=== design 1 ===
Fig. 1: design 1, the metal 4 layer
Drawn at 3 px/um. Supply wires on this layer in gray.
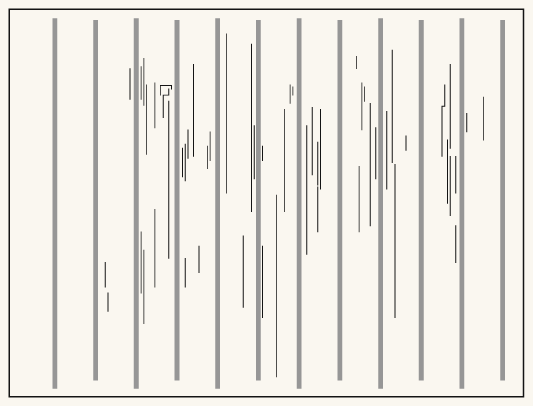

`src/rtl/div_pkg.sv`:
```
// div_pkg -- shared definitions for the sequential divider.
//   DEFAULT_WIDTH : default operand/result width in bits.
//   div_state_e   : FSM state encoding (IDLE, CALC, FIX, DONE).
//   cnt_width()   : width of the iteration counter for a given WIDTH.
package div_pkg;

  localparam int DEFAULT_WIDTH = 32;

  typedef enum logic [1:0] {
    IDLE = 2'd0,
    CALC = 2'd1,
    FIX  = 2'd2,
    DONE = 2'd3
  } div_state_e;

  // One extra bit so the counter can hold the value WIDTH itself.
  function automatic int cnt_width(input int width);
    return $clog2(width) + 1;
  endfunction

endpackage

```
`src/rtl/seq_divider_if.sv`:
```
// seq_divider_if -- request/result bundle of the sequential divider.
//   Request  (master -> slave): start, is_signed, dividend, divisor.
//   Result   (slave -> master): busy, done, quotient, remainder, DZ, OF, ZF.
//   Debug    (slave -> master): state, the current FSM state.
//
// Handshake: start is a request pulse that the divider samples only while
// it is idle (busy low and done low); operands are captured on that same
// edge. There is no back-pressure: a start seen in any other state is
// dropped. done is a one-cycle completion pulse; the result fields are
// valid from that cycle and held until the next accepted start completes.
interface seq_divider_if
  import div_pkg::*;
#(
  parameter int WIDTH = DEFAULT_WIDTH
) ();

  logic             start;
  logic             is_signed;
  logic [WIDTH-1:0] dividend;
  logic [WIDTH-1:0] divisor;
  logic             busy;
  logic             done;
  logic [WIDTH-1:0] quotient;
  logic [WIDTH-1:0] remainder;
  logic             DZ;
  logic             OF;
  logic             ZF;
  div_state_e       state;

  modport master (
    output start, is_signed, dividend, divisor,
    input  busy, done, quotient, remainder, DZ, OF, ZF, state
  );

  modport slave (
    input  start, is_signed, dividend, divisor,
    output busy, done, quotient, remainder, DZ, OF, ZF, state
  );

endinterface

```
`src/rtl/div_step.sv`:
```
// div_step -- one combinational restoring-division iteration.
//   rem_in   : current partial remainder (always < divisor)
//   dvd_bit  : next dividend bit, shifted in at the LSB
//   divisor  : divisor magnitude
//   rem_out  : next partial remainder
//   q_bit    : quotient bit produced by this iteration
module div_step
  import div_pkg::*;
#(
  parameter int WIDTH = DEFAULT_WIDTH
) (
  input  logic [WIDTH-1:0] rem_in,
  input  logic             dvd_bit,
  input  logic [WIDTH-1:0] divisor,
  output logic [WIDTH-1:0] rem_out,
  output logic             q_bit
);

  logic [WIDTH:0] trial;

  // WIDTH+1 bits so the shifted-out remainder MSB is kept; the sign of the
  // difference tells whether the divisor fits.
  always_comb begin
    trial   = {rem_in, dvd_bit} - {1'b0, divisor};
    q_bit   = ~trial[WIDTH];
    rem_out = q_bit ? trial[WIDTH-1:0] : {rem_in[WIDTH-2:0], dvd_bit};
  end

endmodule

```
`src/rtl/seq_divider.sv`:
```
// seq_divider -- multi-cycle signed/unsigned restoring divider.
//   clk   : clock, all state on rising edge
//   rst_n : asynchronous active-low reset
//   bus   : seq_divider_if.slave (request, results, flags, debug state)
// A normal divide takes one accept cycle, WIDTH iteration cycles, one
// sign-fix cycle and then pulses done. Divide-by-zero and signed min/-1
// skip straight to DONE with fixed results.
module seq_divider
  import div_pkg::*;
#(
  parameter int WIDTH = DEFAULT_WIDTH
) (
  input  logic          clk,
  input  logic          rst_n,
  seq_divider_if.slave  bus
);

  localparam int CNT_W = cnt_width(WIDTH);
  localparam logic [WIDTH-1:0]  MIN_VAL  = {1'b1, {(WIDTH-1){1'b0}}};
  localparam logic [CNT_W-1:0]  LAST_CNT = CNT_W'(WIDTH - 1);

  div_state_e       state_q, state_d;
  logic [CNT_W-1:0] cnt_q;
  logic [WIDTH-1:0] dvd_q;   // dividend magnitude, becomes quotient magnitude
  logic [WIDTH-1:0] dsr_q;   // divisor magnitude
  logic [WIDTH-1:0] rem_q;   // partial remainder
  logic             neg_quo_q, neg_rem_q;

  logic [WIDTH-1:0] quo_res_q, rem_res_q;
  logic             dz_q, of_q, zf_q;

  logic             dsr_zero, ovf_case, dvd_neg, dsr_neg, last_iter;
  logic [WIDTH-1:0] dvd_mag, dsr_mag;
  logic [WIDTH-1:0] rem_next;
  logic             q_bit;
  logic [WIDTH-1:0] quo_fix, rem_fix;

  // Request decode, only meaningful in IDLE.
  always_comb begin
    dsr_zero  = (bus.divisor == '0);
    ovf_case  = bus.is_signed && (bus.dividend == MIN_VAL) && (bus.divisor == '1);
    dvd_neg   = bus.is_signed && bus.dividend[WIDTH-1];
    dsr_neg   = bus.is_signed && bus.divisor[WIDTH-1];
    dvd_mag   = dvd_neg ? (~bus.dividend + 1'b1) : bus.dividend;
    dsr_mag   = dsr_neg ? (~bus.divisor + 1'b1) : bus.divisor;
    last_iter = (cnt_q == LAST_CNT);
    quo_fix   = neg_quo_q ? (~dvd_q + 1'b1) : dvd_q;
    rem_fix   = neg_rem_q ? (~rem_q + 1'b1) : rem_q;
  end

  div_step #(.WIDTH(WIDTH)) u_step (
    .rem_in  (rem_q),
    .dvd_bit (dvd_q[WIDTH-1]),
    .divisor (dsr_q),
    .rem_out (rem_next),
    .q_bit   (q_bit)
  );

  // FSM state register.
  always_ff @(posedge clk or negedge rst_n) begin
    if (!rst_n) state_q <= IDLE;
    else        state_q <= state_d;
  end

  // FSM next state.
  always_comb begin
    state_d = state_q;
    case (state_q)
      IDLE: begin
        if (bus.start) begin
          if (dsr_zero || ovf_case) state_d = DONE;
          else                      state_d = CALC;
        end
      end
      CALC:    if (last_iter) state_d = FIX;
      FIX:     state_d = DONE;
      DONE:    state_d = IDLE;
      default: state_d = IDLE;
    endcase
  end

  // Datapath and held results.
  always_ff @(posedge clk or negedge rst_n) begin
    if (!rst_n) begin
      cnt_q     <= '0;
      dvd_q     <= '0;
      dsr_q     <= '0;
      rem_q     <= '0;
      neg_quo_q <= 1'b0;
      neg_rem_q <= 1'b0;
      quo_res_q <= '0;
      rem_res_q <= '0;
      dz_q      <= 1'b0;
      of_q      <= 1'b0;
      zf_q      <= 1'b1;
    end else begin
      case (state_q)
        IDLE: begin
          if (bus.start) begin
            cnt_q     <= '0;
            dvd_q     <= dvd_mag;
            dsr_q     <= dsr_mag;
            rem_q     <= '0;
            neg_quo_q <= dvd_neg ^ dsr_neg;
            neg_rem_q <= dvd_neg;
            if (dsr_zero) begin
              quo_res_q <= '1;
              rem_res_q <= bus.dividend;
              dz_q      <= 1'b1;
              of_q      <= 1'b0;
              zf_q      <= 1'b0;
            end else if (ovf_case) begin
              // min / -1 does not fit; return the dividend unchanged.
              quo_res_q <= bus.dividend;
              rem_res_q <= '0;
              dz_q      <= 1'b0;
              of_q      <= 1'b1;
              zf_q      <= 1'b0;
            end
          end
        end
        CALC: begin
          // Quotient bits shift in behind the consumed dividend bits.
          dvd_q <= {dvd_q[WIDTH-2:0], q_bit};
          rem_q <= rem_next;
          cnt_q <= cnt_q + 1'b1;
        end
        FIX: begin
          quo_res_q <= quo_fix;
          rem_res_q <= rem_fix;
          dz_q      <= 1'b0;
          of_q      <= 1'b0;
          zf_q      <= (quo_fix == '0);
        end
        default: ;
      endcase
    end
  end

  assign bus.busy      = (state_q == CALC) || (state_q == FIX);
  assign bus.done      = (state_q == DONE);
  assign bus.quotient  = quo_res_q;
  assign bus.remainder = rem_res_q;
  assign bus.DZ        = dz_q;
  assign bus.OF        = of_q;
  assign bus.ZF        = zf_q;
  assign bus.state     = state_q;

endmodule

```
`src/flat_wrapper.sv`:
```
// flat-port wrapper written by rule: the top's interface ports become plain ports
module seq_divider_flat import div_pkg::*;
#(
  parameter int WIDTH = DEFAULT_WIDTH
)
  (clk, rst_n, bus_start, bus_is_signed, bus_dividend, bus_divisor, bus_busy, bus_done, bus_quotient, bus_remainder, bus_DZ, bus_OF, bus_ZF, bus_state);
  seq_divider_if #(.WIDTH(WIDTH)) bus_i ();
  input  logic clk;
  input  logic rst_n;
  input wire logic [$bits(bus_i.start)-1:0] bus_start;
  input wire logic [$bits(bus_i.is_signed)-1:0] bus_is_signed;
  input wire logic [$bits(bus_i.dividend)-1:0] bus_dividend;
  input wire logic [$bits(bus_i.divisor)-1:0] bus_divisor;
  output wire logic [$bits(bus_i.busy)-1:0] bus_busy;
  output wire logic [$bits(bus_i.done)-1:0] bus_done;
  output wire logic [$bits(bus_i.quotient)-1:0] bus_quotient;
  output wire logic [$bits(bus_i.remainder)-1:0] bus_remainder;
  output wire logic [$bits(bus_i.DZ)-1:0] bus_DZ;
  output wire logic [$bits(bus_i.OF)-1:0] bus_OF;
  output wire logic [$bits(bus_i.ZF)-1:0] bus_ZF;
  output wire logic [$bits(bus_i.state)-1:0] bus_state;
  assign bus_i.start = bus_start;
  assign bus_i.is_signed = bus_is_signed;
  assign bus_i.dividend = bus_dividend;
  assign bus_i.divisor = bus_divisor;
  assign bus_busy = bus_i.busy;
  assign bus_done = bus_i.done;
  assign bus_quotient = bus_i.quotient;
  assign bus_remainder = bus_i.remainder;
  assign bus_DZ = bus_i.DZ;
  assign bus_OF = bus_i.OF;
  assign bus_ZF = bus_i.ZF;
  assign bus_state = bus_i.state;
  seq_divider #(.WIDTH(WIDTH)) u_core (.clk(clk), .rst_n(rst_n), .bus(bus_i));
endmodule
```
`config.mk`:
```
export PLATFORM = sky130hd
export DESIGN_NAME = seq_divider_flat
export DESIGN_NICKNAME = d
export VERILOG_FILES = /design/src/rtl/div_pkg.sv /design/src/rtl/seq_divider_if.sv /design/src/rtl/div_step.sv /design/src/rtl/seq_divider.sv /design/src/flat_wrapper.sv
export SDC_FILE = /design/constraint.sdc
export NUM_CORES = 1
export LEC_CHECK = 0
export ABC_CLOCK_PERIOD_IN_PS = 3450
export CAP_MARGIN = 20
export CORE_ASPECT_RATIO = 0.75
export CORE_UTILIZATION = 58
export CTS_CLUSTER_DIAMETER = 60
export CTS_CLUSTER_SIZE = 12
export DETAILED_ROUTE_END_ITERATION = 6
export PLACE_DENSITY = 0.82
export SYNTH_ARGS = -nofsm -noshare
export SYNTH_HDL_FRONTEND = slang
export SYNTH_SLANG_ARGS = --single-unit
export TNS_END_PERCENT = 100
```
`constraint.sdc`:
```
create_clock -name clk -period 3.45 [get_ports clk]
set_input_delay 1.035 -clock clk [delete_from_list [all_inputs] [get_ports clk]]
set_output_delay 1.035 -clock clk [all_outputs]
set_load 0.01 [all_outputs]
```
=== design 2 ===
==> src/rtl/nand_cmd_sequencer.sv <==
// NAND command/address sequencer: issues CMD1, up to five address bytes and an
// optional CMD2 through the command/address latch units, handshaking on busy.
module nand_cmd_sequencer #(
    parameter int unsigned BUSY_TIMEOUT = 4,
    parameter int unsigned T_WB_CYCLES  = 0
) (
    input  logic        clk,
    input  logic        nreset,
    input  logic        start,
    input  logic [7:0]  cmd1,
    input  logic [2:0]  addr_count,
    input  logic [39:0] addr,
    input  logic        has_cmd2,
    input  logic [7:0]  cmd2,
    input  logic        cle_busy,
    input  logic        ale_busy,
    output logic        cle_activate,
    output logic        ale_activate,
    output logic [15:0] latch_data,
    output logic        busy,
    output logic        done,
    output logic        error
);

    localparam int unsigned WAIT_W = (BUSY_TIMEOUT > 1) ? $clog2(BUSY_TIMEOUT) : 1;
    localparam int unsigned TWB_W  = (T_WB_CYCLES > 1) ? $clog2(T_WB_CYCLES) : 1;
    localparam logic [WAIT_W-1:0] WAIT_LAST = WAIT_W'((BUSY_TIMEOUT > 0) ? BUSY_TIMEOUT - 1 : 0);
    localparam logic [TWB_W-1:0]  TWB_LAST  = TWB_W'((T_WB_CYCLES > 0) ? T_WB_CYCLES - 1 : 0);
    localparam logic [2:0]        MAX_ADDR  = 3'd5;

    typedef enum logic [3:0] {
        S_IDLE,
        S_CMD1,
        S_CMD1_WAIT,
        S_ADDR,
        S_ADDR_WAIT,
        S_CMD2,
        S_CMD2_WAIT,
        S_TWB,
        S_FINISH
    } state_t;

    state_t             state_q, state_d;
    logic [7:0]         cmd1_q, cmd1_d;
    logic [7:0]         cmd2_q, cmd2_d;
    logic [39:0]        addr_q, addr_d;
    logic [2:0]         cnt_q, cnt_d;
    logic               has_cmd2_q, has_cmd2_d;
    logic [2:0]         idx_q, idx_d;
    logic [WAIT_W-1:0]  wait_cnt_q, wait_cnt_d;
    logic               seen_q, seen_d;
    logic [TWB_W-1:0]   twb_cnt_q, twb_cnt_d;
    logic               cle_activate_q, cle_activate_d;
    logic               ale_activate_q, ale_activate_d;
    logic [15:0]        latch_data_q, latch_data_d;
    logic               busy_q, busy_d;
    logic               done_q, done_d;
    logic               error_q, error_d;

    logic               in_wait;
    logic               wait_busy;
    logic               wait_exit;
    logic               timeout;

    // Next-state, capture, busy handshake and registered-output computation
    always_comb begin
        state_d        = state_q;
        cmd1_d         = cmd1_q;
        cmd2_d         = cmd2_q;
        addr_d         = addr_q;
        cnt_d          = cnt_q;
        has_cmd2_d     = has_cmd2_q;
        idx_d          = idx_q;
        wait_cnt_d     = wait_cnt_q;
        seen_d         = seen_q;
        twb_cnt_d      = twb_cnt_q;
        cle_activate_d = 1'b0;
        ale_activate_d = 1'b0;
        latch_data_d   = 16'h0000;
        busy_d         = 1'b0;
        done_d         = 1'b0;
        error_d        = 1'b0;
        wait_exit      = 1'b0;
        timeout        = 1'b0;

        in_wait   = (state_q == S_CMD1_WAIT) || (state_q == S_ADDR_WAIT) ||
                    (state_q == S_CMD2_WAIT);
        // Only the addressed latch unit's busy matters in a WAIT state
        wait_busy = (state_q == S_ADDR_WAIT) ? ale_busy : cle_busy;

        // Busy must rise (within the timeout window) and then fall
        if (in_wait) begin
            if (!seen_q) begin
                if (wait_busy) begin
                    seen_d = 1'b1;
                end else if (wait_cnt_q == WAIT_LAST) begin
                    timeout = 1'b1;
                end else begin
                    wait_cnt_d = wait_cnt_q + WAIT_W'(1);
                end
            end else if (!wait_busy) begin
                wait_exit = 1'b1;
            end
        end

        case (state_q)
            S_IDLE: begin
                // A start coinciding with the done pulse is dropped
                if (start && !done_q) begin
                    cmd1_d     = cmd1;
                    cmd2_d     = cmd2;
                    addr_d     = addr;
                    cnt_d      = (addr_count > MAX_ADDR) ? MAX_ADDR : addr_count;
                    has_cmd2_d = has_cmd2;
                    idx_d      = 3'd0;
                    state_d    = S_CMD1;
                end
            end
            S_CMD1: state_d = S_CMD1_WAIT;
            S_CMD1_WAIT: begin
                if (wait_exit) begin
                    if (cnt_q != 3'd0) begin
                        state_d = S_ADDR;
                    end else if (has_cmd2_q) begin
                        state_d = S_CMD2;
                    end else begin
                        state_d = S_FINISH;
                    end
                end
            end
            S_ADDR: state_d = S_ADDR_WAIT;
            S_ADDR_WAIT: begin
                if (wait_exit) begin
                    idx_d = idx_q + 3'd1;
                    if (idx_d < cnt_q) begin
                        state_d = S_ADDR;
                    end else if (has_cmd2_q) begin
                        state_d = S_CMD2;
                    end else begin
                        state_d = S_FINISH;
                    end
                end
            end
            S_CMD2: state_d = S_CMD2_WAIT;
            S_CMD2_WAIT: begin
                if (wait_exit) begin
                    twb_cnt_d = '0;
                    state_d   = (T_WB_CYCLES == 0) ? S_FINISH : S_TWB;
                end
            end
            S_TWB: begin
                if (twb_cnt_q == TWB_LAST) begin
                    state_d = S_FINISH;
                end else begin
                    twb_cnt_d = twb_cnt_q + TWB_W'(1);
                end
            end
            S_FINISH: begin
                state_d = S_IDLE;
                done_d  = 1'b1;
            end
            default: state_d = S_IDLE;
        endcase

        // Timeout aborts the sequence straight back to IDLE
        if (timeout) begin
            state_d = S_IDLE;
            error_d = 1'b1;
        end

        // Fresh handshake tracking for every activate
        if ((state_d == S_CMD1) || (state_d == S_ADDR) || (state_d == S_CMD2)) begin
            wait_cnt_d = '0;
            seen_d     = 1'b0;
        end

        cle_activate_d = (state_d == S_CMD1) || (state_d == S_CMD2);
        ale_activate_d = (state_d == S_ADDR);
        busy_d         = (state_d != S_IDLE);

        // Byte presented from the activate cycle until its WAIT state exits
        case (state_d)
            S_CMD1:      latch_data_d = {8'h00, cmd1_d};
            S_ADDR:      latch_data_d = {8'h00, 8'(addr_q >> {idx_d, 3'b000})};
            S_CMD2:      latch_data_d = {8'h00, cmd2_q};
            S_CMD1_WAIT,
            S_ADDR_WAIT,
            S_CMD2_WAIT: latch_data_d = latch_data_q;
            default:     latch_data_d = 16'h0000;
        endcase
    end

    // State, captured request and output registers
    always_ff @(posedge clk or negedge nreset) begin
        if (!nreset) begin
            state_q        <= S_IDLE;
            cmd1_q         <= 8'h00;
            cmd2_q         <= 8'h00;
            addr_q         <= 40'h0;
            cnt_q          <= 3'd0;
            has_cmd2_q     <= 1'b0;
            idx_q          <= 3'd0;
            wait_cnt_q     <= '0;
            seen_q         <= 1'b0;
            twb_cnt_q      <= '0;
            cle_activate_q <= 1'b0;
            ale_activate_q <= 1'b0;
            latch_data_q   <= 16'h0000;
            busy_q         <= 1'b0;
            done_q         <= 1'b0;
            error_q        <= 1'b0;
        end else begin
            state_q        <= state_d;
            cmd1_q         <= cmd1_d;
            cmd2_q         <= cmd2_d;
            addr_q         <= addr_d;
            cnt_q          <= cnt_d;
            has_cmd2_q     <= has_cmd2_d;
            idx_q          <= idx_d;
            wait_cnt_q     <= wait_cnt_d;
            seen_q         <= seen_d;
            twb_cnt_q      <= twb_cnt_d;
            cle_activate_q <= cle_activate_d;
            ale_activate_q <= ale_activate_d;
            latch_data_q   <= latch_data_d;
            busy_q         <= busy_d;
            done_q         <= done_d;
            error_q        <= error_d;
        end
    end

    assign cle_activate = cle_activate_q;
    assign ale_activate = ale_activate_q;
    assign latch_data   = latch_data_q;
    assign busy         = busy_q;
    assign done         = done_q;
    assign error        = error_q;

endmodule

==> config.mk <==
export PLATFORM = sky130hd
export DESIGN_NAME = nand_cmd_sequencer
export DESIGN_NICKNAME = d
export VERILOG_FILES = /design/src/rtl/nand_cmd_sequencer.sv
export SDC_FILE = /design/constraint.sdc
export NUM_CORES = 1
export LEC_CHECK = 0
export ABC_AREA = 1
export ABC_CLOCK_PERIOD_IN_PS = 6520
export CAP_MARGIN = 20
export CORE_UTILIZATION = 45
export DETAILED_ROUTE_END_ITERATION = 8
export GPL_ROUTABILITY_DRIVEN = 0
export PLACE_DENSITY_LB_ADDON = 0.05
export SLEW_MARGIN = 20
export SYNTH_ARGS = -nofsm -noshare
export SYNTH_HDL_FRONTEND = slang
export SYNTH_SLANG_ARGS = --single-unit
==> constraint.sdc <==
create_clock -name clk -period 6.52 [get_ports clk]
set_clock_uncertainty 0.15 [all_clocks]
set_input_delay 1.956 -clock clk [delete_from_list [all_inputs] [get_ports clk]]
set_output_delay 1.956 -clock clk [all_outputs]
set_load 0.01 [all_outputs]
=== design 3 ===
**config.mk**
```make
export PLATFORM = sky130hd
export DESIGN_NAME = booth_mul_dispatcher
export DESIGN_NICKNAME = d
export VERILOG_FILES = /design/src/rtl/booth_mul_dispatcher.sv
export SDC_FILE = /design/constraint.sdc
export NUM_CORES = 1
export LEC_CHECK = 0
export ABC_AREA = 1
export CAP_MARGIN = 20
export CORE_MARGIN = 2
export CORE_UTILIZATION = 57
export DETAILED_ROUTE_END_ITERATION = 6
export GPL_TIMING_DRIVEN = 0
export PLACE_DENSITY = 0.85
export SETUP_SLACK_MARGIN = 0.5
export SYNTH_ARGS = -nofsm -noshare
export SYNTH_HDL_FRONTEND = slang
export SYNTH_SLANG_ARGS = --single-unit
```
**constraint.sdc**
```tcl
create_clock -name clk -period 3.61 [get_ports clk]
set_clock_uncertainty 0.2 [all_clocks]
set_input_delay 0.361 -clock clk [delete_from_list [all_inputs] [get_ports clk]]
set_output_delay 0.361 -clock clk [all_outputs]
set_load 0.01 [all_outputs]
```
**src/rtl/booth_mul_dispatcher.sv**
```systemverilog
// Operand FIFO plus start/ready sequencer around booth_multiplier, with a valid/ready result port.
// Optional running accumulator of products enabled by defining BOOTH_DISP_ACC_EN.
module booth_mul_dispatcher #(
  parameter int unsigned DEPTH    = 4,
  parameter int unsigned START_TO = 4
) (
  input  logic        clk,
  input  logic        reset,
  input  logic        in_valid,
  output logic        in_ready,
  input  logic [7:0]  in_a,
  input  logic [7:0]  in_b,
  output logic        mul_start,
  output logic [7:0]  mul_a,
  output logic [7:0]  mul_b,
  input  logic        mul_ready,
  input  logic [15:0] mul_result,
  output logic        res_valid,
  input  logic        res_ready,
  output logic [15:0] res_data,
  output logic        busy,
`ifdef BOOTH_DISP_ACC_EN
  output logic        err,
  output logic [23:0] acc_out
`else
  output logic        err
`endif
);

  localparam int unsigned AW = $clog2(DEPTH);
  localparam int unsigned TW = $clog2(START_TO);
  localparam logic [AW:0]   FULL_CNT = (AW+1)'(DEPTH);
  localparam logic [TW-1:0] TO_LAST  = TW'(START_TO - 1);

  typedef enum logic [1:0] {IDLE, ISSUE, WAIT_DONE, HOLD} state_t;

  state_t        state, state_nx;
  logic [7:0]    mem_a [DEPTH];
  logic [7:0]    mem_b [DEPTH];
  logic [AW-1:0] wr_ptr, rd_ptr;
  logic [AW:0]   count;
  logic [TW-1:0] timer;
  logic          push, pop, capture, timeout;

  // in_ready looks at count only, so a full FIFO refuses even when a pop coincides
  assign in_ready = (count != FULL_CNT);
  assign push     = in_valid && in_ready;
  assign pop      = (state == IDLE) && (count != '0) && mul_ready;
  assign capture  = (state == WAIT_DONE) && mul_ready;
  assign timeout  = (state == ISSUE) && mul_ready && (timer == TO_LAST);

  always_ff @(posedge clk or negedge reset) begin
    if (!reset) begin
      state <= IDLE;
    end else begin
      state <= state_nx;
    end
  end

  always_comb begin
    state_nx = state;
    case (state)
      IDLE:      if (pop) state_nx = ISSUE;
      ISSUE: begin
        if (!mul_ready)   state_nx = WAIT_DONE;
        else if (timeout) state_nx = IDLE;
      end
      WAIT_DONE: if (mul_ready) state_nx = HOLD;
      HOLD:      if (res_ready) state_nx = IDLE;
      default:   state_nx = IDLE;
    endcase
  end

  always_comb begin
    mul_start = 1'b0;
    res_valid = 1'b0;
    busy      = (count != '0);
    case (state)
      ISSUE:     begin mul_start = 1'b1; busy = 1'b1; end
      WAIT_DONE: busy = 1'b1;
      HOLD:      begin res_valid = 1'b1; busy = 1'b1; end
      default:   ;
    endcase
  end

  always_ff @(posedge clk) begin
    if (push) begin
      mem_a[wr_ptr] <= in_a;
      mem_b[wr_ptr] <= in_b;
    end
  end

  always_ff @(posedge clk or negedge reset) begin
    if (!reset) begin
      wr_ptr   <= '0;
      rd_ptr   <= '0;
      count    <= '0;
      timer    <= '0;
      mul_a    <= '0;
      mul_b    <= '0;
      res_data <= '0;
      err      <= 1'b0;
    end else begin
      if (push) wr_ptr <= wr_ptr + 1'b1;
      if (pop) begin
        rd_ptr <= rd_ptr + 1'b1;
        mul_a  <= mem_a[rd_ptr];
        mul_b  <= mem_b[rd_ptr];
      end
      case ({push, pop})
        2'b10:   count <= count + 1'b1;
        2'b01:   count <= count - 1'b1;
        default: ;
      endcase
      if (pop)                                         timer <= '0;
      else if (state == ISSUE && mul_ready && !timeout) timer <= timer + 1'b1;
      if (timeout) err      <= 1'b1;
      if (capture) res_data <= mul_result;
    end
  end

`ifdef BOOTH_DISP_ACC_EN
  always_ff @(posedge clk or negedge reset) begin
    if (!reset) begin
      acc_out <= '0;
    end else if (capture) begin
      acc_out <= acc_out + {{8{mul_result[15]}}, mul_result};
    end
  end
`endif

endmodule

```

==> screenshots <==
Close-up of the layout.
Plate I
Region (31, 12) to (61, 42) um. Cells in gray, sequential cells in the stronger gray; small squares are vias.
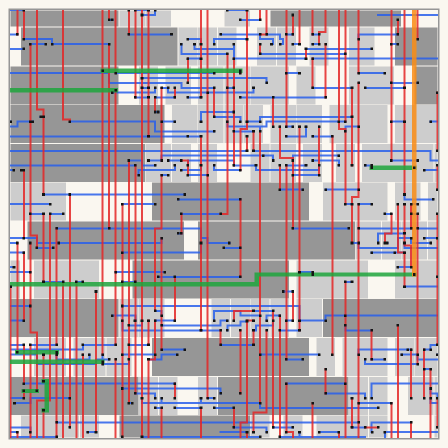
Plate II
Region (32, 13) to (62, 43) um. Cells in gray, sequential cells in the stronger gray; small squares are vias.
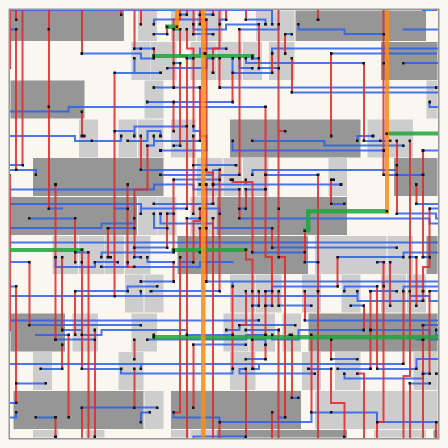
Plate III
Region (70, 24) to (100, 54) um. Cells in gray, sequential cells in the stronger gray; small squares are vias.
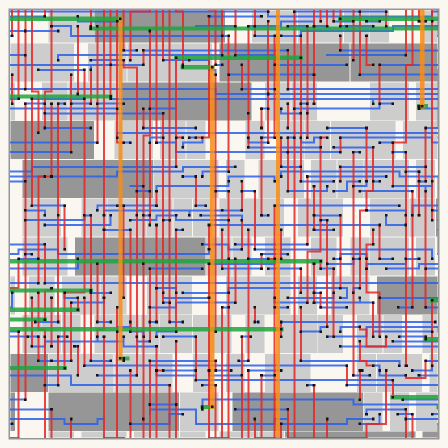
Plate I -> design 3
Plate III -> design 1
Plate II -> design 2

Fig. 2: design 2, the metal 4 layer
Drawn at 4 px/um. Supply wires on this layer in gray.
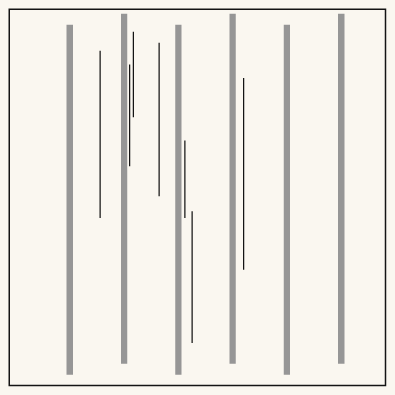
share of all routed wire: 2.5%
wire length on this layer: 225 um
main direction: vertical

==> flow_summary_export.csv, design 2 <==
group,metric,value,unit
run_status,outcome,"completed",
pwr,maxPowerGroup,"combinational logic",
final_layout,fillCellCount,786,
worst_setup_path,critical_path_class,"in -> reg",
grt,gr-total-overflow,0,
drt,wirelength,8990,um
sta,fmax,253,MHz
yosys,logic_family,"simple AND/OR/NAND/NOR gates",
drt,drcViolationCount,0,
pwr,p_seq,0.000761,W
sta,period_used_share,0.605,
die,pin_count,86,
yosys,synth.distinct_cells,32,
worst_setup_path,worstPathRequired,6.65,ns
pwr,sequentialPowerShare,0.365,
clock_network,cts_post_setup_buffers_inserted,0,
pwr,clockPowerShare,0.215,
yosys,yosys_most_used_dff,"dfrtp_1",
pwr,clock_power,0.000450,W
yosys,topCellsByArea,"dfrtp_1 (50%), nand2_1 (12%), nand3_1 (9.5%)",
die,fp_util,0.463,
pwr,powerDensity,434,nW/um2
clock_network,htree_num_levels,3,
final_layout,nets,612,
final_layout,final_cell_mix,"nand2_1 (119), clkdlybuf4s50_1 (76), dfrtp_1 (75), nand3_1 (72), inv_1 (66)",
grt,grt_pass1_wl,15100,um
clock_network,tritoncts,"yes",
clock_network,clockBufferDepth,2,
drt,drtIter0Drc,165,
yosys,synth_area,3780,um2
yosys,ys_area,3780,um2
drt,vias,3217,
yosys,ys_warn_count,0,
grt,grt_use_met3,0.0340,
yosys,async_flop_share,1.00,
grt,grt_util_met1,0.311,
place,dp_hpwl,6190,um
yosys,adder_share,0.0132,
grt,antenna_found_initial,0,
yosys,top_cell,"nand2_1",
clock_network,clk_latency,0.35,ns
yosys,synth_flops,75,
run,warnings,26,
[design 2: worst paths after layout]
check / startpoint / endpoint / slack (ns) / depth (start not counted)
worst max-delay path: start / latch_data[4] / 2.57 / 10
worst min-delay path: addr_q[32] / addr_q[32] / 0.32 / 2
worst max register to register: idx_q[0] / latch_data[4] / 3.56 / 10
worst min register to register: addr_q[32] / addr_q[32] / 0.32 / 2
max in group asynchronous: nreset / addr_q[9] / 3.99 / 1
min in group asynchronous: nreset / addr_q[29] / 1.59 / 1
[design 2: through the flow]
step	setup WS [ns]	area, um2	utilization
after CTS	2.53	4810	0.588
after detailed placement	2.22	4560	0.558
after global placement	2.31	4560	0.558
after global routing	2.38	4810	0.588
after floorplan	3.18	3810	-
final	2.57	4810	0.588
[design 2: area by class of cell]
cell class	instances	area, um2	area share
Clock buffer	11	151	0.0315
Inverter	73	274	0.0570
Timing Repair Buffer	78	776	0.161
Multi-Input combinational cell	306	1500	0.313
Clock inverter	4	97.6	0.0203
Sequential cell	75	1880	0.390
Tap cell	105	131	0.0273
[design 2: state kept, by name, indices dropped and copies added, names as in the netlist, 2 cells and up]
signal,count
addr_q,40
cmd2_q,8
latch_data,8
state_q,4
cnt_q,3
idx_q,3
wait_cnt_q,2
Fig. 3: design 3, clock wires, drivers and flops
Drawn at 4 px/um.
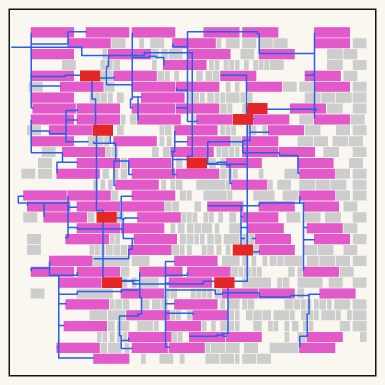
[clock wires] blue | length: 1040 um
[flip-flops] magenta | count: 108
[clock-net drivers] red | count: 9
flops lie: spread over the die
routed clock nets: 10

Fig. 4: design 3, routed metal per tile
Drawn at 4 px/um. The die is cut into 18 by 18 equal tiles; white is low, dark blue is high, scaled to the fullest tile. Values are wire area over tile area, all layers added.
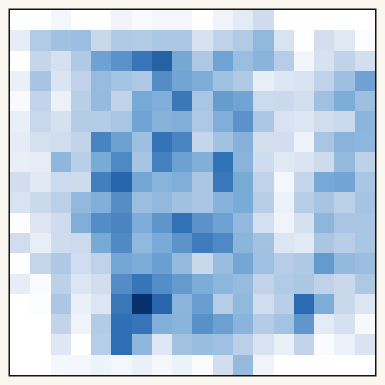
tiles over half the peak: 19%
nearly empty tiles: 8.6%
mean over tiles: 0.16
densest ninth of the die: middle

==> flow_summary_export.csv, design 3 <==
group,metric,value,unit
drt,vias,2832,
yosys,adder_share,0.0219,
clock_network,clk_pin_slew_worst_paths,0.10,ns
die,fp-row-count,31,
place,place_inst,529,
sta,period_needed,2.52,ns
yosys,ys_area,4340,um2
yosys,syn_area_per_cell,12.2,um2
drt,highest_layer,"met4",
clock_network,htree_num_levels,3,
clock_network,holdBufCountCts,1,
min_path,min-delay-path-class,"in -> async",
drt,drtIter0Drc,174,
drt,wire_per_inst,15.1,um
final_layout,drive_gt1_frac,0.139,
yosys,topCellsByArea,"edfxtp_1 (44%), dfrtp_1 (25%), o21ai_0 (5.8%)",
run_status,outcome,"completed",
place,gp_congestion,0.798,
clock_network,tritoncts,"yes",
worst_setup_path,r2r_cells,12,
pwr,powerDensity,804,nW/um2
sta,drv_slew,0,
yosys,top_cell,"edfxtp_1",
yosys,synth.distinct_cells,31,
drt,drtAntennaViolNets,0,
worst_setup_path,critical_path_class,"in -> reg",
final_layout,num_antenna_cells,0,
[design 3: cell type report]
cell class                 count  area (um2)
buffer                        15         105
clock buffer                  12         181
clock inverter                 4        27.5
fill                         462        1880
inverter                      18        68.8
multi-input combinational    214        1150
sequential                   108        3020
tap                           99         124
timing repair buffer          76         767
[design 3: cell families (layout without fill, tap and decap cells)]
kind of cell | Yosys count | in the layout
mux | 16 | 16
buf+inv | 33 | 125
compound gates | 56 | 56
fa+ha+maj | 7 | 7
simple gates | 131 | 131
xor+xnor | 4 | 4
flops | 108 | 108
[design 3: path summary, 6_finish.rpt]
kind	start	slack, ns	end
min reg2reg	timer[0]	0.27	timer[0]
min in group clk	timer[0]	0.27	timer[0]
min	reset	0.19	asynchronous set/reset pin
max reg2reg	state[0]	1.12	count[2]
max	mul_ready	1.09	count[2]
max in group asynchronous	reset	2.55	timer[0]
[design 3: power by group through the flow]
stage / Sequential (W) / Clock [W] / Combinational (W)
final: 0.00188 / 0.000728 / 0.00177
after global routing: 0.00193 / 0.000793 / 0.00197
after CTS: 0.00188 / 0.000744 / 0.00179
after detailed placement: 0.00191 / 0 / 0.00178
after global placement: 0.00189 / 0 / 0.00171
after floorplan: 0.00196 / 0 / 0.000933
Fig. 5: design 1, logic cells by family
Drawn at 3 px/um.
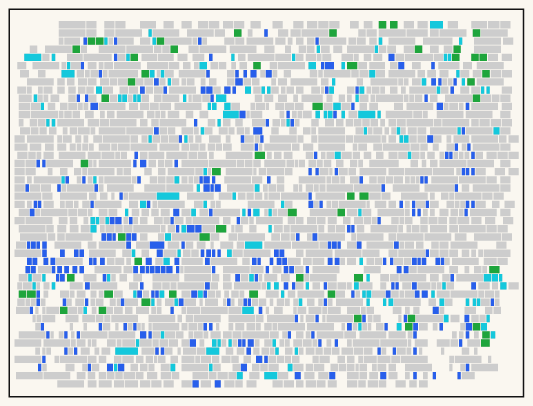
[nand cells] blue | cells: 296 | most used: nand2_1 | where: spread over the die
[non-inverting ao/oa cells] green | cells: 55 | most used: a21o_1 | where: spread over the die
[nor cells] cyan | cells: 159 | most used: nor2_1 | where: spread over the die
most numerous logic cell after layout: buf_4
fin cells: 2093
multi-input combinational area share: 0.469

Fig. 6: design 1, congestion heat map
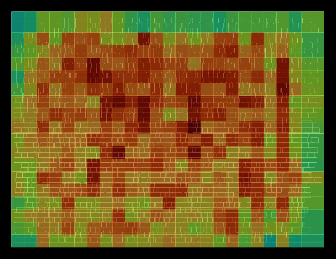
M1 GR Usage: 0.582
M3 GR Usage: 0.102
routing usage on met2: 0.594
GRT Overall Usage: 0.403

## Picture notes: Fig. 1
wire length on this layer: 1090 um
share of all routed wire: 2.5%

==> flow_summary_export.csv, design 1 <==
group,metric,value,unit
yosys,synth-simple-area-share,0.194,
die,core-area,20600,um2
place,dpl-instance-area,15400,um2
grt,first_global_vias,12600,
worst_setup_path,cp_top_family,"simple AND/OR/NAND/NOR gates",
worst_setup_path,reg2reg_slack,0.08,ns
sta,period_needed,3.47,ns
run_status,outcome,"finished, violations left",
sta,rsz0062_at_grt,"true",
pwr,pg_comb,0.0103,W
drt,vias,13400,
worst_setup_path,crit_buf_inv,3,
pwr,p_sw,0.00772,W
sta,hold_violations,0,
worst_setup_path,critical_path_class,"in -> reg",
drt,drtAntennaViolNets,0,
sta,setup_viol,2,
sta,relSlewSlack,0.407,
sta,timing.final.ws_setup,-0.0155,ns
run,warnings,33,
yosys,synth.largest_area_cell,"dfrtp_1",
yosys,async_flop_share,1.00,
run_status,violations,"negative setup slack",
pwr,p_comb_frac,0.639,
pwr,clockPowerShare,0.125,
pwr,maxPowerGroup,"combinational logic",
final_layout,nets,1909,
design 1: metrics by stage:
step                      hold WS [ns]  setup TNS [ns]  std cells  setup slack [ns]  power (W)
after floorplan                  0.450           -1.58       1519           -0.0593    0.00973
after global placement           0.462          -33.35       2041            -0.535     0.0129
after detailed placement         0.465          -39.40       2041            -0.640     0.0132
after CTS                        0.481         -0.0443       2089           -0.0274     0.0156
after global routing             0.495          -0.570       2093           -0.0675     0.0171
final                            0.479         -0.0252       2093           -0.0155     0.0161
design 1: cells in the mapped netlist (all sizes together) (4+ instances only):
cell type / instances
xnor2: 66
o22ai: 14
buf: 11
a32oi: 13
a221oi: 24
o21a: 6
clkbuf: 90
and3: 6
mux2: 12
nand2b: 18
o21ai: 171
o41ai: 12
a211oi: 7
nand2: 184
mux2i: 4
nor2b: 7
o31ai: 29
a21oi: 69
nand4: 19
or4: 14
inv: 58
dfrtp: 172
and2: 8
a21o: 34
nand3: 71
a22o: 4
or3: 12
or2: 7
nor4: 14
a22oi: 47
nor3b: 4
a2111oi: 4
a31oi: 8
nor2: 100
xor2: 83
nor3: 33
ha: 42

=== design 4 ===
Fig. 7: design 4, routed metal per tile
Drawn at 1 px/um. The die is cut into 30 by 31 equal tiles; white is low, dark blue is high, scaled to the fullest tile. Values are wire area over tile area, all layers added.
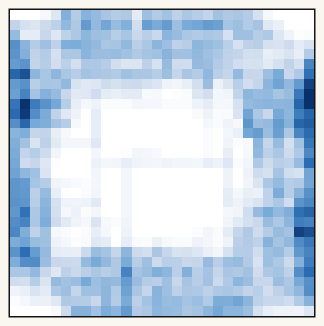

===== src/rtl/pcie_pkg.sv =====
// Shared definitions for the PCIe requester-request path: default stream widths,
// the beat record carried through the output register slice, and the arbiter states.
package pcie_pkg;

    localparam int PCIE_DATA_WIDTH_DEFAULT = 64;
    localparam int PCIE_KEEP_WIDTH_DEFAULT = PCIE_DATA_WIDTH_DEFAULT / 32;
    localparam int TUSER_WIDTH_DEFAULT     = 85;

    // One RQ beat; field order fixes the packed layout used by the slice.
    typedef struct packed {
        logic [PCIE_DATA_WIDTH_DEFAULT-1:0] data;
        logic [TUSER_WIDTH_DEFAULT-1:0]     tuser;
        logic [PCIE_KEEP_WIDTH_DEFAULT-1:0] tkeep;
        logic                               tlast;
    } rq_beat_t;

    localparam int RQ_BEAT_W = $bits(rq_beat_t);

    typedef enum logic [0:0] {
        ARB_IDLE = 1'b0,
        ARB_XFER = 1'b1
    } arb_state_e;

    // Successor of a requester index in the rotating order, wrapping to 0.
    function automatic int next_index(input int idx, input int num);
        return (idx >= num - 1) ? 0 : idx + 1;
    endfunction

endpackage


===== src/rtl/pcie_axis_skid.sv =====
// Two-entry AXI-Stream register slice. The output always comes from the head
// register, and the input ready depends only on the fill count, so no combinational
// path runs from the downstream ready back to the upstream side.
module pcie_axis_skid
    import pcie_pkg::*;
#(
    parameter int WIDTH = RQ_BEAT_W
)(
    input  logic             clk,
    input  logic             rst,
    input  logic [WIDTH-1:0] in_data,
    input  logic             in_valid,
    output logic             in_ready,
    output logic [WIDTH-1:0] out_data,
    output logic             out_valid,
    input  logic             out_ready
);

    logic [WIDTH-1:0] head;
    logic [WIDTH-1:0] tail;
    logic [1:0]       count;
    logic             push;
    logic             pop;

    assign in_ready  = (count < 2'd2);
    assign out_valid = (count != 2'd0);
    assign out_data  = head;
    assign push      = in_valid && in_ready;
    assign pop       = out_valid && out_ready;

    // Fill/drain bookkeeping: head is what the core sees, tail catches one extra beat.
    always_ff @(posedge clk or posedge rst) begin
        if (rst) begin
            head  <= '0;
            tail  <= '0;
            count <= 2'd0;
        end else begin
            case (count)
                2'd0: begin
                    if (push) begin
                        head  <= in_data;
                        count <= 2'd1;
                    end
                end
                2'd1: begin
                    if (push && pop) begin
                        head <= in_data;
                    end else if (push) begin
                        tail  <= in_data;
                        count <= 2'd2;
                    end else if (pop) begin
                        count <= 2'd0;
                    end
                end
                2'd2: begin
                    if (pop) begin
                        head  <= tail;
                        count <= 2'd1;
                    end
                end
                default: begin
                    count <= 2'd0;
                end
            endcase
        end
    end

endmodule


===== src/rtl/pcie_rq_arbiter.sv =====
// Packet-atomic round-robin arbiter sharing the PCIe RQ stream between NUM_REQ
// request engines. A grant covers one whole TLP; the next winner is chosen only
// after tlast, starting the search just past the previous winner.
module pcie_rq_arbiter
    import pcie_pkg::*;
#(
    parameter int PCIE_DATA_WIDTH = PCIE_DATA_WIDTH_DEFAULT,
    parameter int PCIE_KEEP_WIDTH = PCIE_DATA_WIDTH / 32,
    parameter int TUSER_WIDTH     = TUSER_WIDTH_DEFAULT,
    parameter int NUM_REQ         = 4,
    parameter int REQ_IDX_W       = $clog2(NUM_REQ)
)(
    input  logic                               pcie_clk_in,
    input  logic                               pcie_reset_out,
    input  logic                               pcie_link_up,
    input  logic [NUM_REQ*PCIE_DATA_WIDTH-1:0] req_tdata,
    input  logic [NUM_REQ*TUSER_WIDTH-1:0]     req_tuser,
    input  logic [NUM_REQ*PCIE_KEEP_WIDTH-1:0] req_tkeep,
    input  logic [NUM_REQ-1:0]                 req_tlast,
    input  logic [NUM_REQ-1:0]                 req_tvalid,
    output logic [NUM_REQ-1:0]                 req_tready,
    output logic [PCIE_DATA_WIDTH-1:0]         s_axis_rq_tdata,
    output logic [TUSER_WIDTH-1:0]             s_axis_rq_tuser,
    output logic [PCIE_KEEP_WIDTH-1:0]         s_axis_rq_tkeep,
    output logic                               s_axis_rq_tlast,
    output logic                               s_axis_rq_tvalid,
    input  logic                               s_axis_rq_tready,
    output logic [REQ_IDX_W-1:0]               grant_idx,
    output logic                               busy
);

    // Same field order as rq_beat_t, sized from this instance's parameters.
    localparam int BEAT_W = PCIE_DATA_WIDTH + TUSER_WIDTH + PCIE_KEEP_WIDTH + 1;

    arb_state_e                 state;
    logic [REQ_IDX_W-1:0]       rr_ptr;
    logic [REQ_IDX_W-1:0]       next_grant;
    logic                       any_req;

    logic [PCIE_DATA_WIDTH-1:0] sel_tdata;
    logic [TUSER_WIDTH-1:0]     sel_tuser;
    logic [PCIE_KEEP_WIDTH-1:0] sel_tkeep;
    logic                       sel_tlast;
    logic                       sel_tvalid;

    logic                       skid_in_valid;
    logic                       skid_in_ready;
    logic [BEAT_W-1:0]          skid_in_data;
    logic [BEAT_W-1:0]          skid_out_data;
    logic                       accept;

    assign any_req = |req_tvalid;

    // Rotating priority search: walk from rr_ptr upward; the lowest offset that is valid wins.
    always_comb begin
        logic [REQ_IDX_W:0] cand;
        next_grant = rr_ptr;
        cand       = '0;
        for (int k = NUM_REQ - 1; k >= 0; k--) begin
            cand = {1'b0, rr_ptr} + (REQ_IDX_W + 1)'(k);
            if (cand >= (REQ_IDX_W + 1)'(NUM_REQ)) begin
                cand = cand - (REQ_IDX_W + 1)'(NUM_REQ);
            end
            if (req_tvalid[cand[REQ_IDX_W-1:0]]) begin
                next_grant = cand[REQ_IDX_W-1:0];
            end
        end
    end

    // Grant mux: pick the granted requester's beat from the packed input buses.
    always_comb begin
        sel_tdata  = '0;
        sel_tuser  = '0;
        sel_tkeep  = '0;
        sel_tlast  = 1'b0;
        sel_tvalid = 1'b0;
        for (int i = 0; i < NUM_REQ; i++) begin
            if (grant_idx == REQ_IDX_W'(i)) begin
                sel_tdata  = req_tdata[i*PCIE_DATA_WIDTH +: PCIE_DATA_WIDTH];
                sel_tuser  = req_tuser[i*TUSER_WIDTH +: TUSER_WIDTH];
                sel_tkeep  = req_tkeep[i*PCIE_KEEP_WIDTH +: PCIE_KEEP_WIDTH];
                sel_tlast  = req_tlast[i];
                sel_tvalid = req_tvalid[i];
            end
        end
    end

    // Ready demux: only the granted requester sees the slice's ready, and only while transferring.
    always_comb begin
        req_tready = '0;
        for (int i = 0; i < NUM_REQ; i++) begin
            if ((state == ARB_XFER) && (grant_idx == REQ_IDX_W'(i))) begin
                req_tready[i] = skid_in_ready;
            end
        end
    end

    assign skid_in_valid = (state == ARB_XFER) && sel_tvalid;
    assign accept        = skid_in_valid && skid_in_ready;
    assign skid_in_data  = {sel_tdata, sel_tuser, sel_tkeep, sel_tlast};

    // Arbitration FSM: a new grant needs the link up; an open packet always runs to tlast.
    always_ff @(posedge pcie_clk_in or posedge pcie_reset_out) begin
        if (pcie_reset_out) begin
            state     <= ARB_IDLE;
            rr_ptr    <= '0;
            grant_idx <= '0;
            busy      <= 1'b0;
        end else begin
            case (state)
                ARB_IDLE: begin
                    if (pcie_link_up && any_req) begin
                        grant_idx <= next_grant;
                        busy      <= 1'b1;
                        state     <= ARB_XFER;
                    end
                end
                ARB_XFER: begin
                    if (accept && sel_tlast) begin
                        rr_ptr <= REQ_IDX_W'(next_index(int'(grant_idx), NUM_REQ));
                        busy   <= 1'b0;
                        state  <= ARB_IDLE;
                    end
                end
                default: begin
                    busy  <= 1'b0;
                    state <= ARB_IDLE;
                end
            endcase
        end
    end

    pcie_axis_skid #(
        .WIDTH (BEAT_W)
    ) rq_skid (
        .clk       (pcie_clk_in),
        .rst       (pcie_reset_out),
        .in_data   (skid_in_data),
        .in_valid  (skid_in_valid),
        .in_ready  (skid_in_ready),
        .out_data  (skid_out_data),
        .out_valid (s_axis_rq_tvalid),
        .out_ready (s_axis_rq_tready)
    );

    assign {s_axis_rq_tdata, s_axis_rq_tuser, s_axis_rq_tkeep, s_axis_rq_tlast} = skid_out_data;

endmodule

===== config.mk =====
export PLATFORM = sky130hd
export DESIGN_NAME = pcie_rq_arbiter
export DESIGN_NICKNAME = d
export VERILOG_FILES = /design/src/rtl/pcie_pkg.sv /design/src/rtl/pcie_axis_skid.sv /design/src/rtl/pcie_rq_arbiter.sv
export SDC_FILE = /design/constraint.sdc
export NUM_CORES = 1
export LEC_CHECK = 0
export ABC_AREA = 1
export ABC_CLOCK_PERIOD_IN_PS = 9000
export CAP_MARGIN = 30
export CORE_AREA = 2 2 302 304
export DETAILED_ROUTE_END_ITERATION = 12
export DIE_AREA = 0 0 304 306
export MAX_ROUTING_LAYER = met4
export PLACE_DENSITY = 0.53
export SKIP_LAST_GASP = 1
export SYNTH_ARGS = -nofsm -noshare
export SYNTH_HDL_FRONTEND = slang
export SYNTH_SLANG_ARGS = --single-unit

===== constraint.sdc =====
create_clock -name pcie_clk_in -period 9 [get_ports pcie_clk_in]
set_clock_uncertainty 0.05 [all_clocks]
set_input_delay 0.9 -clock pcie_clk_in [delete_from_list [all_inputs] [get_ports pcie_clk_in]]
set_output_delay 0.9 -clock pcie_clk_in [all_outputs]
set_load 0.05 [all_outputs]

=== design 5 ===
--- src/rtl/expr_pkg.sv ---
// Shared types and character codes for the serial expression recogniser.
package expr_pkg;

    typedef enum logic [1:0] {
        S_START,
        S_NUM,
        S_OP,
        S_ERR
    } state_t;

    typedef enum logic [1:0] {
        CLS_DIGIT,
        CLS_OP,
        CLS_IDLE,
        CLS_OTHER
    } cls_t;

    localparam logic [7:0] CHR_DIGIT_LO = 8'h30;
    localparam logic [7:0] CHR_DIGIT_HI = 8'h39;
    localparam logic [7:0] CHR_OP_ADD   = 8'h2B;
    localparam logic [7:0] CHR_OP_MUL   = 8'h2A;
    localparam logic [7:0] CHR_IDLE     = 8'h00;

endpackage

--- src/rtl/expr_fsm_if.sv ---
// Character stream into the recogniser and its valid-expression flag back out.
interface expr_fsm_if;

    logic [7:0] in;
    logic       out;

    modport master (output in, input out);
    modport slave  (input in, output out);

endinterface

--- src/rtl/expr_char_class.sv ---
// Combinational classifier: ASCII byte -> digit / operator / idle / other.
module expr_char_class
    import expr_pkg::*;
#(
    parameter logic [7:0] DIGIT_LO = CHR_DIGIT_LO,
    parameter logic [7:0] DIGIT_HI = CHR_DIGIT_HI,
    parameter logic [7:0] OP_ADD   = CHR_OP_ADD,
    parameter logic [7:0] OP_MUL   = CHR_OP_MUL,
    parameter logic [7:0] IDLE_CHR = CHR_IDLE
) (
    input  logic [7:0] in,
    output cls_t       cls
);

    always_comb begin
        cls = CLS_OTHER;
        if ((in >= DIGIT_LO) && (in <= DIGIT_HI)) begin
            cls = CLS_DIGIT;
        end else if ((in == OP_ADD) || (in == OP_MUL)) begin
            cls = CLS_OP;
        end else if (in == IDLE_CHR) begin
            cls = CLS_IDLE;
        end
    end

endmodule

--- src/rtl/expr_fsm.sv ---
// Moore recogniser for expressions D(OD)*; out is high while input so far is valid.
// Define EXPR_MULTIDIGIT_EN to accept multi-digit operands.
module expr_fsm
    import expr_pkg::*;
#(
    parameter logic [7:0] DIGIT_LO = CHR_DIGIT_LO,
    parameter logic [7:0] DIGIT_HI = CHR_DIGIT_HI,
    parameter logic [7:0] OP_ADD   = CHR_OP_ADD,
    parameter logic [7:0] OP_MUL   = CHR_OP_MUL,
    parameter logic [7:0] IDLE_CHR = CHR_IDLE
) (
    input  logic       clk,
    input  logic       clr,
    expr_fsm_if.slave  bus
);

    cls_t   cls;
    state_t state;

    expr_char_class #(
        .DIGIT_LO (DIGIT_LO),
        .DIGIT_HI (DIGIT_HI),
        .OP_ADD   (OP_ADD),
        .OP_MUL   (OP_MUL),
        .IDLE_CHR (IDLE_CHR)
    ) u_class (
        .in  (bus.in),
        .cls (cls)
    );

    // Idle bytes leave the state untouched in every state, including S_ERR.
    always_ff @(posedge clk or negedge clr) begin
        if (!clr) begin
            state <= S_START;
        end else if (cls != CLS_IDLE) begin
            case (state)
                S_START: state <= (cls == CLS_DIGIT) ? S_NUM : S_ERR;
                S_NUM: begin
                    if (cls == CLS_OP) begin
                        state <= S_OP;
                    end else if (cls == CLS_DIGIT) begin
`ifdef EXPR_MULTIDIGIT_EN
                        state <= S_NUM;
`else
                        state <= S_ERR;
`endif
                    end else begin
                        state <= S_ERR;
                    end
                end
                S_OP:    state <= (cls == CLS_DIGIT) ? S_NUM : S_ERR;
                default: state <= S_ERR;
            endcase
        end
    end

    assign bus.out = (state == S_NUM);

endmodule

--- src/flat_wrapper.sv ---
// flat-port wrapper written by rule: the top's interface ports become plain ports
module expr_fsm_flat import expr_pkg::*;
#(
    parameter logic [7:0] DIGIT_LO = CHR_DIGIT_LO,
    parameter logic [7:0] DIGIT_HI = CHR_DIGIT_HI,
    parameter logic [7:0] OP_ADD   = CHR_OP_ADD,
    parameter logic [7:0] OP_MUL   = CHR_OP_MUL,
    parameter logic [7:0] IDLE_CHR = CHR_IDLE
)
  (clk, clr, bus_in, bus_out);
  expr_fsm_if bus_i ();
  input  logic clk;
  input  logic clr;
  input wire logic [$bits(bus_i.in)-1:0] bus_in;
  output wire logic [$bits(bus_i.out)-1:0] bus_out;
  assign bus_i.in = bus_in;
  assign bus_out = bus_i.out;
  expr_fsm #(.DIGIT_LO(DIGIT_LO), .DIGIT_HI(DIGIT_HI), .OP_ADD(OP_ADD), .OP_MUL(OP_MUL), .IDLE_CHR(IDLE_CHR)) u_core (.clk(clk), .clr(clr), .bus(bus_i));
endmodule
--- config.mk ---
export PLATFORM = sky130hd
export DESIGN_NAME = expr_fsm_flat
export DESIGN_NICKNAME = d
export VERILOG_FILES = /design/src/rtl/expr_pkg.sv /design/src/rtl/expr_fsm_if.sv /design/src/rtl/expr_char_class.sv /design/src/rtl/expr_fsm.sv /design/src/flat_wrapper.sv
export SDC_FILE = /design/constraint.sdc
export NUM_CORES = 1
export LEC_CHECK = 0
export CORE_AREA = 2 2 39 41
export DETAILED_ROUTE_END_ITERATION = 6
export DIE_AREA = 0 0 41 43
export DONT_BUFFER_PORTS = 1
export PLACE_DENSITY = 0.33
export SYNTH_ARGS = -nofsm -noshare
export SYNTH_HDL_FRONTEND = slang
export SYNTH_SLANG_ARGS = --single-unit
--- constraint.sdc ---
create_clock -name clk -period 1.14 [get_ports clk]
set_clock_uncertainty 0.2 [all_clocks]
set_input_delay 0.228 -clock clk [delete_from_list [all_inputs] [get_ports clk]]
set_output_delay 0.228 -clock clk [all_outputs]
set_load 0.02 [all_outputs]
=== design 6 ===
### config.mk
export PLATFORM = sky130hd
export DESIGN_NAME = m_nto1_bus_mux_reg
export DESIGN_NICKNAME = d
export VERILOG_FILES = /design/src/rtl/m_nto1_bus_mux_reg_pkg.sv /design/src/rtl/m_nto1_bus_mux_reg_rr_arbiter.sv /design/src/rtl/m_nto1_bus_mux_reg.sv
export SDC_FILE = /design/constraint.sdc
export NUM_CORES = 1
export LEC_CHECK = 0
export CORE_ASPECT_RATIO = 1.1
export CORE_MARGIN = 4
export CORE_UTILIZATION = 40
export CTS_BUF_LIST = sky130_fd_sc_hd__clkbuf_4 sky130_fd_sc_hd__clkbuf_8
export CTS_CLUSTER_SIZE = 12
export DETAILED_ROUTE_END_ITERATION = 8
export HOLD_SLACK_MARGIN = 0.03
export PLACE_DENSITY = 0.77
export SLEW_MARGIN = 25
export SYNTH_ARGS = -nofsm -noshare
export SYNTH_HDL_FRONTEND = slang
export SYNTH_SLANG_ARGS = --single-unit
### constraint.sdc
create_clock -name w_clock -period 4.07 [get_ports w_clock]
set_input_delay 0.814 -clock w_clock [delete_from_list [all_inputs] [get_ports w_clock]]
set_output_delay 0.814 -clock w_clock [all_outputs]
set_load 0.02 [all_outputs]
### src/rtl/m_nto1_bus_mux_reg_pkg.sv
// ----------------------------------------------------------------------------
// m_nto1_bus_mux_reg_pkg
//   Shared definitions for the N-to-1 registered bus multiplexer.
//   - mux_mode_e : channel selection mode (fixed channel or round-robin)
// ----------------------------------------------------------------------------
package m_nto1_bus_mux_reg_pkg;

    typedef enum logic {
        MODE_FIXED = 1'b0,
        MODE_RR    = 1'b1
    } mux_mode_e;

endpackage

### src/rtl/m_nto1_bus_mux_reg_rr_arbiter.sv
// ----------------------------------------------------------------------------
// m_rr_arbiter
//   Round-robin arbiter: grants the first requesting channel at or after ptr,
//   wrapping from N_CH-1 back to 0.
//   Ports:
//     req    in   N_CH   per-channel request
//     ptr    in   CH_W   highest-priority channel this cycle (must be < N_CH)
//     enable in   1      when low, no grant is issued
//     grant  out  N_CH   one-hot grant (zero when no grant)
//     idx    out  CH_W   index of the granted channel (0 when no grant)
//     any    out  1      a grant was issued
// ----------------------------------------------------------------------------
module m_rr_arbiter
    import m_nto1_bus_mux_reg_pkg::*;
#(
    parameter int unsigned N_CH = 2,
    parameter int unsigned CH_W = 1
) (
    input  logic [N_CH-1:0] req,
    input  logic [CH_W-1:0] ptr,
    input  logic            enable,
    output logic [N_CH-1:0] grant,
    output logic [CH_W-1:0] idx,
    output logic            any
);

    // Two ordered scans: channels ptr..N_CH-1 first, then 0..ptr-1.
    always_comb begin
        grant = '0;
        idx   = '0;
        any   = 1'b0;
        if (enable) begin
            for (int unsigned k = 0; k < N_CH; k++) begin
                if (!any && req[k] && (CH_W'(k) >= ptr)) begin
                    any      = 1'b1;
                    grant[k] = 1'b1;
                    idx      = CH_W'(k);
                end
            end
            for (int unsigned k = 0; k < N_CH; k++) begin
                if (!any && req[k] && (CH_W'(k) < ptr)) begin
                    any      = 1'b1;
                    grant[k] = 1'b1;
                    idx      = CH_W'(k);
                end
            end
        end
    end

endmodule

### src/rtl/m_nto1_bus_mux_reg.sv
// ----------------------------------------------------------------------------
// m_nto1_bus_mux_reg
//   N-to-1 bus multiplexer with registered output, valid/ready handshake,
//   fixed or round-robin channel selection and optional add of INC_VALUE.
//   Ports:
//     w_clock        in   1           rising-edge clock
//     w_reset        in   1           asynchronous active-high reset
//     w_bus_mux_in   in   N_CH*WIDTH  flattened inputs, channel k at [k*WIDTH +: WIDTH]
//     w_valid_in     in   N_CH        per-channel valid
//     w_ready_out    out  N_CH        per-channel grant, one-hot or zero (combinational)
//     w_channel      in   CH_W        channel selected in fixed mode
//     w_mode         in   1           0 = fixed, 1 = round-robin
//     w_increment    in   1           add INC_VALUE to the selected word
//     w_bus_mux_out  out  WIDTH       registered data
//     w_carry_out    out  1           registered carry of the add
//     w_channel_out  out  CH_W        registered source channel of w_bus_mux_out
//     w_valid_out    out  1           output register holds valid data
//     w_ready_in     in   1           consumer accepts data
// ----------------------------------------------------------------------------
module m_nto1_bus_mux_reg
    import m_nto1_bus_mux_reg_pkg::*;
#(
    parameter int unsigned WIDTH     = 8,
    parameter int unsigned N_CH      = 2,
    parameter int unsigned CH_W      = 1,
    parameter int unsigned INC_VALUE = 1
) (
    input  logic                   w_clock,
    input  logic                   w_reset,
    input  logic [N_CH*WIDTH-1:0]  w_bus_mux_in,
    input  logic [N_CH-1:0]        w_valid_in,
    output logic [N_CH-1:0]        w_ready_out,
    input  logic [CH_W-1:0]        w_channel,
    input  logic                   w_mode,
    input  logic                   w_increment,
    output logic [WIDTH-1:0]       w_bus_mux_out,
    output logic                   w_carry_out,
    output logic [CH_W-1:0]        w_channel_out,
    output logic                   w_valid_out,
    input  logic                   w_ready_in
);

    logic [WIDTH-1:0] data_q,  data_d;
    logic             carry_q, carry_d;
    logic [CH_W-1:0]  chan_q,  chan_d;
    logic             valid_q, valid_d;
    logic [CH_W-1:0]  ptr_q,   ptr_d;

    logic             load;
    logic             grant_en;
    logic             rr_mode;
    logic             in_range;
    logic [N_CH-1:0]  fix_grant;
    logic [N_CH-1:0]  rr_grant;
    logic [CH_W-1:0]  rr_idx;
    logic             rr_any;
    logic [N_CH-1:0]  grant;
    logic             any_grant;
    logic [CH_W-1:0]  sel_idx;
    logic [WIDTH-1:0] sel;
    logic [WIDTH:0]   sum;

    m_rr_arbiter #(
        .N_CH (N_CH),
        .CH_W (CH_W)
    ) u_rr_arbiter (
        .req    (w_valid_in),
        .ptr    (ptr_q),
        .enable (grant_en && rr_mode),
        .grant  (rr_grant),
        .idx    (rr_idx),
        .any    (rr_any)
    );

    always_comb begin
        load     = !valid_q || w_ready_in;
        // Grants are suppressed while reset is asserted so ready_out reads 0.
        grant_en = load && !w_reset;
        rr_mode  = (w_mode == MODE_RR);
        in_range = (32'(w_channel) < N_CH);

        fix_grant = '0;
        if (grant_en && !rr_mode && in_range) begin
            for (int unsigned k = 0; k < N_CH; k++) begin
                if (CH_W'(k) == w_channel) begin
                    fix_grant[k] = w_valid_in[k];
                end
            end
        end

        grant     = rr_mode ? rr_grant : fix_grant;
        sel_idx   = rr_mode ? rr_idx : w_channel;
        any_grant = |grant;

        // AND-OR select keyed on the one-hot grant so X on ungranted
        // channels cannot reach the adder.
        sel = '0;
        for (int unsigned k = 0; k < N_CH; k++) begin
            sel = sel | ({WIDTH{grant[k]}} & w_bus_mux_in[k*WIDTH +: WIDTH]);
        end

        sum = {1'b0, sel} + (w_increment ? {1'b0, WIDTH'(INC_VALUE)} : '0);

        data_d  = data_q;
        carry_d = carry_q;
        chan_d  = chan_q;
        valid_d = valid_q;
        if (load) begin
            valid_d = any_grant;
            if (any_grant) begin
                data_d  = sum[WIDTH-1:0];
                carry_d = sum[WIDTH];
                chan_d  = sel_idx;
            end
        end

        ptr_d = ptr_q;
        if (rr_any) begin
            ptr_d = (32'(rr_idx) == N_CH - 1) ? '0 : rr_idx + 1'b1;
        end
    end

    always_ff @(posedge w_clock or posedge w_reset) begin
        if (w_reset) begin
            data_q  <= '0;
            carry_q <= 1'b0;
            chan_q  <= '0;
            valid_q <= 1'b0;
            ptr_q   <= '0;
        end else begin
            data_q  <= data_d;
            carry_q <= carry_d;
            chan_q  <= chan_d;
            valid_q <= valid_d;
            ptr_q   <= ptr_d;
        end
    end

    assign w_ready_out   = grant;
    assign w_bus_mux_out = data_q;
    assign w_carry_out   = carry_q;
    assign w_channel_out = chan_q;
    assign w_valid_out   = valid_q;

endmodule

=== design 7 ===
$ cat src/rtl/jk_ctrl_pkg.sv
// Shared definitions for the JK-cell counter controller.
//   State encodings for the controller FSM and the count-direction constants.
package jk_ctrl_pkg;

   typedef logic [1:0] state_t;

   localparam state_t ST_IDLE = 2'd0;
   localparam state_t ST_RUN  = 2'd1;
   localparam state_t ST_HOLD = 2'd2;
   localparam state_t ST_DONE = 2'd3;

   localparam logic DIR_UP = 1'b1;
   localparam logic DIR_DN = 1'b0;

endpackage

$ cat src/rtl/jk_cell.sv
// Single JK flip-flop cell with clock enable.
//   clk   : clock, state updates on posedge
//   reset : synchronous active-high reset, clears q
//   j, k  : JK excitation (00 hold, 01 clear, 10 set, 11 toggle)
//   en    : cell enable; when low the cell holds
//   q     : cell output
module jk_cell (
   input  logic clk,
   input  logic reset,
   input  logic j,
   input  logic k,
   input  logic en,
   output logic q
);

   logic q_d;

   always_comb begin
      q_d = q;
      if (en) begin
         unique case ({j, k})
            2'b00:   q_d = q;
            2'b01:   q_d = 1'b0;
            2'b10:   q_d = 1'b1;
            default: q_d = ~q;
         endcase
      end
   end

   always_ff @(posedge clk) begin
      if (reset) q <= 1'b0;
      else       q <= q_d;
   end

endmodule

$ cat src/rtl/jk_counter_ctrl.sv
// Programmable up/down counter built from a bank of WIDTH JK cells.
//   The controller computes the desired next count every cycle and excites
//   each cell with J/K so the bank lands on it; the bank itself is the count.
// Ports:
//   clk      : clock
//   reset    : synchronous active-high reset
//   start    : begin counting (IDLE) / resume (HOLD)
//   stop     : pause (RUN->HOLD) / abort (HOLD->IDLE); beats start
//   up_dn    : direction, latched on an accepted start from IDLE
//   load     : parallel load, honoured in IDLE, HOLD and DONE
//   load_val : value to load
//   mod_val  : terminal value, latched on an accepted start from IDLE
//   q        : counter value (JK bank outputs)
//   busy     : RUN or HOLD
//   tc       : terminal count reached while running
//   done     : one-cycle pulse while in DONE
module jk_counter_ctrl
   import jk_ctrl_pkg::*;
#(
   parameter int unsigned WIDTH       = 4,
   parameter bit          AUTO_RELOAD = 1'b0
) (
   input  logic             clk,
   input  logic             reset,
   input  logic             start,
   input  logic             stop,
   input  logic             up_dn,
   input  logic             load,
   input  logic [WIDTH-1:0] load_val,
   input  logic [WIDTH-1:0] mod_val,
   output logic [WIDTH-1:0] q,
   output logic             busy,
   output logic             tc,
   output logic             done
);

   localparam logic [WIDTH-1:0] One = 1;

   state_t           state_q, state_d;
   logic [WIDTH-1:0] mod_q, mod_d;
   logic             dir_q, dir_d;

   logic [WIDTH-1:0] end_val, wrap_val, step_val, nxt;
   logic [WIDTH-1:0] j_bits, k_bits;
   logic             en;

   assign end_val  = (dir_q == DIR_UP) ? mod_q : '0;
   assign wrap_val = (dir_q == DIR_UP) ? '0 : mod_q;
   // Plain modular step: a start value outside [0, mod_q] runs the full range.
   assign step_val = (dir_q == DIR_UP) ? q + One : q - One;

   assign tc   = (state_q == ST_RUN) && (q == end_val);
   assign busy = (state_q == ST_RUN) || (state_q == ST_HOLD);
   assign done = (state_q == ST_DONE);

   // FSM and latched configuration
   always_comb begin
      state_d = state_q;
      mod_d   = mod_q;
      dir_d   = dir_q;
      unique case (state_q)
         ST_IDLE: begin
            if (start && !stop) begin
               state_d = ST_RUN;
               mod_d   = mod_val;
               dir_d   = up_dn;
            end
         end
         ST_RUN: begin
            if (stop)                   state_d = ST_HOLD;
            else if (tc && !AUTO_RELOAD) state_d = ST_DONE;
         end
         ST_HOLD: begin
            if (stop)       state_d = ST_IDLE;
            else if (start) state_d = ST_RUN;
         end
         default: state_d = ST_IDLE;
      endcase
   end

   // Next-count mux; defaults to holding the bank
   always_comb begin
      nxt = q;
      if (state_q == ST_RUN) begin
         if (!stop) begin
            if (!tc)             nxt = step_val;
            else if (AUTO_RELOAD) nxt = wrap_val;
         end
      end else if (load) begin
         nxt = load_val;
      end
   end

   // Set/clear only the bits that change, so J=K=1 never occurs.
   assign j_bits = nxt & ~q;
   assign k_bits = ~nxt & q;
   assign en     = (nxt != q);

   always_ff @(posedge clk) begin
      if (reset) begin
         state_q <= ST_IDLE;
         mod_q   <= '0;
         dir_q   <= DIR_UP;
      end else begin
         state_q <= state_d;
         mod_q   <= mod_d;
         dir_q   <= dir_d;
      end
   end

   for (genvar i = 0; i < WIDTH; i++) begin : g_cell
      jk_cell u_cell (
         .clk   (clk),
         .reset (reset),
         .j     (j_bits[i]),
         .k     (k_bits[i]),
         .en    (en),
         .q     (q[i])
      );
   end

endmodule

$ cat config.mk
export PLATFORM = sky130hd
export DESIGN_NAME = jk_counter_ctrl
export DESIGN_NICKNAME = d
export VERILOG_FILES = /design/src/rtl/jk_ctrl_pkg.sv /design/src/rtl/jk_cell.sv /design/src/rtl/jk_counter_ctrl.sv
export SDC_FILE = /design/constraint.sdc
export NUM_CORES = 1
export LEC_CHECK = 0
export CORE_MARGIN = 2
export CORE_UTILIZATION = 45
export DETAILED_ROUTE_END_ITERATION = 10
export PLACE_DENSITY = 0.83
export SYNTH_ARGS = -nofsm -noshare
export SYNTH_HDL_FRONTEND = slang
export SYNTH_HIERARCHICAL = 1
export SYNTH_SLANG_ARGS = --single-unit
$ cat constraint.sdc
create_clock -name clk -period 2.7 [get_ports clk]
set_input_delay 0.81 -clock clk [delete_from_list [all_inputs] [get_ports clk]]
set_output_delay 0.81 -clock clk [all_outputs]
set_load 0.02 [all_outputs]
Fig. 8: design 5, pin map
Drawn at 6 px/um. Pins as bars across the die edge, other pins in gray.
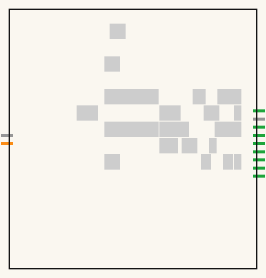
[clr] orange | pins: 1 | direction: input | edge: left
[bus_in] green | pins: 8 | direction: input | edge: right

==> flow_summary_export.csv, design 5 <==
group,metric,value,unit
run_status,outcome,"finished, violations left",
run_status,violations,"negative setup slack",
yosys,synth.distinct_cells,11,
final_layout,area_growth,64.3,%
sta,setup_viol,2,
yosys,async_flop_share,1.00,
grt,antenna_found_initial,0,
pwr,p_total,0.000235,W
die,chipHeight,43,um
pwr,p_sw,0.0000427,W
pwr,leakage,0.0680,nW
drt,wirelength,338,um
final_layout,non_clock_inverter_count,0,
drt,drtIter0Drc,1,
place,place_inst,30,
worst_setup_path,crit_path_start,"u_core.state[1]",
yosys,ys_area,123,um2
sta,timing.final.ws_setup,-0.154,ns
yosys,seq_area_frac_synth,0.408,
yosys,edf_count,0,
min_path,min_to,"u_core.state[1]",
worst_setup_path,critPathMaxFanout,2,
clock_network,cts_buffers,3,
design 5: power by group through the flow:
| stage | combinational, W | sequential [W] | clock (W) |
|---|---|---|---|
| 2_1_floorplan | 0.00000543 | 0.0000723 | 0 |
| 3_3_place_gp | 0.00000587 | 0.0000723 | 0 |
| 3_5_place_dp | 0.00000656 | 0.0000723 | 0 |
| 4_1_cts | 0.0000103 | 0.0000715 | 0.000164 |
| 5_1_grt | 0.0000117 | 0.0000715 | 0.000163 |
| 6_report | 0.00000998 | 0.0000715 | 0.000154 |
design 5: worst max-delay path: cells and delay by family, from the launching register on:
kind / cells / cell delay [ns]
AND/OR/NAND/NOR: 1 / 0.13
buffers and inverters: 1 / 0.12
flip-flops: 1 / 0.39
design 5: layer usage:
layer / vias to the layer above / wire length, um / track usage
li1: 62 / - / -
met1: 60 / 120 / 0.0289
met2: 11 / 150 / 0.0719
met3: 2 / 57 / 0.0314
met4: 0 / 9 / 0.0800
met5: - / 0 / 0
design 5: cell usage in the layout (no fill, tap or decap), drive strengths merged:
master and n:
nor2 2, dfrtp 2, buf 2, nand3b 1, o21ai 1, dlygate4sd3 1
nand4 1, nor4 1, clkbuf 3, nor2b 1, nand2 1, nand3 1
o22a 2
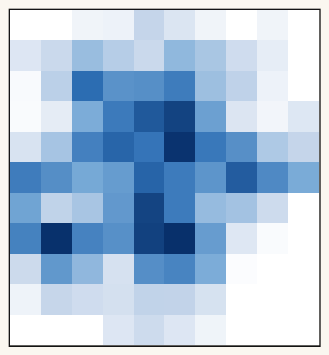
Fig. 9. Routed metal per tile (design 6).
Drawn at 6 px/um. The die is cut into 10 by 11 equal tiles; white is low, dark blue is high, scaled to the fullest tile. Values are wire area over tile area, all layers added.
nearly empty tiles: 18%
mean over tiles: 0.13
tiles over half the peak: 34%

==> flow_summary_export.csv, design 6 <==
group,metric,value,unit
yosys,syn_inst,84,
pwr,leakage,0.528,nW
grt,met2_usage,0.296,
drt,met2_length,1140,um
yosys,synth_flops,12,
worst_setup_path,reg2reg_slack,1.52,ns
worst_setup_path,max_stage_delay,0.64,ns
yosys,xor_share,0.0105,
sta,period_used_share,0.868,
run_status,outcome,"completed",
yosys,synth.largest_area_cell,"dfrtp_1",
yosys,ys_sh_aoi,0.258,
final_layout,area_growth,51.9,%
yosys,seq_area_frac_synth,0.360,
final_layout,drive_gt1_frac,0.211,
clock_network,clock-sinks,12,
yosys,async_flop_share,1.00,
final_layout,largest_reg_flops,8,
grt,grt_use_total,0.171,
yosys,ys_cells,84,
clock_network,clk_latency,0.28,ns
design 6: synth_stat cells, types with 2 or more instances:
master	n
and2_2	3
inv_1	2
nand4_1	2
nand3_1	5
and3_2	2
and2_1	3
mux2_2	3
a22o_1	3
nand2_1	5
ha_1	2
nor2_1	6
dfrtp_1	12
a21oi_1	4
design 6: worst paths after layout:
check | endpoint | from | depth (start not counted)
setup reg to reg | w_bus_mux_out[6] | w_valid_out | 9
min in group asynchronous | w_valid_out | w_reset | 3
hold reg to reg | w_bus_mux_out[4] | w_bus_mux_out[4] | 2
setup / recovery | w_ready_out[1] | w_valid_in[0] | 5
hold / removal | w_bus_mux_out[4] | w_bus_mux_out[4] | 2
max in group asynchronous | w_bus_mux_out[3] | w_reset | 3
design 6: layout make-up:
type,count,area (um2)
fill,193,732
multi-input combinational,67,513
timing repair buffer,38,375
sequential,12,300
clock buffer,4,36.3
tap,28,35.0
inverter,2,7.51
design 6: report_power, final:
part / switching (W) / total [W] / internal (W)
registers: 0.0000142 / 0.000157 / 0.000143
logic: 0.0000857 / 0.000180 / 0.0000944
clock network: 0.0000444 / 0.0000988 / 0.0000544
total: 0.000144 / 0.000436 / 0.000292
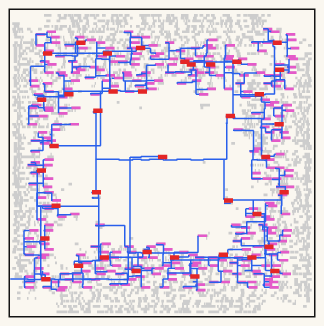
Fig. 10. Clock wires, drivers and flops (design 4).
Drawn at 1 px/um.
[clock-net drivers] red | count: 39
[clock wires] blue | length: 5370 um
[flip-flops] magenta | count: 312
flops lie: spread over the die

Fig. 11: design 4, logic cells by family
Drawn at 2 px/um.
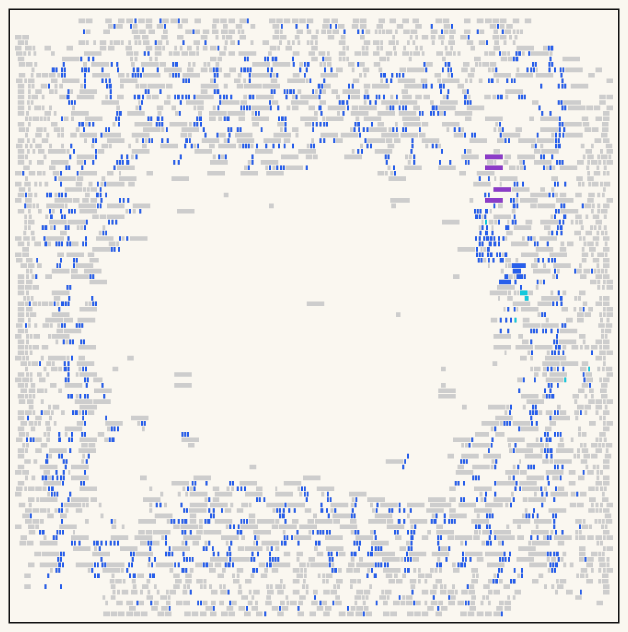
[fa/ha/maj cells] purple | cells: 4 | most used: ha_4 | where: top right
[nand cells] blue | cells: 1216 | most used: nand2_1 | where: spread over the die
[nor cells] cyan | cells: 6 | most used: nor2_1 | where: right middle

## Picture notes: Fig. 7
emptiest ninth of the die: middle
fullest tile: 0.57
mean over tiles: 0.14
nearly empty tiles: 17%
tiles over half the peak: 11%
routed len/inst: 18.2 um
GRT Overall Usage: 0.176
final WL: 81700 um
via count: 19900

==> flow_summary_export.csv, design 4 <==
group,metric,value,unit
sta,timing.final.ws_setup,4.27,ns
yosys,top_cell_area_share,0.421,
run,cap_violations,0,
clock_network,htree_num_levels,2,
grt,first_global_vias,19800,
final_layout,flop_area,7810,um2
clock_network,clockBufferDepth,3,
drt,vias_per_cell,4.43,
yosys,topCellsByArea,"dfrtp_1 (42%), nand2_1 (22%), o21ai_0 (7.1%)",
run_status,outcome,"completed",
final_layout,final_cell_mix,"nand2_1 (1102), clkdlybuf4s50_1 (775), dfrtp_1 (312), o21ai_0 (263), a21oi_1 (209)",
die,core-area,89600,um2
sta,rsz0062_at_grt,"false",
run,warnings,38,
min_path,min-delay-path-class,"reg -> reg",
drt,first_pass_iters,5,
place,preCtsSetupSlack,4.48,ns
worst_setup_path,crit_cells,7,
worst_setup_path,r2r_cells,13,
==> design 4: per-layer routing <==
metal,track usage,up-vias,part of all wire
met3,0.0472,123,0.070
met2,0.288,643,0.47
li1,-,9969,-
met1,0.202,9147,0.41
met5,-,-,0
met4,0.0749,0,0.043
==> design 4: worst reg2reg max path: stages, from the launching register on <==
cell and delay, ns:
dfrtp_1 0.48, inv_1 0.15, ha_4 0.28, buf_4 0.31
inv_2 0.47, nand2_2 0.14, o21ai_2 0.16, nand4_2 0.13
nand3_2 0.14, nand2_8 0.24, inv_6 0.76, buf_4 0.87
nand2_1 0.19, nand2_1 0.09
==> design 4: area by class of cell <==
cell class                      count  share of cell area
Antenna cell                        7            0.000618
Clock buffer                       59              0.0410
Clock inverter                      7             0.00402
Inverter                           23             0.00357
Multi-Input combinational cell   2104               0.340
Sequential cell                   312               0.275
Tap cell                         1176              0.0519
Timing Repair Buffer              803               0.283
==> design 4: report_power, final <==
part | switching, W | internal (W)
Sequential | 0.000352 | 0.00206
Clock | 0.000632 | 0.000973
Combinational | 0.00443 | 0.00200
Total | 0.00541 | 0.00504
Fig. 12: design 7, close-up of the layout
Region (13, 2) to (43, 32) um. Cells in gray, sequential cells in the stronger gray; small squares are vias.
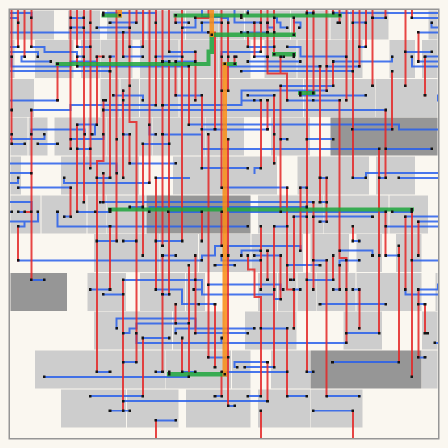
[M1] blue
[M4] orange
[M2] red
[M3] green
cells with their middle in the window: 80
most frequent: buf_4 (15), ha_1 (9), inv_1 (7)
sequential cells in the window: 3
netlist names of flops here include: g_cell.u_cell/q (3)

Fig. 13: design 7, routed metal per tile
Drawn at 6 px/um. The die is cut into 11 by 11 equal tiles; white is low, dark blue is high, scaled to the fullest tile. Values are wire area over tile area, all layers added.
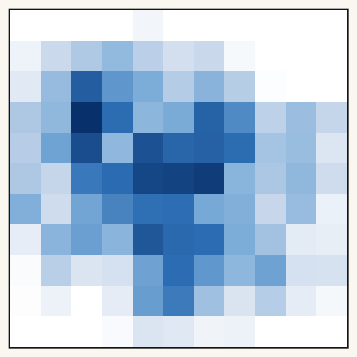
mean over tiles: 0.15
emptiest ninth of the die: top right
nearly empty tiles: 20%
fullest tile: 0.45
tiles over half the peak: 26%
densest ninth of the die: middle

==> flow_summary_export.csv, design 7 <==
group,metric,value,unit
run_status,violations,"negative setup slack",
yosys,logic_family,"adder cells",
pwr,p_sw_frac,0.430,
drt,wirelength,3010,um
grt,first_global_vias,1153,
sta,timing.final.ws_setup,-0.0292,ns
drt,vias,1128,
run_status,outcome,"finished, violations left",
final_layout,final_cell_area,1740,um2
yosys,top_cell_area_share,0.235,
sta,setup_viol,4,
clock_network,clk_latency,0.28,ns
drt,wl_met1,1270,um
pwr,p_comb_frac,0.764,
final_layout,fin_cells,216,
-- design 7: worst max-delay path, delay by kind of cell, from the launching register on --
| family | cells | cell delay (ns) |
|---|---|---|
| AOI/OAI and AO/OA | 3 | 0.58 |
| and+or+nand+nor | 2 | 0.39 |
| buffers and inverters | 1 | 0.20 |
| DFF | 1 | 0.37 |
| xor gates and xnor gates | 1 | 0.16 |
| adders and majority gates | 1 | 0.25 |
| muxes | 3 | 0.67 |
-- design 7: Yosys cell counts --
cell type  instances
a211o_1            1
nand2b_1           1
a31oi_1            1
xnor2_1            5
dfxtp_1           11
o22ai_1            1
a211oi_1           2
a41oi_1            1
clkbuf_1           1
or3_1              1
a21o_1             2
nor2_1            14
buf_4              1
inv_1             18
a21oi_1            7
a31o_2             1
nand4_1            2
o41ai_4            1
mux2_4             1
o221ai_1           1
o21bai_1           1
nor2b_4            4
buf_1              2
mux2i_1           13
o21ai_0            1
nand2_1            3
o2bb2ai_1          1
fa_1               1
ha_1              23
nand3_1            5
nand2b_2           1
mux2_2             2
nor4_1             1
nor2b_1            3
o311ai_0           1
a32oi_2            1
nor3_1             2

==> layout pictures side by side <==
Congestion heat map.
image #1
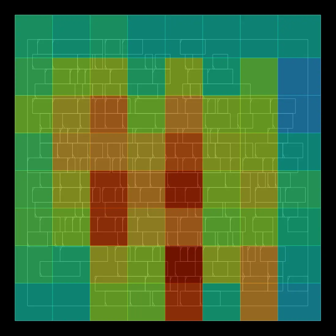
image #2
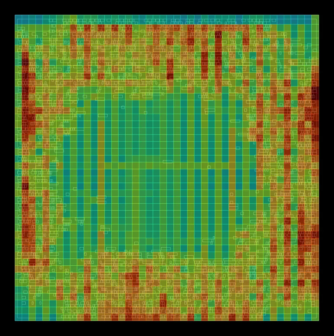
image #3
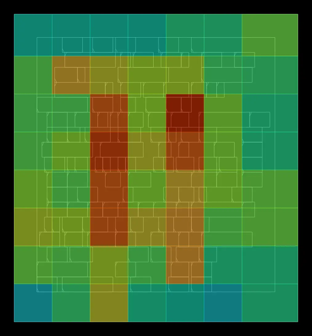
- image #3 = design 6
- image #2 = design 4
- image #1 = design 7
The one with the most wire per cell is image #2.
The one with the lowest utilization is image #2.


=== design 8 ===
**config.mk**
```make
export PLATFORM = sky130hd
export DESIGN_NAME = cgra0_conf_writer_flat
export DESIGN_NICKNAME = d
export VERILOG_FILES = /design/src/rtl/cgra0_conf_writer_if.sv /design/src/rtl/cgra0_conf_writer.sv /design/src/flat_wrapper.sv
export SDC_FILE = /design/constraint.sdc
export NUM_CORES = 1
export LEC_CHECK = 0
export ABC_AREA = 1
export CAP_MARGIN = 20
export CELL_PAD_IN_SITES_DETAIL_PLACEMENT = 0
export CELL_PAD_IN_SITES_GLOBAL_PLACEMENT = 1
export CORE_MARGIN = 5
export CORE_UTILIZATION = 33
export DETAILED_ROUTE_END_ITERATION = 12
export GPL_ROUTABILITY_DRIVEN = 0
export MAX_ROUTING_LAYER = met4
export PLACE_DENSITY_LB_ADDON = 0.1
export SYNTH_ARGS = -nofsm -noshare
export SYNTH_HDL_FRONTEND = slang
export SYNTH_SLANG_ARGS = --single-unit
```
**constraint.sdc**
```tcl
create_clock -name clk -period 2.14 [get_ports clk]
set_input_delay 0.535 -clock clk [delete_from_list [all_inputs] [get_ports clk]]
set_output_delay 0.535 -clock clk [all_outputs]
set_load 0.01 [all_outputs]
```
**src/rtl/cgra0_conf_writer_if.sv**
```systemverilog
// Configuration word source handshake: the source drives valid/data and the writer returns ready.
interface cgra0_conf_writer_if;
  localparam int unsigned DATA_W = 64;

  logic              conf_in_valid;
  logic [DATA_W-1:0] conf_in_data;
  logic              conf_in_ready;

  modport master (output conf_in_valid, output conf_in_data, input conf_in_ready);
  modport slave  (input conf_in_valid, input conf_in_data, output conf_in_ready);
endinterface

```
**src/rtl/cgra0_conf_writer.sv**
```systemverilog
// Streams a counted sequence of configuration words onto the PE broadcast bus, with optional
// inter-word gaps and a drain period before the completion pulse.
module cgra0_conf_writer #(
  parameter int unsigned GAP_CYCLES   = 0,
  parameter int unsigned DRAIN_CYCLES = 3
) (
  input  logic                      clk,
  input  logic                      rst,
  input  logic                      start,
  input  logic [31:0]               conf_qtd,
  cgra0_conf_writer_if.slave        conf_in,
  output logic [63:0]               conf_bus_out,
  output logic                      busy,
  output logic                      conf_done,
  output logic                      err_bad_type
);
  localparam int unsigned DATA_W  = 64;
  localparam int unsigned CNT_W   = 32;
  localparam int unsigned TYPE_W  = 8;
  localparam logic [TYPE_W-1:0] MAX_TYPE = TYPE_W'(7);

  typedef enum logic [2:0] {
    IDLE  = 3'd0,
    SEND  = 3'd1,
    GAP   = 3'd2,
    DRAIN = 3'd3,
    DONE  = 3'd4
  } state_t;

  // A zero drain length bypasses DRAIN entirely.
  localparam state_t            DRAIN_ENTRY = (DRAIN_CYCLES == 0) ? DONE : DRAIN;
  localparam logic [CNT_W-1:0]  DRAIN_LOAD  = (DRAIN_CYCLES == 0) ? '0 : CNT_W'(DRAIN_CYCLES - 1);
  localparam logic [CNT_W-1:0]  GAP_LOAD    = (GAP_CYCLES == 0)   ? '0 : CNT_W'(GAP_CYCLES - 1);

  state_t             state_q, state_d;
  logic [CNT_W-1:0]   qtd_q, qtd_d;
  logic [CNT_W-1:0]   cnt_q, cnt_d;
  logic [CNT_W-1:0]   tmr_q, tmr_d;
  logic [DATA_W-1:0]  bus_q, bus_d;
  logic               ready_q, ready_d;
  logic               busy_q, busy_d;
  logic               done_q, done_d;
  logic               err_q, err_d;
  logic               accept;
  logic               bad_type;

  // Next state, counters and registered outputs.
  always_comb begin
    state_d  = state_q;
    qtd_d    = qtd_q;
    cnt_d    = cnt_q;
    tmr_d    = tmr_q;
    bus_d    = '0;
    err_d    = err_q;
    accept   = 1'b0;
    bad_type = conf_in.conf_in_data[TYPE_W-1:0] > MAX_TYPE;

    unique case (state_q)
      IDLE: begin
        if (start) begin
          qtd_d = conf_qtd;
          cnt_d = '0;
          err_d = 1'b0;
          if (conf_qtd == '0) begin
            state_d = DRAIN_ENTRY;
            tmr_d   = DRAIN_LOAD;
          end else begin
            state_d = SEND;
          end
        end
      end
      SEND: begin
        accept = conf_in.conf_in_valid;
        if (accept) begin
          cnt_d = cnt_q + CNT_W'(1);
          if (bad_type) err_d = 1'b1;
          else          bus_d = conf_in.conf_in_data;
          if (cnt_d == qtd_q) begin
            state_d = DRAIN_ENTRY;
            tmr_d   = DRAIN_LOAD;
          end else if (GAP_CYCLES > 0) begin
            state_d = GAP;
            tmr_d   = GAP_LOAD;
          end
        end
      end
      GAP: begin
        if (tmr_q == '0) state_d = SEND;
        else             tmr_d   = tmr_q - CNT_W'(1);
      end
      DRAIN: begin
        if (tmr_q == '0) state_d = DONE;
        else             tmr_d   = tmr_q - CNT_W'(1);
      end
      DONE:    state_d = IDLE;
      default: state_d = IDLE;
    endcase

    ready_d = (state_d == SEND);
    busy_d  = (state_d != IDLE);
    done_d  = (state_d == DONE);
  end

  always_ff @(posedge clk) begin
    if (rst) begin
      state_q <= IDLE;
      qtd_q   <= '0;
      cnt_q   <= '0;
      tmr_q   <= '0;
      bus_q   <= '0;
      ready_q <= 1'b0;
      busy_q  <= 1'b0;
      done_q  <= 1'b0;
      err_q   <= 1'b0;
    end else begin
      state_q <= state_d;
      qtd_q   <= qtd_d;
      cnt_q   <= cnt_d;
      tmr_q   <= tmr_d;
      bus_q   <= bus_d;
      ready_q <= ready_d;
      busy_q  <= busy_d;
      done_q  <= done_d;
      err_q   <= err_d;
    end
  end

  assign conf_in.conf_in_ready = ready_q;
  assign conf_bus_out          = bus_q;
  assign busy                  = busy_q;
  assign conf_done             = done_q;
  assign err_bad_type          = err_q;
endmodule

```
**src/flat_wrapper.sv**
```systemverilog
// flat-port wrapper written by rule: the top's interface ports become plain ports
module cgra0_conf_writer_flat 
#(
  parameter int unsigned GAP_CYCLES   = 0,
  parameter int unsigned DRAIN_CYCLES = 3
)
  (clk, rst, start, conf_qtd, conf_bus_out, busy, conf_done, err_bad_type, conf_in_conf_in_valid, conf_in_conf_in_data, conf_in_conf_in_ready);
  cgra0_conf_writer_if conf_in_i ();
  input  logic clk;
  input  logic rst;
  input  logic start;
  input  logic [31:0] conf_qtd;
  output logic [63:0] conf_bus_out;
  output logic busy;
  output logic conf_done;
  output logic err_bad_type;
  input wire logic [$bits(conf_in_i.conf_in_valid)-1:0] conf_in_conf_in_valid;
  input wire logic [$bits(conf_in_i.conf_in_data)-1:0] conf_in_conf_in_data;
  output wire logic [$bits(conf_in_i.conf_in_ready)-1:0] conf_in_conf_in_ready;
  assign conf_in_i.conf_in_valid = conf_in_conf_in_valid;
  assign conf_in_i.conf_in_data = conf_in_conf_in_data;
  assign conf_in_conf_in_ready = conf_in_i.conf_in_ready;
  cgra0_conf_writer #(.GAP_CYCLES(GAP_CYCLES), .DRAIN_CYCLES(DRAIN_CYCLES)) u_core (.clk(clk), .rst(rst), .start(start), .conf_qtd(conf_qtd), .conf_in(conf_in_i), .conf_bus_out(conf_bus_out), .busy(busy), .conf_done(conf_done), .err_bad_type(err_bad_type));
endmodule
```
=== design 9 ===
**src/rtl/spi_pkg.sv**
```systemverilog
// Shared constants for the SPI register bank: register map, bit positions,
// writable masks and reset values.
package spi_pkg;

    localparam int unsigned REG_W = 8;

    localparam int unsigned ADDR_CR1 = 0;
    localparam int unsigned ADDR_CR2 = 1;
    localparam int unsigned ADDR_BR  = 2;
    localparam int unsigned ADDR_SR  = 3;
    localparam int unsigned ADDR_DR  = 5;

    localparam int unsigned CR1_SPIE  = 7;
    localparam int unsigned CR1_SPE   = 6;
    localparam int unsigned CR1_SPTIE = 5;
    localparam int unsigned CR1_MSTR  = 4;
    localparam int unsigned CR1_CPOL  = 3;
    localparam int unsigned CR1_CPHA  = 2;
    localparam int unsigned CR1_SSOE  = 1;
    localparam int unsigned CR1_LSBFE = 0;

    localparam int unsigned CR2_MODFEN  = 4;
    localparam int unsigned CR2_BIDIROE = 3;
    localparam int unsigned CR2_SPISWAI = 1;
    localparam int unsigned CR2_SPC0    = 0;

    localparam int unsigned SR_SPIF  = 7;
    localparam int unsigned SR_OVRF  = 6;
    localparam int unsigned SR_SPTEF = 5;
    localparam int unsigned SR_MODF  = 4;

    localparam logic [REG_W-1:0] CR2_WMASK   = 8'h1B;
    localparam logic [REG_W-1:0] BR_WMASK    = 8'h77;
    localparam logic [REG_W-1:0] CR1_RST_DEF = 8'h04;
    localparam logic [REG_W-1:0] CR2_RST     = 8'h00;
    localparam logic [REG_W-1:0] BR_RST      = 8'h00;

endpackage

```
**src/rtl/spi_status_flags.sv**
```systemverilog
// SPIF / MODF / OVRF flags with their read-sequence clear arming.
// SPI_OVERRUN_EN adds OVRF and drops receive data arriving while SPIF is pending.
module spi_status_flags (
    input  logic clk,
    input  logic rst,
    input  logic rx_set,
    input  logic modf_set,
    input  logic sr_rd,
    input  logic dr_rd,
    input  logic cr1_wr,
    output logic spif,
    output logic modf,
    output logic ovrf,
    output logic rx_load_c
);

    logic spif_arm;
    logic modf_arm;
    logic spif_clr;
    logic modf_clr;

    assign spif_clr = dr_rd & spif_arm;
    assign modf_clr = cr1_wr & modf_arm;

`ifdef SPI_OVERRUN_EN
    logic overrun;

    // A pending, uncleared SPIF turns a new receive into an overrun.
    assign overrun   = rx_set & spif & ~spif_clr;
    assign rx_load_c = rx_set & ~overrun;

    always_ff @(posedge clk or posedge rst) begin
        if (rst) begin
            ovrf <= 1'b0;
        end else if (overrun) begin
            ovrf <= 1'b1;
        end else if (spif_clr) begin
            ovrf <= 1'b0;
        end
    end
`else
    assign ovrf      = 1'b0;
    assign rx_load_c = rx_set;
`endif

    // Set always beats the clear sequence completing in the same cycle.
    always_ff @(posedge clk or posedge rst) begin
        if (rst) begin
            spif     <= 1'b0;
            spif_arm <= 1'b0;
            modf     <= 1'b0;
            modf_arm <= 1'b0;
        end else begin
            if (rx_set) begin
                spif <= 1'b1;
            end else if (spif_clr) begin
                spif <= 1'b0;
            end

            if (spif_clr) begin
                spif_arm <= 1'b0;
            end else if (sr_rd && spif) begin
                spif_arm <= 1'b1;
            end

            if (modf_set) begin
                modf <= 1'b1;
            end else if (modf_clr) begin
                modf <= 1'b0;
            end

            if (modf_clr) begin
                modf_arm <= 1'b0;
            end else if (sr_rd && modf) begin
                modf_arm <= 1'b1;
            end
        end
    end

endmodule

```
**src/rtl/spi_reg_bank.sv**
```systemverilog
// CPU-facing SPI register bank: CR1/CR2/BR/SR/DR, tx/rx buffer handshake and irq.
// Optional overrun detection (SR bit 6) is enabled by defining SPI_OVERRUN_EN.
module spi_reg_bank
    import spi_pkg::*;
#(
    parameter int unsigned       DATA_W  = 8,
    parameter int unsigned       ADDR_W  = 3,
    parameter logic [REG_W-1:0]  CR1_RST = CR1_RST_DEF
) (
    input  logic              clk,
    input  logic              rst,
    input  logic [ADDR_W-1:0] addr,
    input  logic              wr_en,
    input  logic              rd_en,
    input  logic [DATA_W-1:0] wdata,
    output logic [DATA_W-1:0] rdata,
    output logic              spie,
    output logic              spe,
    output logic              sptie,
    output logic              mstr,
    output logic              cpol,
    output logic              cpha,
    output logic              ssoe,
    output logic              lsbfe,
    output logic              modfen,
    output logic              bidiroe,
    output logic              spiswai,
    output logic              spc0,
    output logic [2:0]        sppr,
    output logic [2:0]        spr,
    output logic [DATA_W-1:0] tx_data,
    output logic              tx_valid,
    input  logic              tx_ready,
    input  logic [DATA_W-1:0] rx_data,
    input  logic              rx_valid,
    input  logic              mode_fault,
    output logic              irq
);

    logic [REG_W-1:0]  cr1;
    logic [REG_W-1:0]  cr2;
    logic [REG_W-1:0]  br;
    logic              sptef;
    logic [DATA_W-1:0] rx_buf;
    logic              spif;
    logic              modf;
    logic              ovrf;
    logic              rx_load_c;

    logic              rd_act;
    logic              wr_cr1;
    logic              wr_cr2;
    logic              wr_br;
    logic              wr_dr;
    logic              rd_sr;
    logic              rd_dr;
    logic [REG_W-1:0]  sr_val;
    logic [DATA_W-1:0] rd_mux;

    // A simultaneous write suppresses the read.
    assign rd_act = rd_en & ~wr_en;
    assign wr_cr1 = wr_en  && (addr == ADDR_W'(ADDR_CR1));
    assign wr_cr2 = wr_en  && (addr == ADDR_W'(ADDR_CR2));
    assign wr_br  = wr_en  && (addr == ADDR_W'(ADDR_BR));
    assign wr_dr  = wr_en  && (addr == ADDR_W'(ADDR_DR));
    assign rd_sr  = rd_act && (addr == ADDR_W'(ADDR_SR));
    assign rd_dr  = rd_act && (addr == ADDR_W'(ADDR_DR));

    assign spie    = cr1[CR1_SPIE];
    assign spe     = cr1[CR1_SPE];
    assign sptie   = cr1[CR1_SPTIE];
    assign mstr    = cr1[CR1_MSTR];
    assign cpol    = cr1[CR1_CPOL];
    assign cpha    = cr1[CR1_CPHA];
    assign ssoe    = cr1[CR1_SSOE];
    assign lsbfe   = cr1[CR1_LSBFE];
    assign modfen  = cr2[CR2_MODFEN];
    assign bidiroe = cr2[CR2_BIDIROE];
    assign spiswai = cr2[CR2_SPISWAI];
    assign spc0    = cr2[CR2_SPC0];
    assign sppr    = br[6:4];
    assign spr     = br[2:0];

    spi_status_flags u_flags (
        .clk       (clk),
        .rst       (rst),
        .rx_set    (rx_valid),
        .modf_set  (mode_fault & mstr & modfen),
        .sr_rd     (rd_sr),
        .dr_rd     (rd_dr),
        .cr1_wr    (wr_cr1),
        .spif      (spif),
        .modf      (modf),
        .ovrf      (ovrf),
        .rx_load_c (rx_load_c)
    );

    always_comb begin
        sr_val           = '0;
        sr_val[SR_SPIF]  = spif;
        sr_val[SR_OVRF]  = ovrf;
        sr_val[SR_SPTEF] = sptef;
        sr_val[SR_MODF]  = modf;
    end

    always_comb begin
        rd_mux = '0;
        case (addr)
            ADDR_W'(ADDR_CR1): rd_mux = DATA_W'(cr1);
            ADDR_W'(ADDR_CR2): rd_mux = DATA_W'(cr2);
            ADDR_W'(ADDR_BR):  rd_mux = DATA_W'(br);
            ADDR_W'(ADDR_SR):  rd_mux = DATA_W'(sr_val);
            ADDR_W'(ADDR_DR):  rd_mux = rx_buf;
            default:           rd_mux = '0;
        endcase
    end

    always_ff @(posedge clk or posedge rst) begin
        if (rst) begin
            cr1      <= CR1_RST;
            cr2      <= CR2_RST;
            br       <= BR_RST;
            sptef    <= 1'b1;
            tx_data  <= '0;
            tx_valid <= 1'b0;
            rx_buf   <= '0;
            rdata    <= '0;
            irq      <= 1'b0;
        end else begin
            if (wr_cr1) cr1 <= wdata[REG_W-1:0];
            if (wr_cr2) cr2 <= wdata[REG_W-1:0] & CR2_WMASK;
            if (wr_br)  br  <= wdata[REG_W-1:0] & BR_WMASK;

            // Disabling the SPI abandons any pending transmit word.
            if (wr_cr1 && !wdata[CR1_SPE]) begin
                tx_valid <= 1'b0;
                sptef    <= 1'b1;
            end else if (wr_dr && sptef && spe) begin
                tx_data  <= wdata;
                tx_valid <= 1'b1;
                sptef    <= 1'b0;
            end else if (tx_valid && tx_ready) begin
                tx_valid <= 1'b0;
                sptef    <= 1'b1;
            end

            if (rx_load_c) rx_buf <= rx_data;
            if (rd_act)    rdata  <= rd_mux;

            irq <= (spie & (spif | modf | ovrf)) | (sptie & sptef & spe);
        end
    end

endmodule

```
**config.mk**
```make
export PLATFORM = sky130hd
export DESIGN_NAME = spi_reg_bank
export DESIGN_NICKNAME = d
export VERILOG_FILES = /design/src/rtl/spi_pkg.sv /design/src/rtl/spi_status_flags.sv /design/src/rtl/spi_reg_bank.sv
export SDC_FILE = /design/constraint.sdc
export NUM_CORES = 1
export LEC_CHECK = 0
export CELL_PAD_IN_SITES_DETAIL_PLACEMENT = 1
export CELL_PAD_IN_SITES_GLOBAL_PLACEMENT = 1
export CORE_MARGIN = 3
export CORE_UTILIZATION = 40
export DETAILED_ROUTE_END_ITERATION = 8
export GPL_ROUTABILITY_DRIVEN = 0
export PLACE_DENSITY = 0.91
export SETUP_SLACK_MARGIN = 0.1
export SYNTH_ARGS = -nofsm -noshare
export SYNTH_HDL_FRONTEND = slang
export SYNTH_HIERARCHICAL = 1
export SYNTH_SLANG_ARGS = --single-unit
```
**constraint.sdc**
```tcl
create_clock -name clk -period 4.2 [get_ports clk]
set_input_delay 0.84 -clock clk [delete_from_list [all_inputs] [get_ports clk]]
set_output_delay 0.84 -clock clk [all_outputs]
set_load 0.05 [all_outputs]
```
Fig. 14: design 9, routed metal per tile
Drawn at 4 px/um. The die is cut into 16 by 16 equal tiles; white is low, dark blue is high, scaled to the fullest tile. Values are wire area over tile area, all layers added.
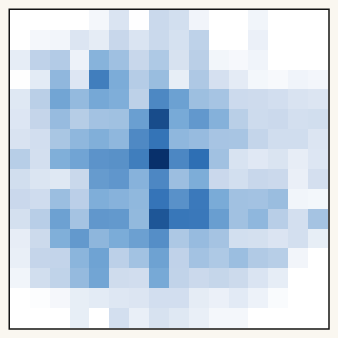
tiles over half the peak: 15%
mean over tiles: 0.14
fullest tile: 0.53
routed len/inst: 19.7 um
via count: 1601
final WL: 5860 um
GRT Overall Usage: 0.203

==> flow_summary_export.csv, design 9 <==
group,metric,value,unit
final_layout,nets,253,
sta,drv_slew,0,
final_layout,fillCellCount,522,
run,cap_violations,0,
worst_setup_path,endpoint,"tx_data[4]",
final_layout,seq_share,0.420,
final_layout,final_cell_mix,"clkdlybuf4s50_1 (61), dfrtp_1 (47), mux2_2 (36), nand2_1 (9), a22oi_1 (8)",
pwr,pg_comb,0.000627,W
drt,drtAntennaViolNets,0,
final_layout,nNonClkBuffers,62,
sta,relSlewSlack,0.452,
drt,highest_layer,"met4",
die,num_tap_cells,70,
final_layout,dominant-cell-class,"registers",
drt,met3WireLength,246,um
drt,drcViolationCount,0,
clock_network,cts_resized,0,
yosys,seq_area_frac_synth,0.567,
clock_network,cts_buffers,5,
sta,rsz0062_at_grt,"false",
clock_network,holdBufCountCts,0,
pwr,peakVddDrop,308,uV
place,dpl-instance-area,2820,um2
final_layout,clockBufferCount,7,
clock_network,cts_post_setup_buffers_inserted,0,
clock_network,root_buffer,"clkbuf_8",
grt,grt_max_degree,30,
final_layout,final_cell_area,2920,um2
pwr,clock_power,0.000297,W
pwr,p_total,0.00159,W
run_status,outcome,"completed",
yosys,top_cell_area_share,0.543,
worst_setup_path,reg2reg_slack,2.30,ns
die,pin_count,62,
sta,period_used_share,0.719,
die,die-area,6330,um2
[design 9: registers in the layout, indices dropped and copies added, names as in the netlist, 4 cells and up]
name and flops:
rdata 8, cr2 4, cr1 8, tx_data 8
br 6, rx_buf 8
[design 9: Yosys cell counts (all sizes together)]
master	n
nand2b	5
dfrtp	47
mux2i	5
conb	1
o31ai	2
o2bb2ai	1
nand3	3
a21oi	3
dfstp	2
a21o	3
nor3b	1
nor2	4
and3	1
and2b	2
a31o	1
buf	7
mux2	36
a32oi	2
nor2b	2
nand3b	1
clkbuf	2
inv	3
a22o	6
o22ai	2
o21ai	5
nand2	9
a22oi	8
nor3	2
and2	1
[design 9: cell families after synthesis]
group / Yosys count
buf+inv: 12
other cells: 1
mux: 41
simple gates: 31
compound gates: 33
flops: 49
[design 9: worst min path at each step]
stage / end / slack [ns]
CTS: u_flags/spif_arm / 0.48
global placement: u_flags/spif_arm / 0.46
finish: u_flags/spif_arm / 0.48
detailed placement: u_flags/spif_arm / 0.47
floorplan: u_flags/modf_arm / 0.45
global route: u_flags/spif_arm / 0.50
[design 9: worst max-delay path, cell delays in order]
cell,delay [ns]
clkdlybuf4s50_1,0.85
and2_4,0.29
nand3_1,0.09
nor3b_2,0.70
mux2_2,0.42
Fig. 15: design 8, logic cells by family
Drawn at 3 px/um.
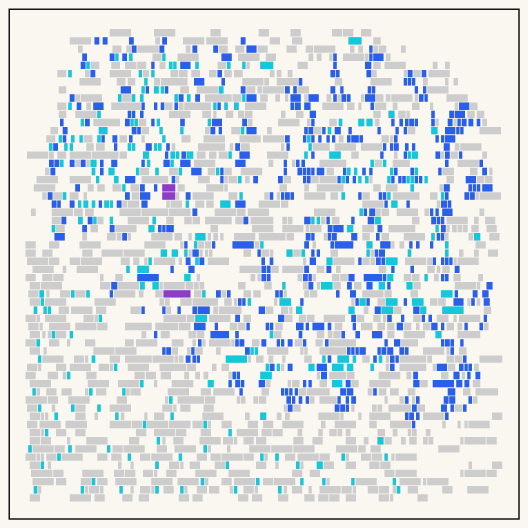
[nand cells] blue | cells: 476 | most used: nand2_1
[nor cells] cyan | cells: 246 | most used: nor2_1 | where: spread over the die
[fa/ha/maj cells] purple | cells: 3 | most used: ha_1

==> flow_summary_export.csv, design 8 <==
group,metric,value,unit
worst_setup_path,slowest_stage,"dfxtp_2",
yosys,ys_cells,1280,
drt,met2_length,13900,um
yosys,syn_inst,1280,
run_status,outcome,"finished, violations left",
worst_setup_path,r2r_cells,20,
grt,antenna_found_initial,0,
yosys,logic_family,"simple AND/OR/NAND/NOR gates",
yosys,seq_area_frac_synth,0.399,
worst_setup_path,setup.worst_path.end_class,"flop",
worst_setup_path,crit_path_start,"u_core.cnt_q[0]",
worst_setup_path,worstPathRequired,2.50,ns
die,pin_count,168,
clock_network,root_buffer,"clkbuf_16",
grt,grt_pass1_wl,44300,um
yosys,edf_count,0,
drt,vias,9111,
clock_network,clk_pin_slew_worst_paths,0.07,ns
sta,timing.final.ws_setup,-0.377,ns
sta,setup_viol,35,
drt,first_pass_iters,5,
final_layout,num_antenna_cells,0,
grt,first_global_vias,8752,
worst_setup_path,endpoint,"u_core.tmr_q[3]",
drt,wl_met1,12700,um
drt,wirelength,28400,um
min_path,hold_path.startpoint,"u_core.qtd_q[27]",
grt,gr-max-usage-layer,"met2",
clock_network,holdBufCountCts,0,
worst_setup_path,critPathMaxFanout,8,
clock_network,cts_post_setup_buffers_inserted,2,
final_layout,fillCellCount,2578,
die,fp.dieW,169,um
yosys,common_cells,"nand2_1 (276), nor2_1 (204), dfxtp_1 (167), nand3_1 (164), inv_1 (163)",
drt,drtIter0Drc,467,
worst_setup_path,cp_top_family,"simple AND/OR/NAND/NOR gates",
pwr,p_comb_frac,0.117,
run_status,violations,"negative setup slack",
## design 8: power by group through the flow
| stage | sequential, W | combinational (W) | clock (W) |
|---|---|---|---|
| floorplan | 0.00328 | 0.000347 | 0 |
| global placement | 0.00328 | 0.000765 | 0 |
| detailed placement | 0.00328 | 0.000768 | 0 |
| CTS | 0.00321 | 0.000796 | 0.00330 |
| global route | 0.00322 | 0.000931 | 0.00344 |
| finish | 0.00321 | 0.000849 | 0.00321 |
## design 8: worst register-to-register path: cells and delay by family (launching register included)
kind,cells,cell delay (ns)
flip-flops,1,0.36
AND-OR/OR-AND,1,0.12
buffers and inverters,4,0.57
AND/OR/NAND/NOR,15,1.39
## design 8: flip-flops by register name, indices dropped and copies added (netlist names)
register / cells
u_core.busy: 1
u_core.cnt_q: 32
u_core.conf_bus_out: 64
u_core.conf_done: 1
u_core.conf_in.conf_in_ready: 1
u_core.err_bad_type: 1
u_core.qtd_q: 32
u_core.state_q: 3
u_core.tmr_q: 32
## design 8: area by class of cell
type	count	area share
clock buffers	17	0.0325
clock inverters	15	0.0147
inverters	166	0.0478
multi-input cells	905	0.361
flip-flops and latches	167	0.256
well taps	330	0.0315
repair buffers	358	0.257

=== design 10 ===
===== src/rtl/fetch_stage.sv =====
`default_nettype none
// ---------------------------------------------------------------------------
// fetch_stage : RV32I instruction fetch + IF/DE register, stall/flush stats
// Rev 1.0
// ---------------------------------------------------------------------------
module fetch_stage #(
  parameter logic [31:0] RESET_PC = 32'h0000_0000,
  parameter logic [31:0] NOP      = 32'h0000_0013,
  parameter int          CNT_W    = 16
) (
  input  logic             clk,
  input  logic             rst,
  input  logic             enable,
  input  logic             br_taken,
  input  logic [31:0]      br_target,
  output logic [31:0]      imem_addr,
  input  logic [31:0]      imem_instr,
  output logic [31:0]      de_pc,
  output logic [31:0]      de_pc4,
  output logic [31:0]      de_instr,
  output logic             de_valid,
  output logic [CNT_W-1:0] stall_cnt,
  output logic [CNT_W-1:0] flush_cnt,
  output logic             misalign
);

  typedef enum logic [1:0] {
    ST_BOOT     = 2'd0,
    ST_RUN      = 2'd1,
    ST_STALL    = 2'd2,
    ST_REDIRECT = 2'd3
  } state_t;

  localparam logic [CNT_W-1:0] CNT_ONE = {{(CNT_W-1){1'b0}}, 1'b1};
  localparam logic [CNT_W-1:0] CNT_MAX = {CNT_W{1'b1}};

  state_t           state_q, state_d;
  logic [31:0]      pc_q, pc_d;
  logic [31:0]      de_pc_q, de_pc_d;
  logic [31:0]      de_pc4_q, de_pc4_d;
  logic [31:0]      de_instr_q, de_instr_d;
  logic             de_valid_q, de_valid_d;
  logic [CNT_W-1:0] stall_cnt_q, stall_cnt_d;
  logic [CNT_W-1:0] flush_cnt_q, flush_cnt_d;
  logic             misalign_q, misalign_d;
  logic [31:0]      pc_plus4;

  assign pc_plus4 = pc_q + 32'd4;

  // Redirect outranks a stall; BOOT fetches exactly like RUN.
  always_comb begin
    state_d     = state_q;
    pc_d        = pc_q;
    de_pc_d     = de_pc_q;
    de_pc4_d    = de_pc4_q;
    de_instr_d  = de_instr_q;
    de_valid_d  = de_valid_q;
    stall_cnt_d = stall_cnt_q;
    flush_cnt_d = flush_cnt_q;
    misalign_d  = misalign_q;
    if (br_taken) begin
      pc_d        = br_target & ~32'h3;
      de_pc_d     = 32'h0;
      de_pc4_d    = 32'h0;
      de_instr_d  = NOP;
      de_valid_d  = 1'b0;
      flush_cnt_d = (flush_cnt_q == CNT_MAX) ? flush_cnt_q : flush_cnt_q + CNT_ONE;
      misalign_d  = misalign_q | (br_target[1:0] != 2'b00);
      state_d     = ST_REDIRECT;
    end else if (!enable) begin
      stall_cnt_d = (stall_cnt_q == CNT_MAX) ? stall_cnt_q : stall_cnt_q + CNT_ONE;
      state_d     = ST_STALL;
    end else begin
      de_pc_d    = pc_q;
      de_pc4_d   = pc_plus4;
      de_instr_d = imem_instr;
      de_valid_d = 1'b1;
      pc_d       = pc_plus4;
      state_d    = ST_RUN;
    end
  end

  always_ff @(posedge clk or posedge rst) begin
    if (rst) begin
      state_q     <= ST_BOOT;
      pc_q        <= RESET_PC;
      de_pc_q     <= 32'h0;
      de_pc4_q    <= 32'h0;
      de_instr_q  <= NOP;
      de_valid_q  <= 1'b0;
      stall_cnt_q <= '0;
      flush_cnt_q <= '0;
      misalign_q  <= 1'b0;
    end else begin
      state_q     <= state_d;
      pc_q        <= pc_d;
      de_pc_q     <= de_pc_d;
      de_pc4_q    <= de_pc4_d;
      de_instr_q  <= de_instr_d;
      de_valid_q  <= de_valid_d;
      stall_cnt_q <= stall_cnt_d;
      flush_cnt_q <= flush_cnt_d;
      misalign_q  <= misalign_d;
    end
  end

  assign imem_addr = pc_q;
  assign de_pc     = de_pc_q;
  assign de_pc4    = de_pc4_q;
  assign de_instr  = de_instr_q;
  assign de_valid  = de_valid_q;
  assign stall_cnt = stall_cnt_q;
  assign flush_cnt = flush_cnt_q;
  assign misalign  = misalign_q;

endmodule
`default_nettype wire

===== config.mk =====
export PLATFORM = sky130hd
export DESIGN_NAME = fetch_stage
export DESIGN_NICKNAME = d
export VERILOG_FILES = /design/src/rtl/fetch_stage.sv
export SDC_FILE = /design/constraint.sdc
export NUM_CORES = 1
export LEC_CHECK = 0
export ABC_AREA = 0
export CORE_MARGIN = 2
export CORE_UTILIZATION = 28
export CTS_CLUSTER_DIAMETER = 200
export DETAILED_ROUTE_END_ITERATION = 12
export GPL_ROUTABILITY_DRIVEN = 0
export GPL_TIMING_DRIVEN = 1
export SLEW_MARGIN = 10
export SYNTH_ARGS = -nofsm -noshare
export SYNTH_HDL_FRONTEND = slang
export SYNTH_SLANG_ARGS = --single-unit

===== constraint.sdc =====
create_clock -name clk -period 10.4 [get_ports clk]
set_clock_uncertainty 0.2 [all_clocks]
set_input_delay 1.04 -clock clk [delete_from_list [all_inputs] [get_ports clk]]
set_output_delay 1.04 -clock clk [all_outputs]
set_load 0.1 [all_outputs]

=== design 11 ===
--- config.mk ---
export PLATFORM = sky130hd
export DESIGN_NAME = mem_bus_arbiter
export DESIGN_NICKNAME = d
export VERILOG_FILES = /design/src/rtl/mem_bus_arbiter_pkg.sv /design/src/rtl/mem_bus_arbiter_timeout.sv /design/src/rtl/mem_bus_arbiter.sv
export SDC_FILE = /design/constraint.sdc
export NUM_CORES = 1
export LEC_CHECK = 0
export ABC_AREA = 0
export CORE_UTILIZATION = 44
export DETAILED_ROUTE_END_ITERATION = 10
export PLACE_DENSITY = 0.95
export SLEW_MARGIN = 20
export SYNTH_ARGS = -nofsm -noshare
export SYNTH_HDL_FRONTEND = slang
export SYNTH_SLANG_ARGS = --single-unit
--- constraint.sdc ---
create_clock -name clk -period 2.9 [get_ports clk]
set_clock_uncertainty 0.2 [all_clocks]
set_input_delay 0.29 -clock clk [delete_from_list [all_inputs] [get_ports clk]]
set_output_delay 0.29 -clock clk [all_outputs]
set_load 0.05 [all_outputs]
--- src/rtl/mem_bus_arbiter_pkg.sv ---
// Shared types for the memory bus arbiter: FSM state encoding, bus widths and
// the timeout counter sizing helper.
package mem_bus_arbiter_pkg;

    typedef enum logic [1:0] {
        ARB_IDLE     = 2'b00,
        ARB_IF_BUSY  = 2'b01,
        ARB_MEM_BUSY = 2'b10,
        ARB_DONE     = 2'b11
    } arb_state_e;

    localparam int BYTE_EN_W = 4;
    localparam logic [BYTE_EN_W-1:0] WEN_READ = '0;

    // Bits needed to hold a count from 0 up to and including limit.
    function automatic int cnt_width(input int limit);
        return (limit < 2) ? 1 : $clog2(limit + 1);
    endfunction

endpackage

--- src/rtl/mem_bus_arbiter_timeout.sv ---
// bus_timeout_counter: counts busy cycles without bus_ready for the arbiter.
// Only present when BUS_TIMEOUT_EN is defined.
`ifdef BUS_TIMEOUT_EN
module bus_timeout_counter
    import mem_bus_arbiter_pkg::*;
#(
    parameter int LIMIT = 255
) (
    input  logic clk,
    input  logic rst_n,
    input  logic clear,
    input  logic count,
    output logic expired
);

    localparam int W = cnt_width(LIMIT);

    logic [W-1:0] cnt_q;

    always_ff @(posedge clk or negedge rst_n) begin
        if (!rst_n) begin
            cnt_q <= '0;
        end else if (clear) begin
            cnt_q <= '0;
        end else if (count && (cnt_q != W'(LIMIT))) begin
            cnt_q <= cnt_q + 1'b1;
        end
    end

    // High in the waiting cycle whose increment makes the count reach LIMIT.
    assign expired = count && (cnt_q == W'(LIMIT - 1));

endmodule
`endif

--- src/rtl/mem_bus_arbiter.sv ---
// mem_bus_arbiter: shares one external memory bus between IF fetches and MEM
// loads/stores, one transaction at a time. BUS_TIMEOUT_EN adds a ready timeout.
module mem_bus_arbiter
    import mem_bus_arbiter_pkg::*;
#(
    parameter int ADDR_W         = 32,
    parameter int DATA_W         = 32,
    parameter int TIMEOUT_CYCLES = 255
) (
    input  logic                 clk,
    input  logic                 rst_n,
    input  logic                 flush,
    input  logic                 if_req,
    input  logic [ADDR_W-1:0]    if_addr,
    output logic [DATA_W-1:0]    if_rdata,
    output logic                 if_done,
    input  logic                 mem_req,
    input  logic [ADDR_W-1:0]    mem_addr,
    input  logic [BYTE_EN_W-1:0] mem_wen,
    input  logic [DATA_W-1:0]    mem_wdata,
    output logic [DATA_W-1:0]    mem_rdata,
    output logic                 mem_done,
    output logic                 bus_req,
    output logic [ADDR_W-1:0]    bus_addr,
    output logic [BYTE_EN_W-1:0] bus_wen,
    output logic [DATA_W-1:0]    bus_wdata,
    input  logic [DATA_W-1:0]    bus_rdata,
    input  logic                 bus_ready,
    output logic                 bus_err,
    output logic                 stall_all,
    output logic [1:0]           dbg_state
);

    // Handshakes: a requester raises *_req with stable fields and holds it until
    // its one-cycle *_done pulse; bus_req holds bus_* stable until the single
    // bus_ready cycle, which also carries bus_rdata.

    arb_state_e        state_q, state_d;
    logic              grant_mem, grant_if;
    logic              busy, finish, timeout_hit;
    logic              discard_q;
    logic [DATA_W-1:0] resp_data;

    assign grant_mem = mem_req & ~mem_done;
    assign grant_if  = if_req & ~if_done;
    assign busy      = (state_q == ARB_IF_BUSY) || (state_q == ARB_MEM_BUSY);
    assign finish    = busy & (bus_ready | timeout_hit);
    assign resp_data = bus_ready ? bus_rdata : '0;

    assign stall_all = (if_req & ~if_done) | (mem_req & ~mem_done);
    assign dbg_state = state_q;

`ifdef BUS_TIMEOUT_EN
    logic expired;
    logic bus_err_q;

    bus_timeout_counter #(
        .LIMIT (TIMEOUT_CYCLES)
    ) u_timeout (
        .clk     (clk),
        .rst_n   (rst_n),
        .clear   (state_q == ARB_IDLE),
        .count   (busy & ~bus_ready),
        .expired (expired)
    );

    assign timeout_hit = expired;

    always_ff @(posedge clk or negedge rst_n) begin
        if (!rst_n) begin
            bus_err_q <= 1'b0;
        end else begin
            bus_err_q <= finish & ~bus_ready;
        end
    end

    assign bus_err = bus_err_q;
`else
    assign timeout_hit = 1'b0;
    assign bus_err     = 1'b0;
`endif

    always_ff @(posedge clk or negedge rst_n) begin
        if (!rst_n) begin
            state_q <= ARB_IDLE;
        end else begin
            state_q <= state_d;
        end
    end

    always_comb begin
        state_d = state_q;
        case (state_q)
            ARB_IDLE: begin
                if (grant_mem) begin
                    state_d = ARB_MEM_BUSY;
                end else if (grant_if) begin
                    state_d = ARB_IF_BUSY;
                end
            end
            ARB_IF_BUSY, ARB_MEM_BUSY: begin
                if (finish) begin
                    state_d = ARB_DONE;
                end
            end
            default: state_d = ARB_IDLE;
        endcase
    end

    always_ff @(posedge clk or negedge rst_n) begin
        if (!rst_n) begin
            bus_req   <= 1'b0;
            bus_addr  <= '0;
            bus_wen   <= '0;
            bus_wdata <= '0;
            if_rdata  <= '0;
            mem_rdata <= '0;
            if_done   <= 1'b0;
            mem_done  <= 1'b0;
            discard_q <= 1'b0;
        end else begin
            if_done  <= 1'b0;
            mem_done <= 1'b0;
            case (state_q)
                ARB_IDLE: begin
                    if (grant_mem) begin
                        bus_req   <= 1'b1;
                        bus_addr  <= mem_addr;
                        bus_wen   <= mem_wen;
                        bus_wdata <= mem_wdata;
                        discard_q <= 1'b0;
                    end else if (grant_if) begin
                        bus_req   <= 1'b1;
                        bus_addr  <= if_addr;
                        bus_wen   <= WEN_READ;
                        bus_wdata <= '0;
                        // A flush coinciding with the grant still issues the fetch.
                        discard_q <= flush;
                    end
                end
                ARB_IF_BUSY: begin
                    if (finish) begin
                        bus_req  <= 1'b0;
                        if_rdata <= resp_data;
                        if_done  <= ~(discard_q | flush);
                    end else begin
                        discard_q <= discard_q | flush;
                    end
                end
                ARB_MEM_BUSY: begin
                    if (finish) begin
                        bus_req   <= 1'b0;
                        mem_rdata <= resp_data;
                        mem_done  <= 1'b1;
                    end
                end
                default: begin
                    discard_q <= 1'b0;
                end
            endcase
        end
    end

endmodule


==> gallery <==
Close-up of the layout.
panel A
Region (43, 20) to (73, 50) um. Cells in gray, sequential cells in the stronger gray; small squares are vias.
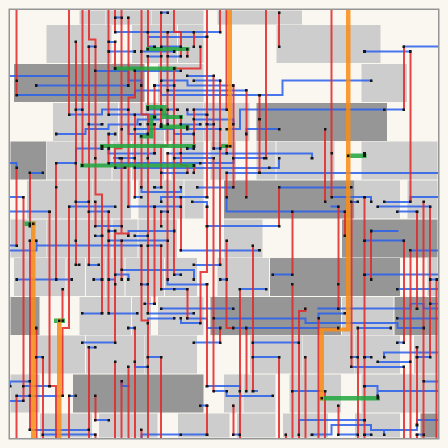
panel B
Region (70, 36) to (100, 66) um. Cells in gray, sequential cells in the stronger gray; small squares are vias.
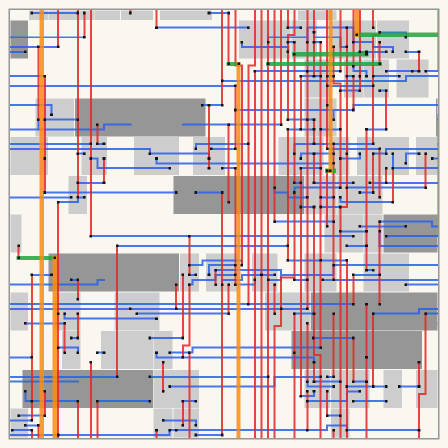
For design 10, see panel B.
For design 11, see panel A.

Fig. 16: design 11, the metal 4 layer
Drawn at 4 px/um. Supply wires on this layer in gray.
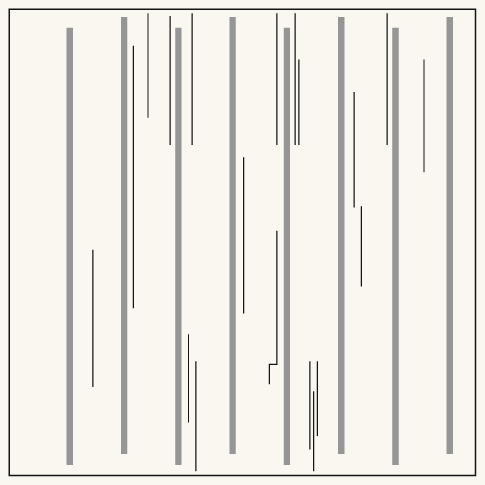
nets with wire on the layer: 16
wire length on this layer: 572 um
longest straight run: 65.3 um
share of all routed wire: 3.6%
main direction: vertical

==> flow_summary_export.csv, design 11 <==
group,metric,value,unit
run_status,outcome,"completed",
yosys,synth.distinct_cells,29,
worst_setup_path,reg2reg_slack,0.72,ns
clock_network,clock-sinks,138,
grt,grt_util_met1,0.238,
sta,timing.final.ws_setup,0.677,ns
drt,vias_per_cell,5.10,
place,place_inst,794,
worst_setup_path,max_stage_delay,0.87,ns
sta,rsz0062_at_grt,"false",
final_layout,fin_cells,826,
grt,antenna_found_initial,0,
grt,grt_use_total,0.240,
pwr,p_sw_frac,0.459,
yosys,edf_count,0,
yosys,xor_share,0,
min_path,hold_path.startpoint,"discard_q",
pwr,p_comb_frac,0.569,
worst_setup_path,crit_path_start,"dbg_state[1]",
min_path,min_to,"if_done",
yosys,top_cell_area_share,0.602,
yosys,synth_area,5740,um2
yosys,logic_family,"multiplexers",
drt,wl_met1,5540,um
worst_setup_path,cp_top_family,"buffers and inverters",
grt,grt_max_degree,139,
pwr,p_total,0.0129,W
worst_setup_path,critPathMaxFanout,6,
final_layout,final_util,0.730,
yosys,syn_nets,506,
worst_setup_path,critical_path_class,"reg -> out",
yosys,syn_area_per_cell,15.8,um2
drt,met3WireLength,1480,um
[design 11: synth_stat cells, drive strengths merged, types with 3 or more instances]
cell type,instances
mux2,128
ha,5
inv,7
a22o,37
buf,19
nand3,5
o311ai,3
dfrtp,138
[design 11: sequential cells by signal (all words and copies together) (netlist names)]
signal     flops
bus_wdata     32
mem_rdata     32
discard_q      1
bus_req        1
dbg_state      2
bus_wen        4
if_done        1
if_rdata      32
bus_addr      32
mem_done       1
[design 11: power by group through the flow]
stage | sequential (W) | clock (W) | combinational, W
floorplan | 0.00653 | 0 | 0.00165
global placement | 0.00332 | 0 | 0.00720
detailed placement | 0.00341 | 0 | 0.00736
CTS | 0.00340 | 0.00223 | 0.00740
global route | 0.00350 | 0.00230 | 0.00763
finish | 0.00339 | 0.00218 | 0.00736
[design 11: timing repair]
action / in CTS / in global routing
hold endpoints to repair: 138 / 0
hold buffers: 1 / 0
buffers inserted: 0 / 0
[design 11: cell type report]
type | instances | area [um2]
Timing Repair Buffer | 281 | 2840
Multi-Input combinational cell | 197 | 2120
Inverter | 7 | 26.3
Sequential cell | 138 | 3450
Tap cell | 172 | 215
Clock inverter | 11 | 148
Clock buffer | 20 | 447
Fill cell | 823 | 3420
Fig. 17: design 10, the metal 4 layer
Drawn at 3 px/um. Supply wires on this layer in gray.
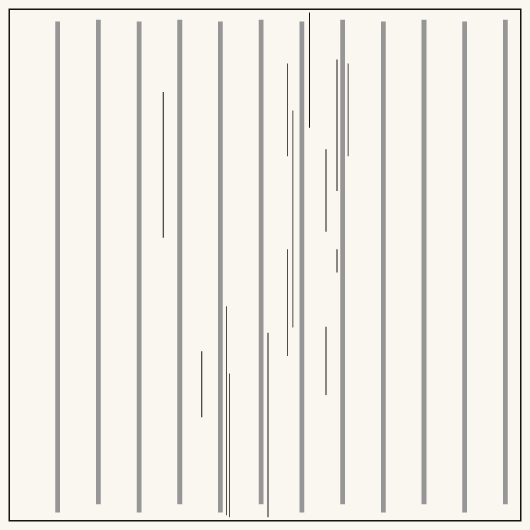
nets with wire on the layer: 12
wire length on this layer: 556 um

Fig. 18: design 10, routed metal per tile
Drawn at 2 px/um. The die is cut into 34 by 34 equal tiles; white is low, dark blue is high, scaled to the fullest tile. Values are wire area over tile area, all layers added.
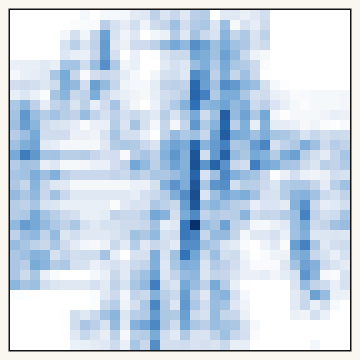
mean over tiles: 0.14
tiles over half the peak: 8.5%
densest ninth of the die: middle
nearly empty tiles: 17%
via count: 6738
routed len/inst: 18.8 um

==> flow_summary_export.csv, design 10 <==
group,metric,value,unit
run_status,outcome,"completed",
drt,first_pass_iters,5,
worst_setup_path,cp.arrival,3.83,ns
clock_network,cts_post_setup_buffers_inserted,0,
sta,tns,0,ns
clock_network,cts_buffers,17,
pwr,clock_power,0.000704,W
clock_network,clock-sinks,157,
sta,rsz0062_at_grt,"false",
sta,period_used_share,0.354,
final_layout,final_cell_area,10800,um2
final_layout,combGateArea,3430,um2
sta,period_needed,3.68,ns
yosys,ys_cells,777,
grt,gr-total-overflow,0,
drt,wl_met1,11300,um
design 10: cell usage after synthesis, drive strengths merged (12+ instances only):
| master | instances | share of area |
|---|---|---|
| or4 | 22 | 0.021 |
| xor2 | 15 | 0.017 |
| o21ai | 32 | 0.021 |
| nand4 | 28 | 0.024 |
| o31ai | 16 | 0.016 |
| inv | 12 | 0.0058 |
| or3 | 21 | 0.017 |
| dfrtp | 154 | 0.50 |
| nand2 | 56 | 0.027 |
| mux2i | 58 | 0.075 |
| nor2 | 109 | 0.053 |
| xnor2 | 24 | 0.027 |
| and3 | 12 | 0.0097 |
| buf | 35 | 0.024 |
| clkbuf | 33 | 0.016 |
| nand3 | 26 | 0.018 |
| a311oi | 14 | 0.016 |
| a21oi | 12 | 0.0078 |
| a31oi | 17 | 0.014 |
design 10: worst max-delay path: stages:
cell	delay (ns)
buf_6	0.60
buf_4	0.66
inv_2	0.24
or4_1	0.67
or3_1	0.35
a31oi_1	0.17
design 10: area by class of cell:
cell class	count	area share
Sequential cell	157	0.364
Multi-Input combinational cell	541	0.317
Timing Repair Buffer	231	0.213
Clock buffer	19	0.0410
Tap cell	341	0.0395
Clock inverter	13	0.0198
Inverter	12	0.00463
Antenna cell	4	0.000926


==> gallery <==
Routed metal per tile.
(a)
Drawn at 2 px/um. The die is cut into 34 by 34 equal tiles; white is low, dark blue is high, scaled to the fullest tile. Values are wire area over tile area, all layers added.
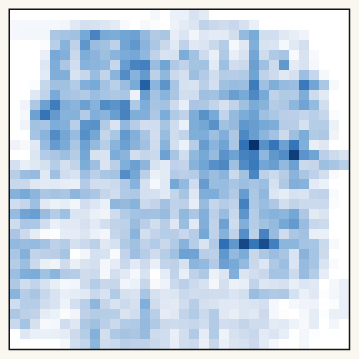
(b)
Drawn at 8 px/um. The die is cut into 8 by 9 equal tiles; white is low, dark blue is high, scaled to the fullest tile. Values are wire area over tile area, all layers added.
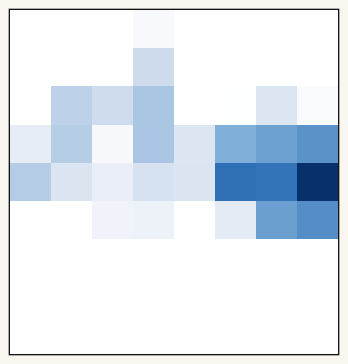
(c)
Drawn at 4 px/um. The die is cut into 19 by 19 equal tiles; white is low, dark blue is high, scaled to the fullest tile. Values are wire area over tile area, all layers added.
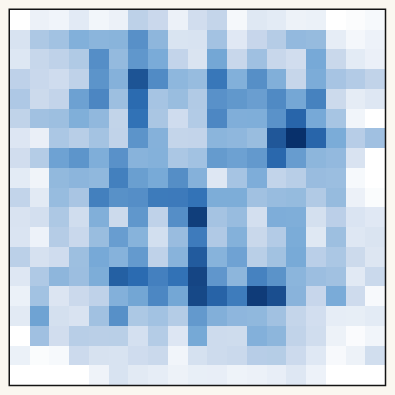
(d)
Drawn at 2 px/um. The die is cut into 34 by 26 equal tiles; white is low, dark blue is high, scaled to the fullest tile. Values are wire area over tile area, all layers added.
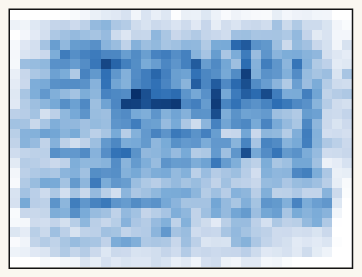
(e)
Drawn at 3 px/um. The die is cut into 23 by 23 equal tiles; white is low, dark blue is high, scaled to the fullest tile. Values are wire area over tile area, all layers added.
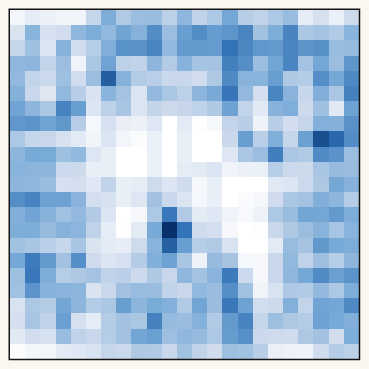
| from | picture |
|---|---|
| design 5 | (b) |
| design 8 | (a) |
| design 11 | (e) |
| design 1 | (d) |
| design 2 | (c) |
- smallest die: (b)

Key to (b):
nearly empty tiles: 61%
fullest tile: 0.29
densest ninth of the die: right middle


==> gallery <==
Logic cells by family.
shot_01.png
Drawn at 12 px/um.
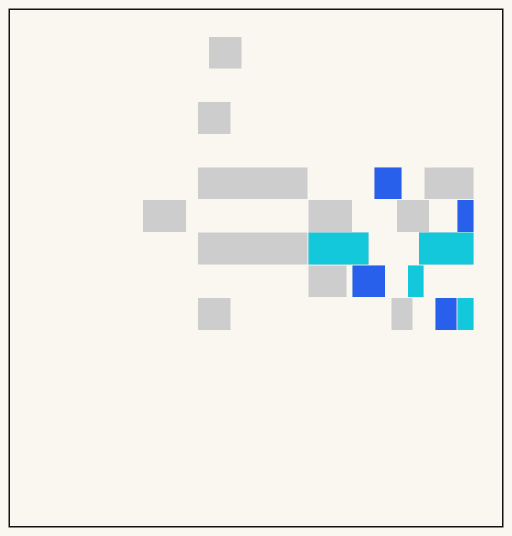
shot_02.png
Drawn at 10 px/um.
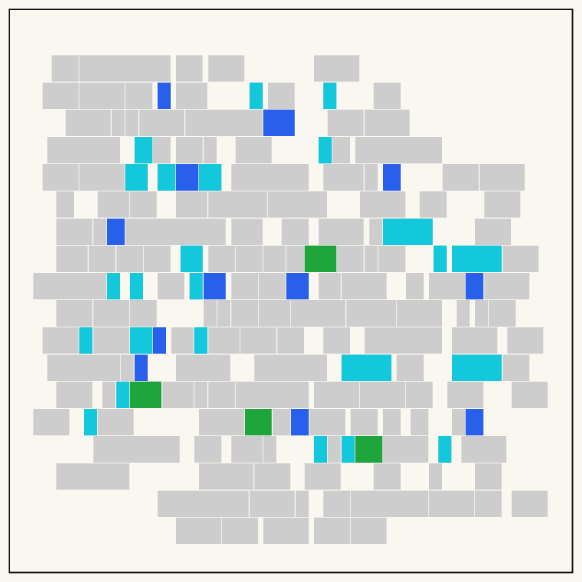
shot_03.png
Drawn at 10 px/um.
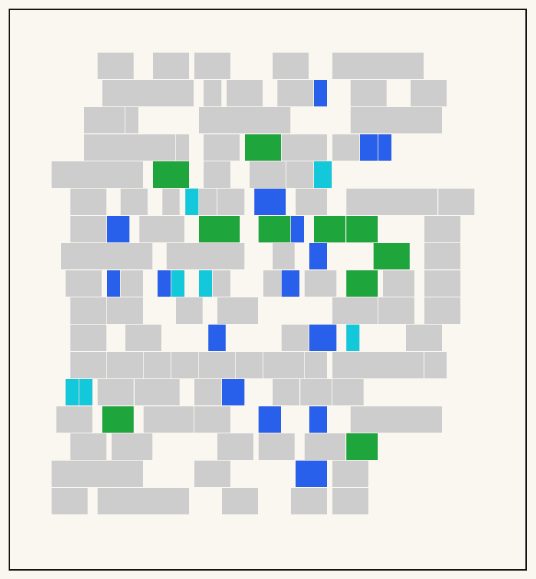
shot_04.png
Drawn at 6 px/um.
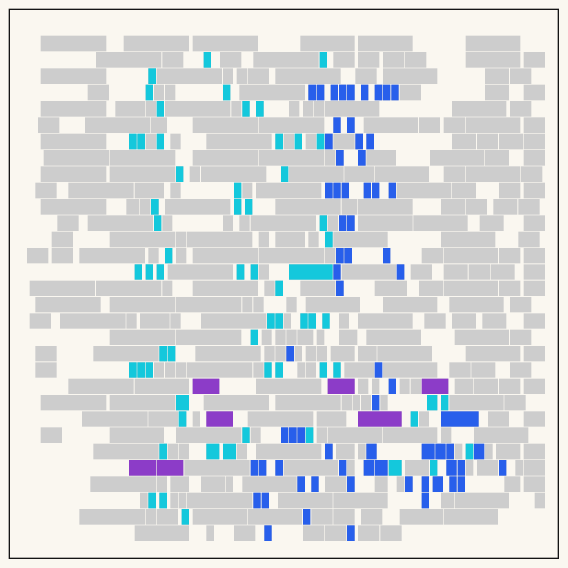
shot_05.png
Drawn at 3 px/um.
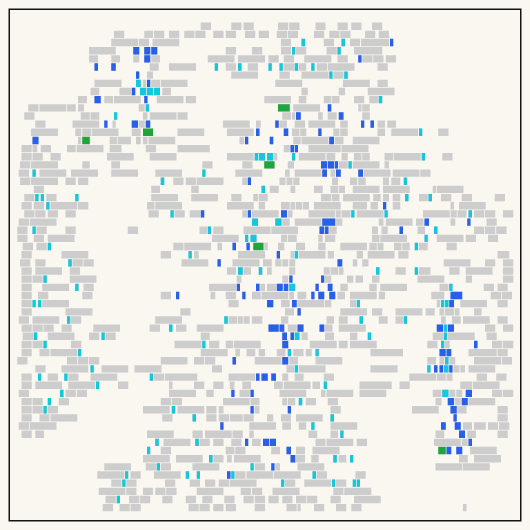
shot_06.png
Drawn at 8 px/um.
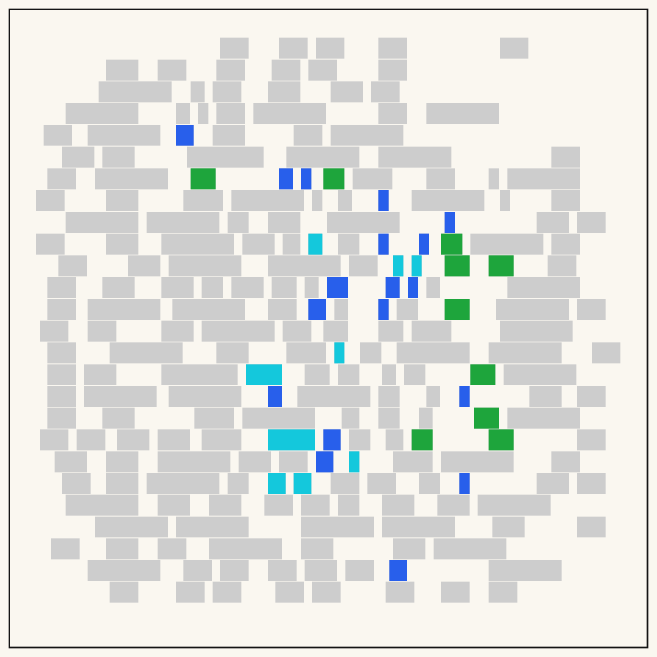
| from | picture |
|---|---|
| design 9 | shot_06.png |
| design 10 | shot_05.png |
| design 6 | shot_03.png |
| design 5 | shot_01.png |
| design 3 | shot_04.png |
| design 7 | shot_02.png |
- largest die: shot_05.png

Key to shot_01.png:
[nor cells] cyan | cells: 4 | most used: nor2_1 | where: right middle
[nand cells] blue | cells: 4 | where: right middle

No activity file was given, so power comes from the tool's default toggle rates.
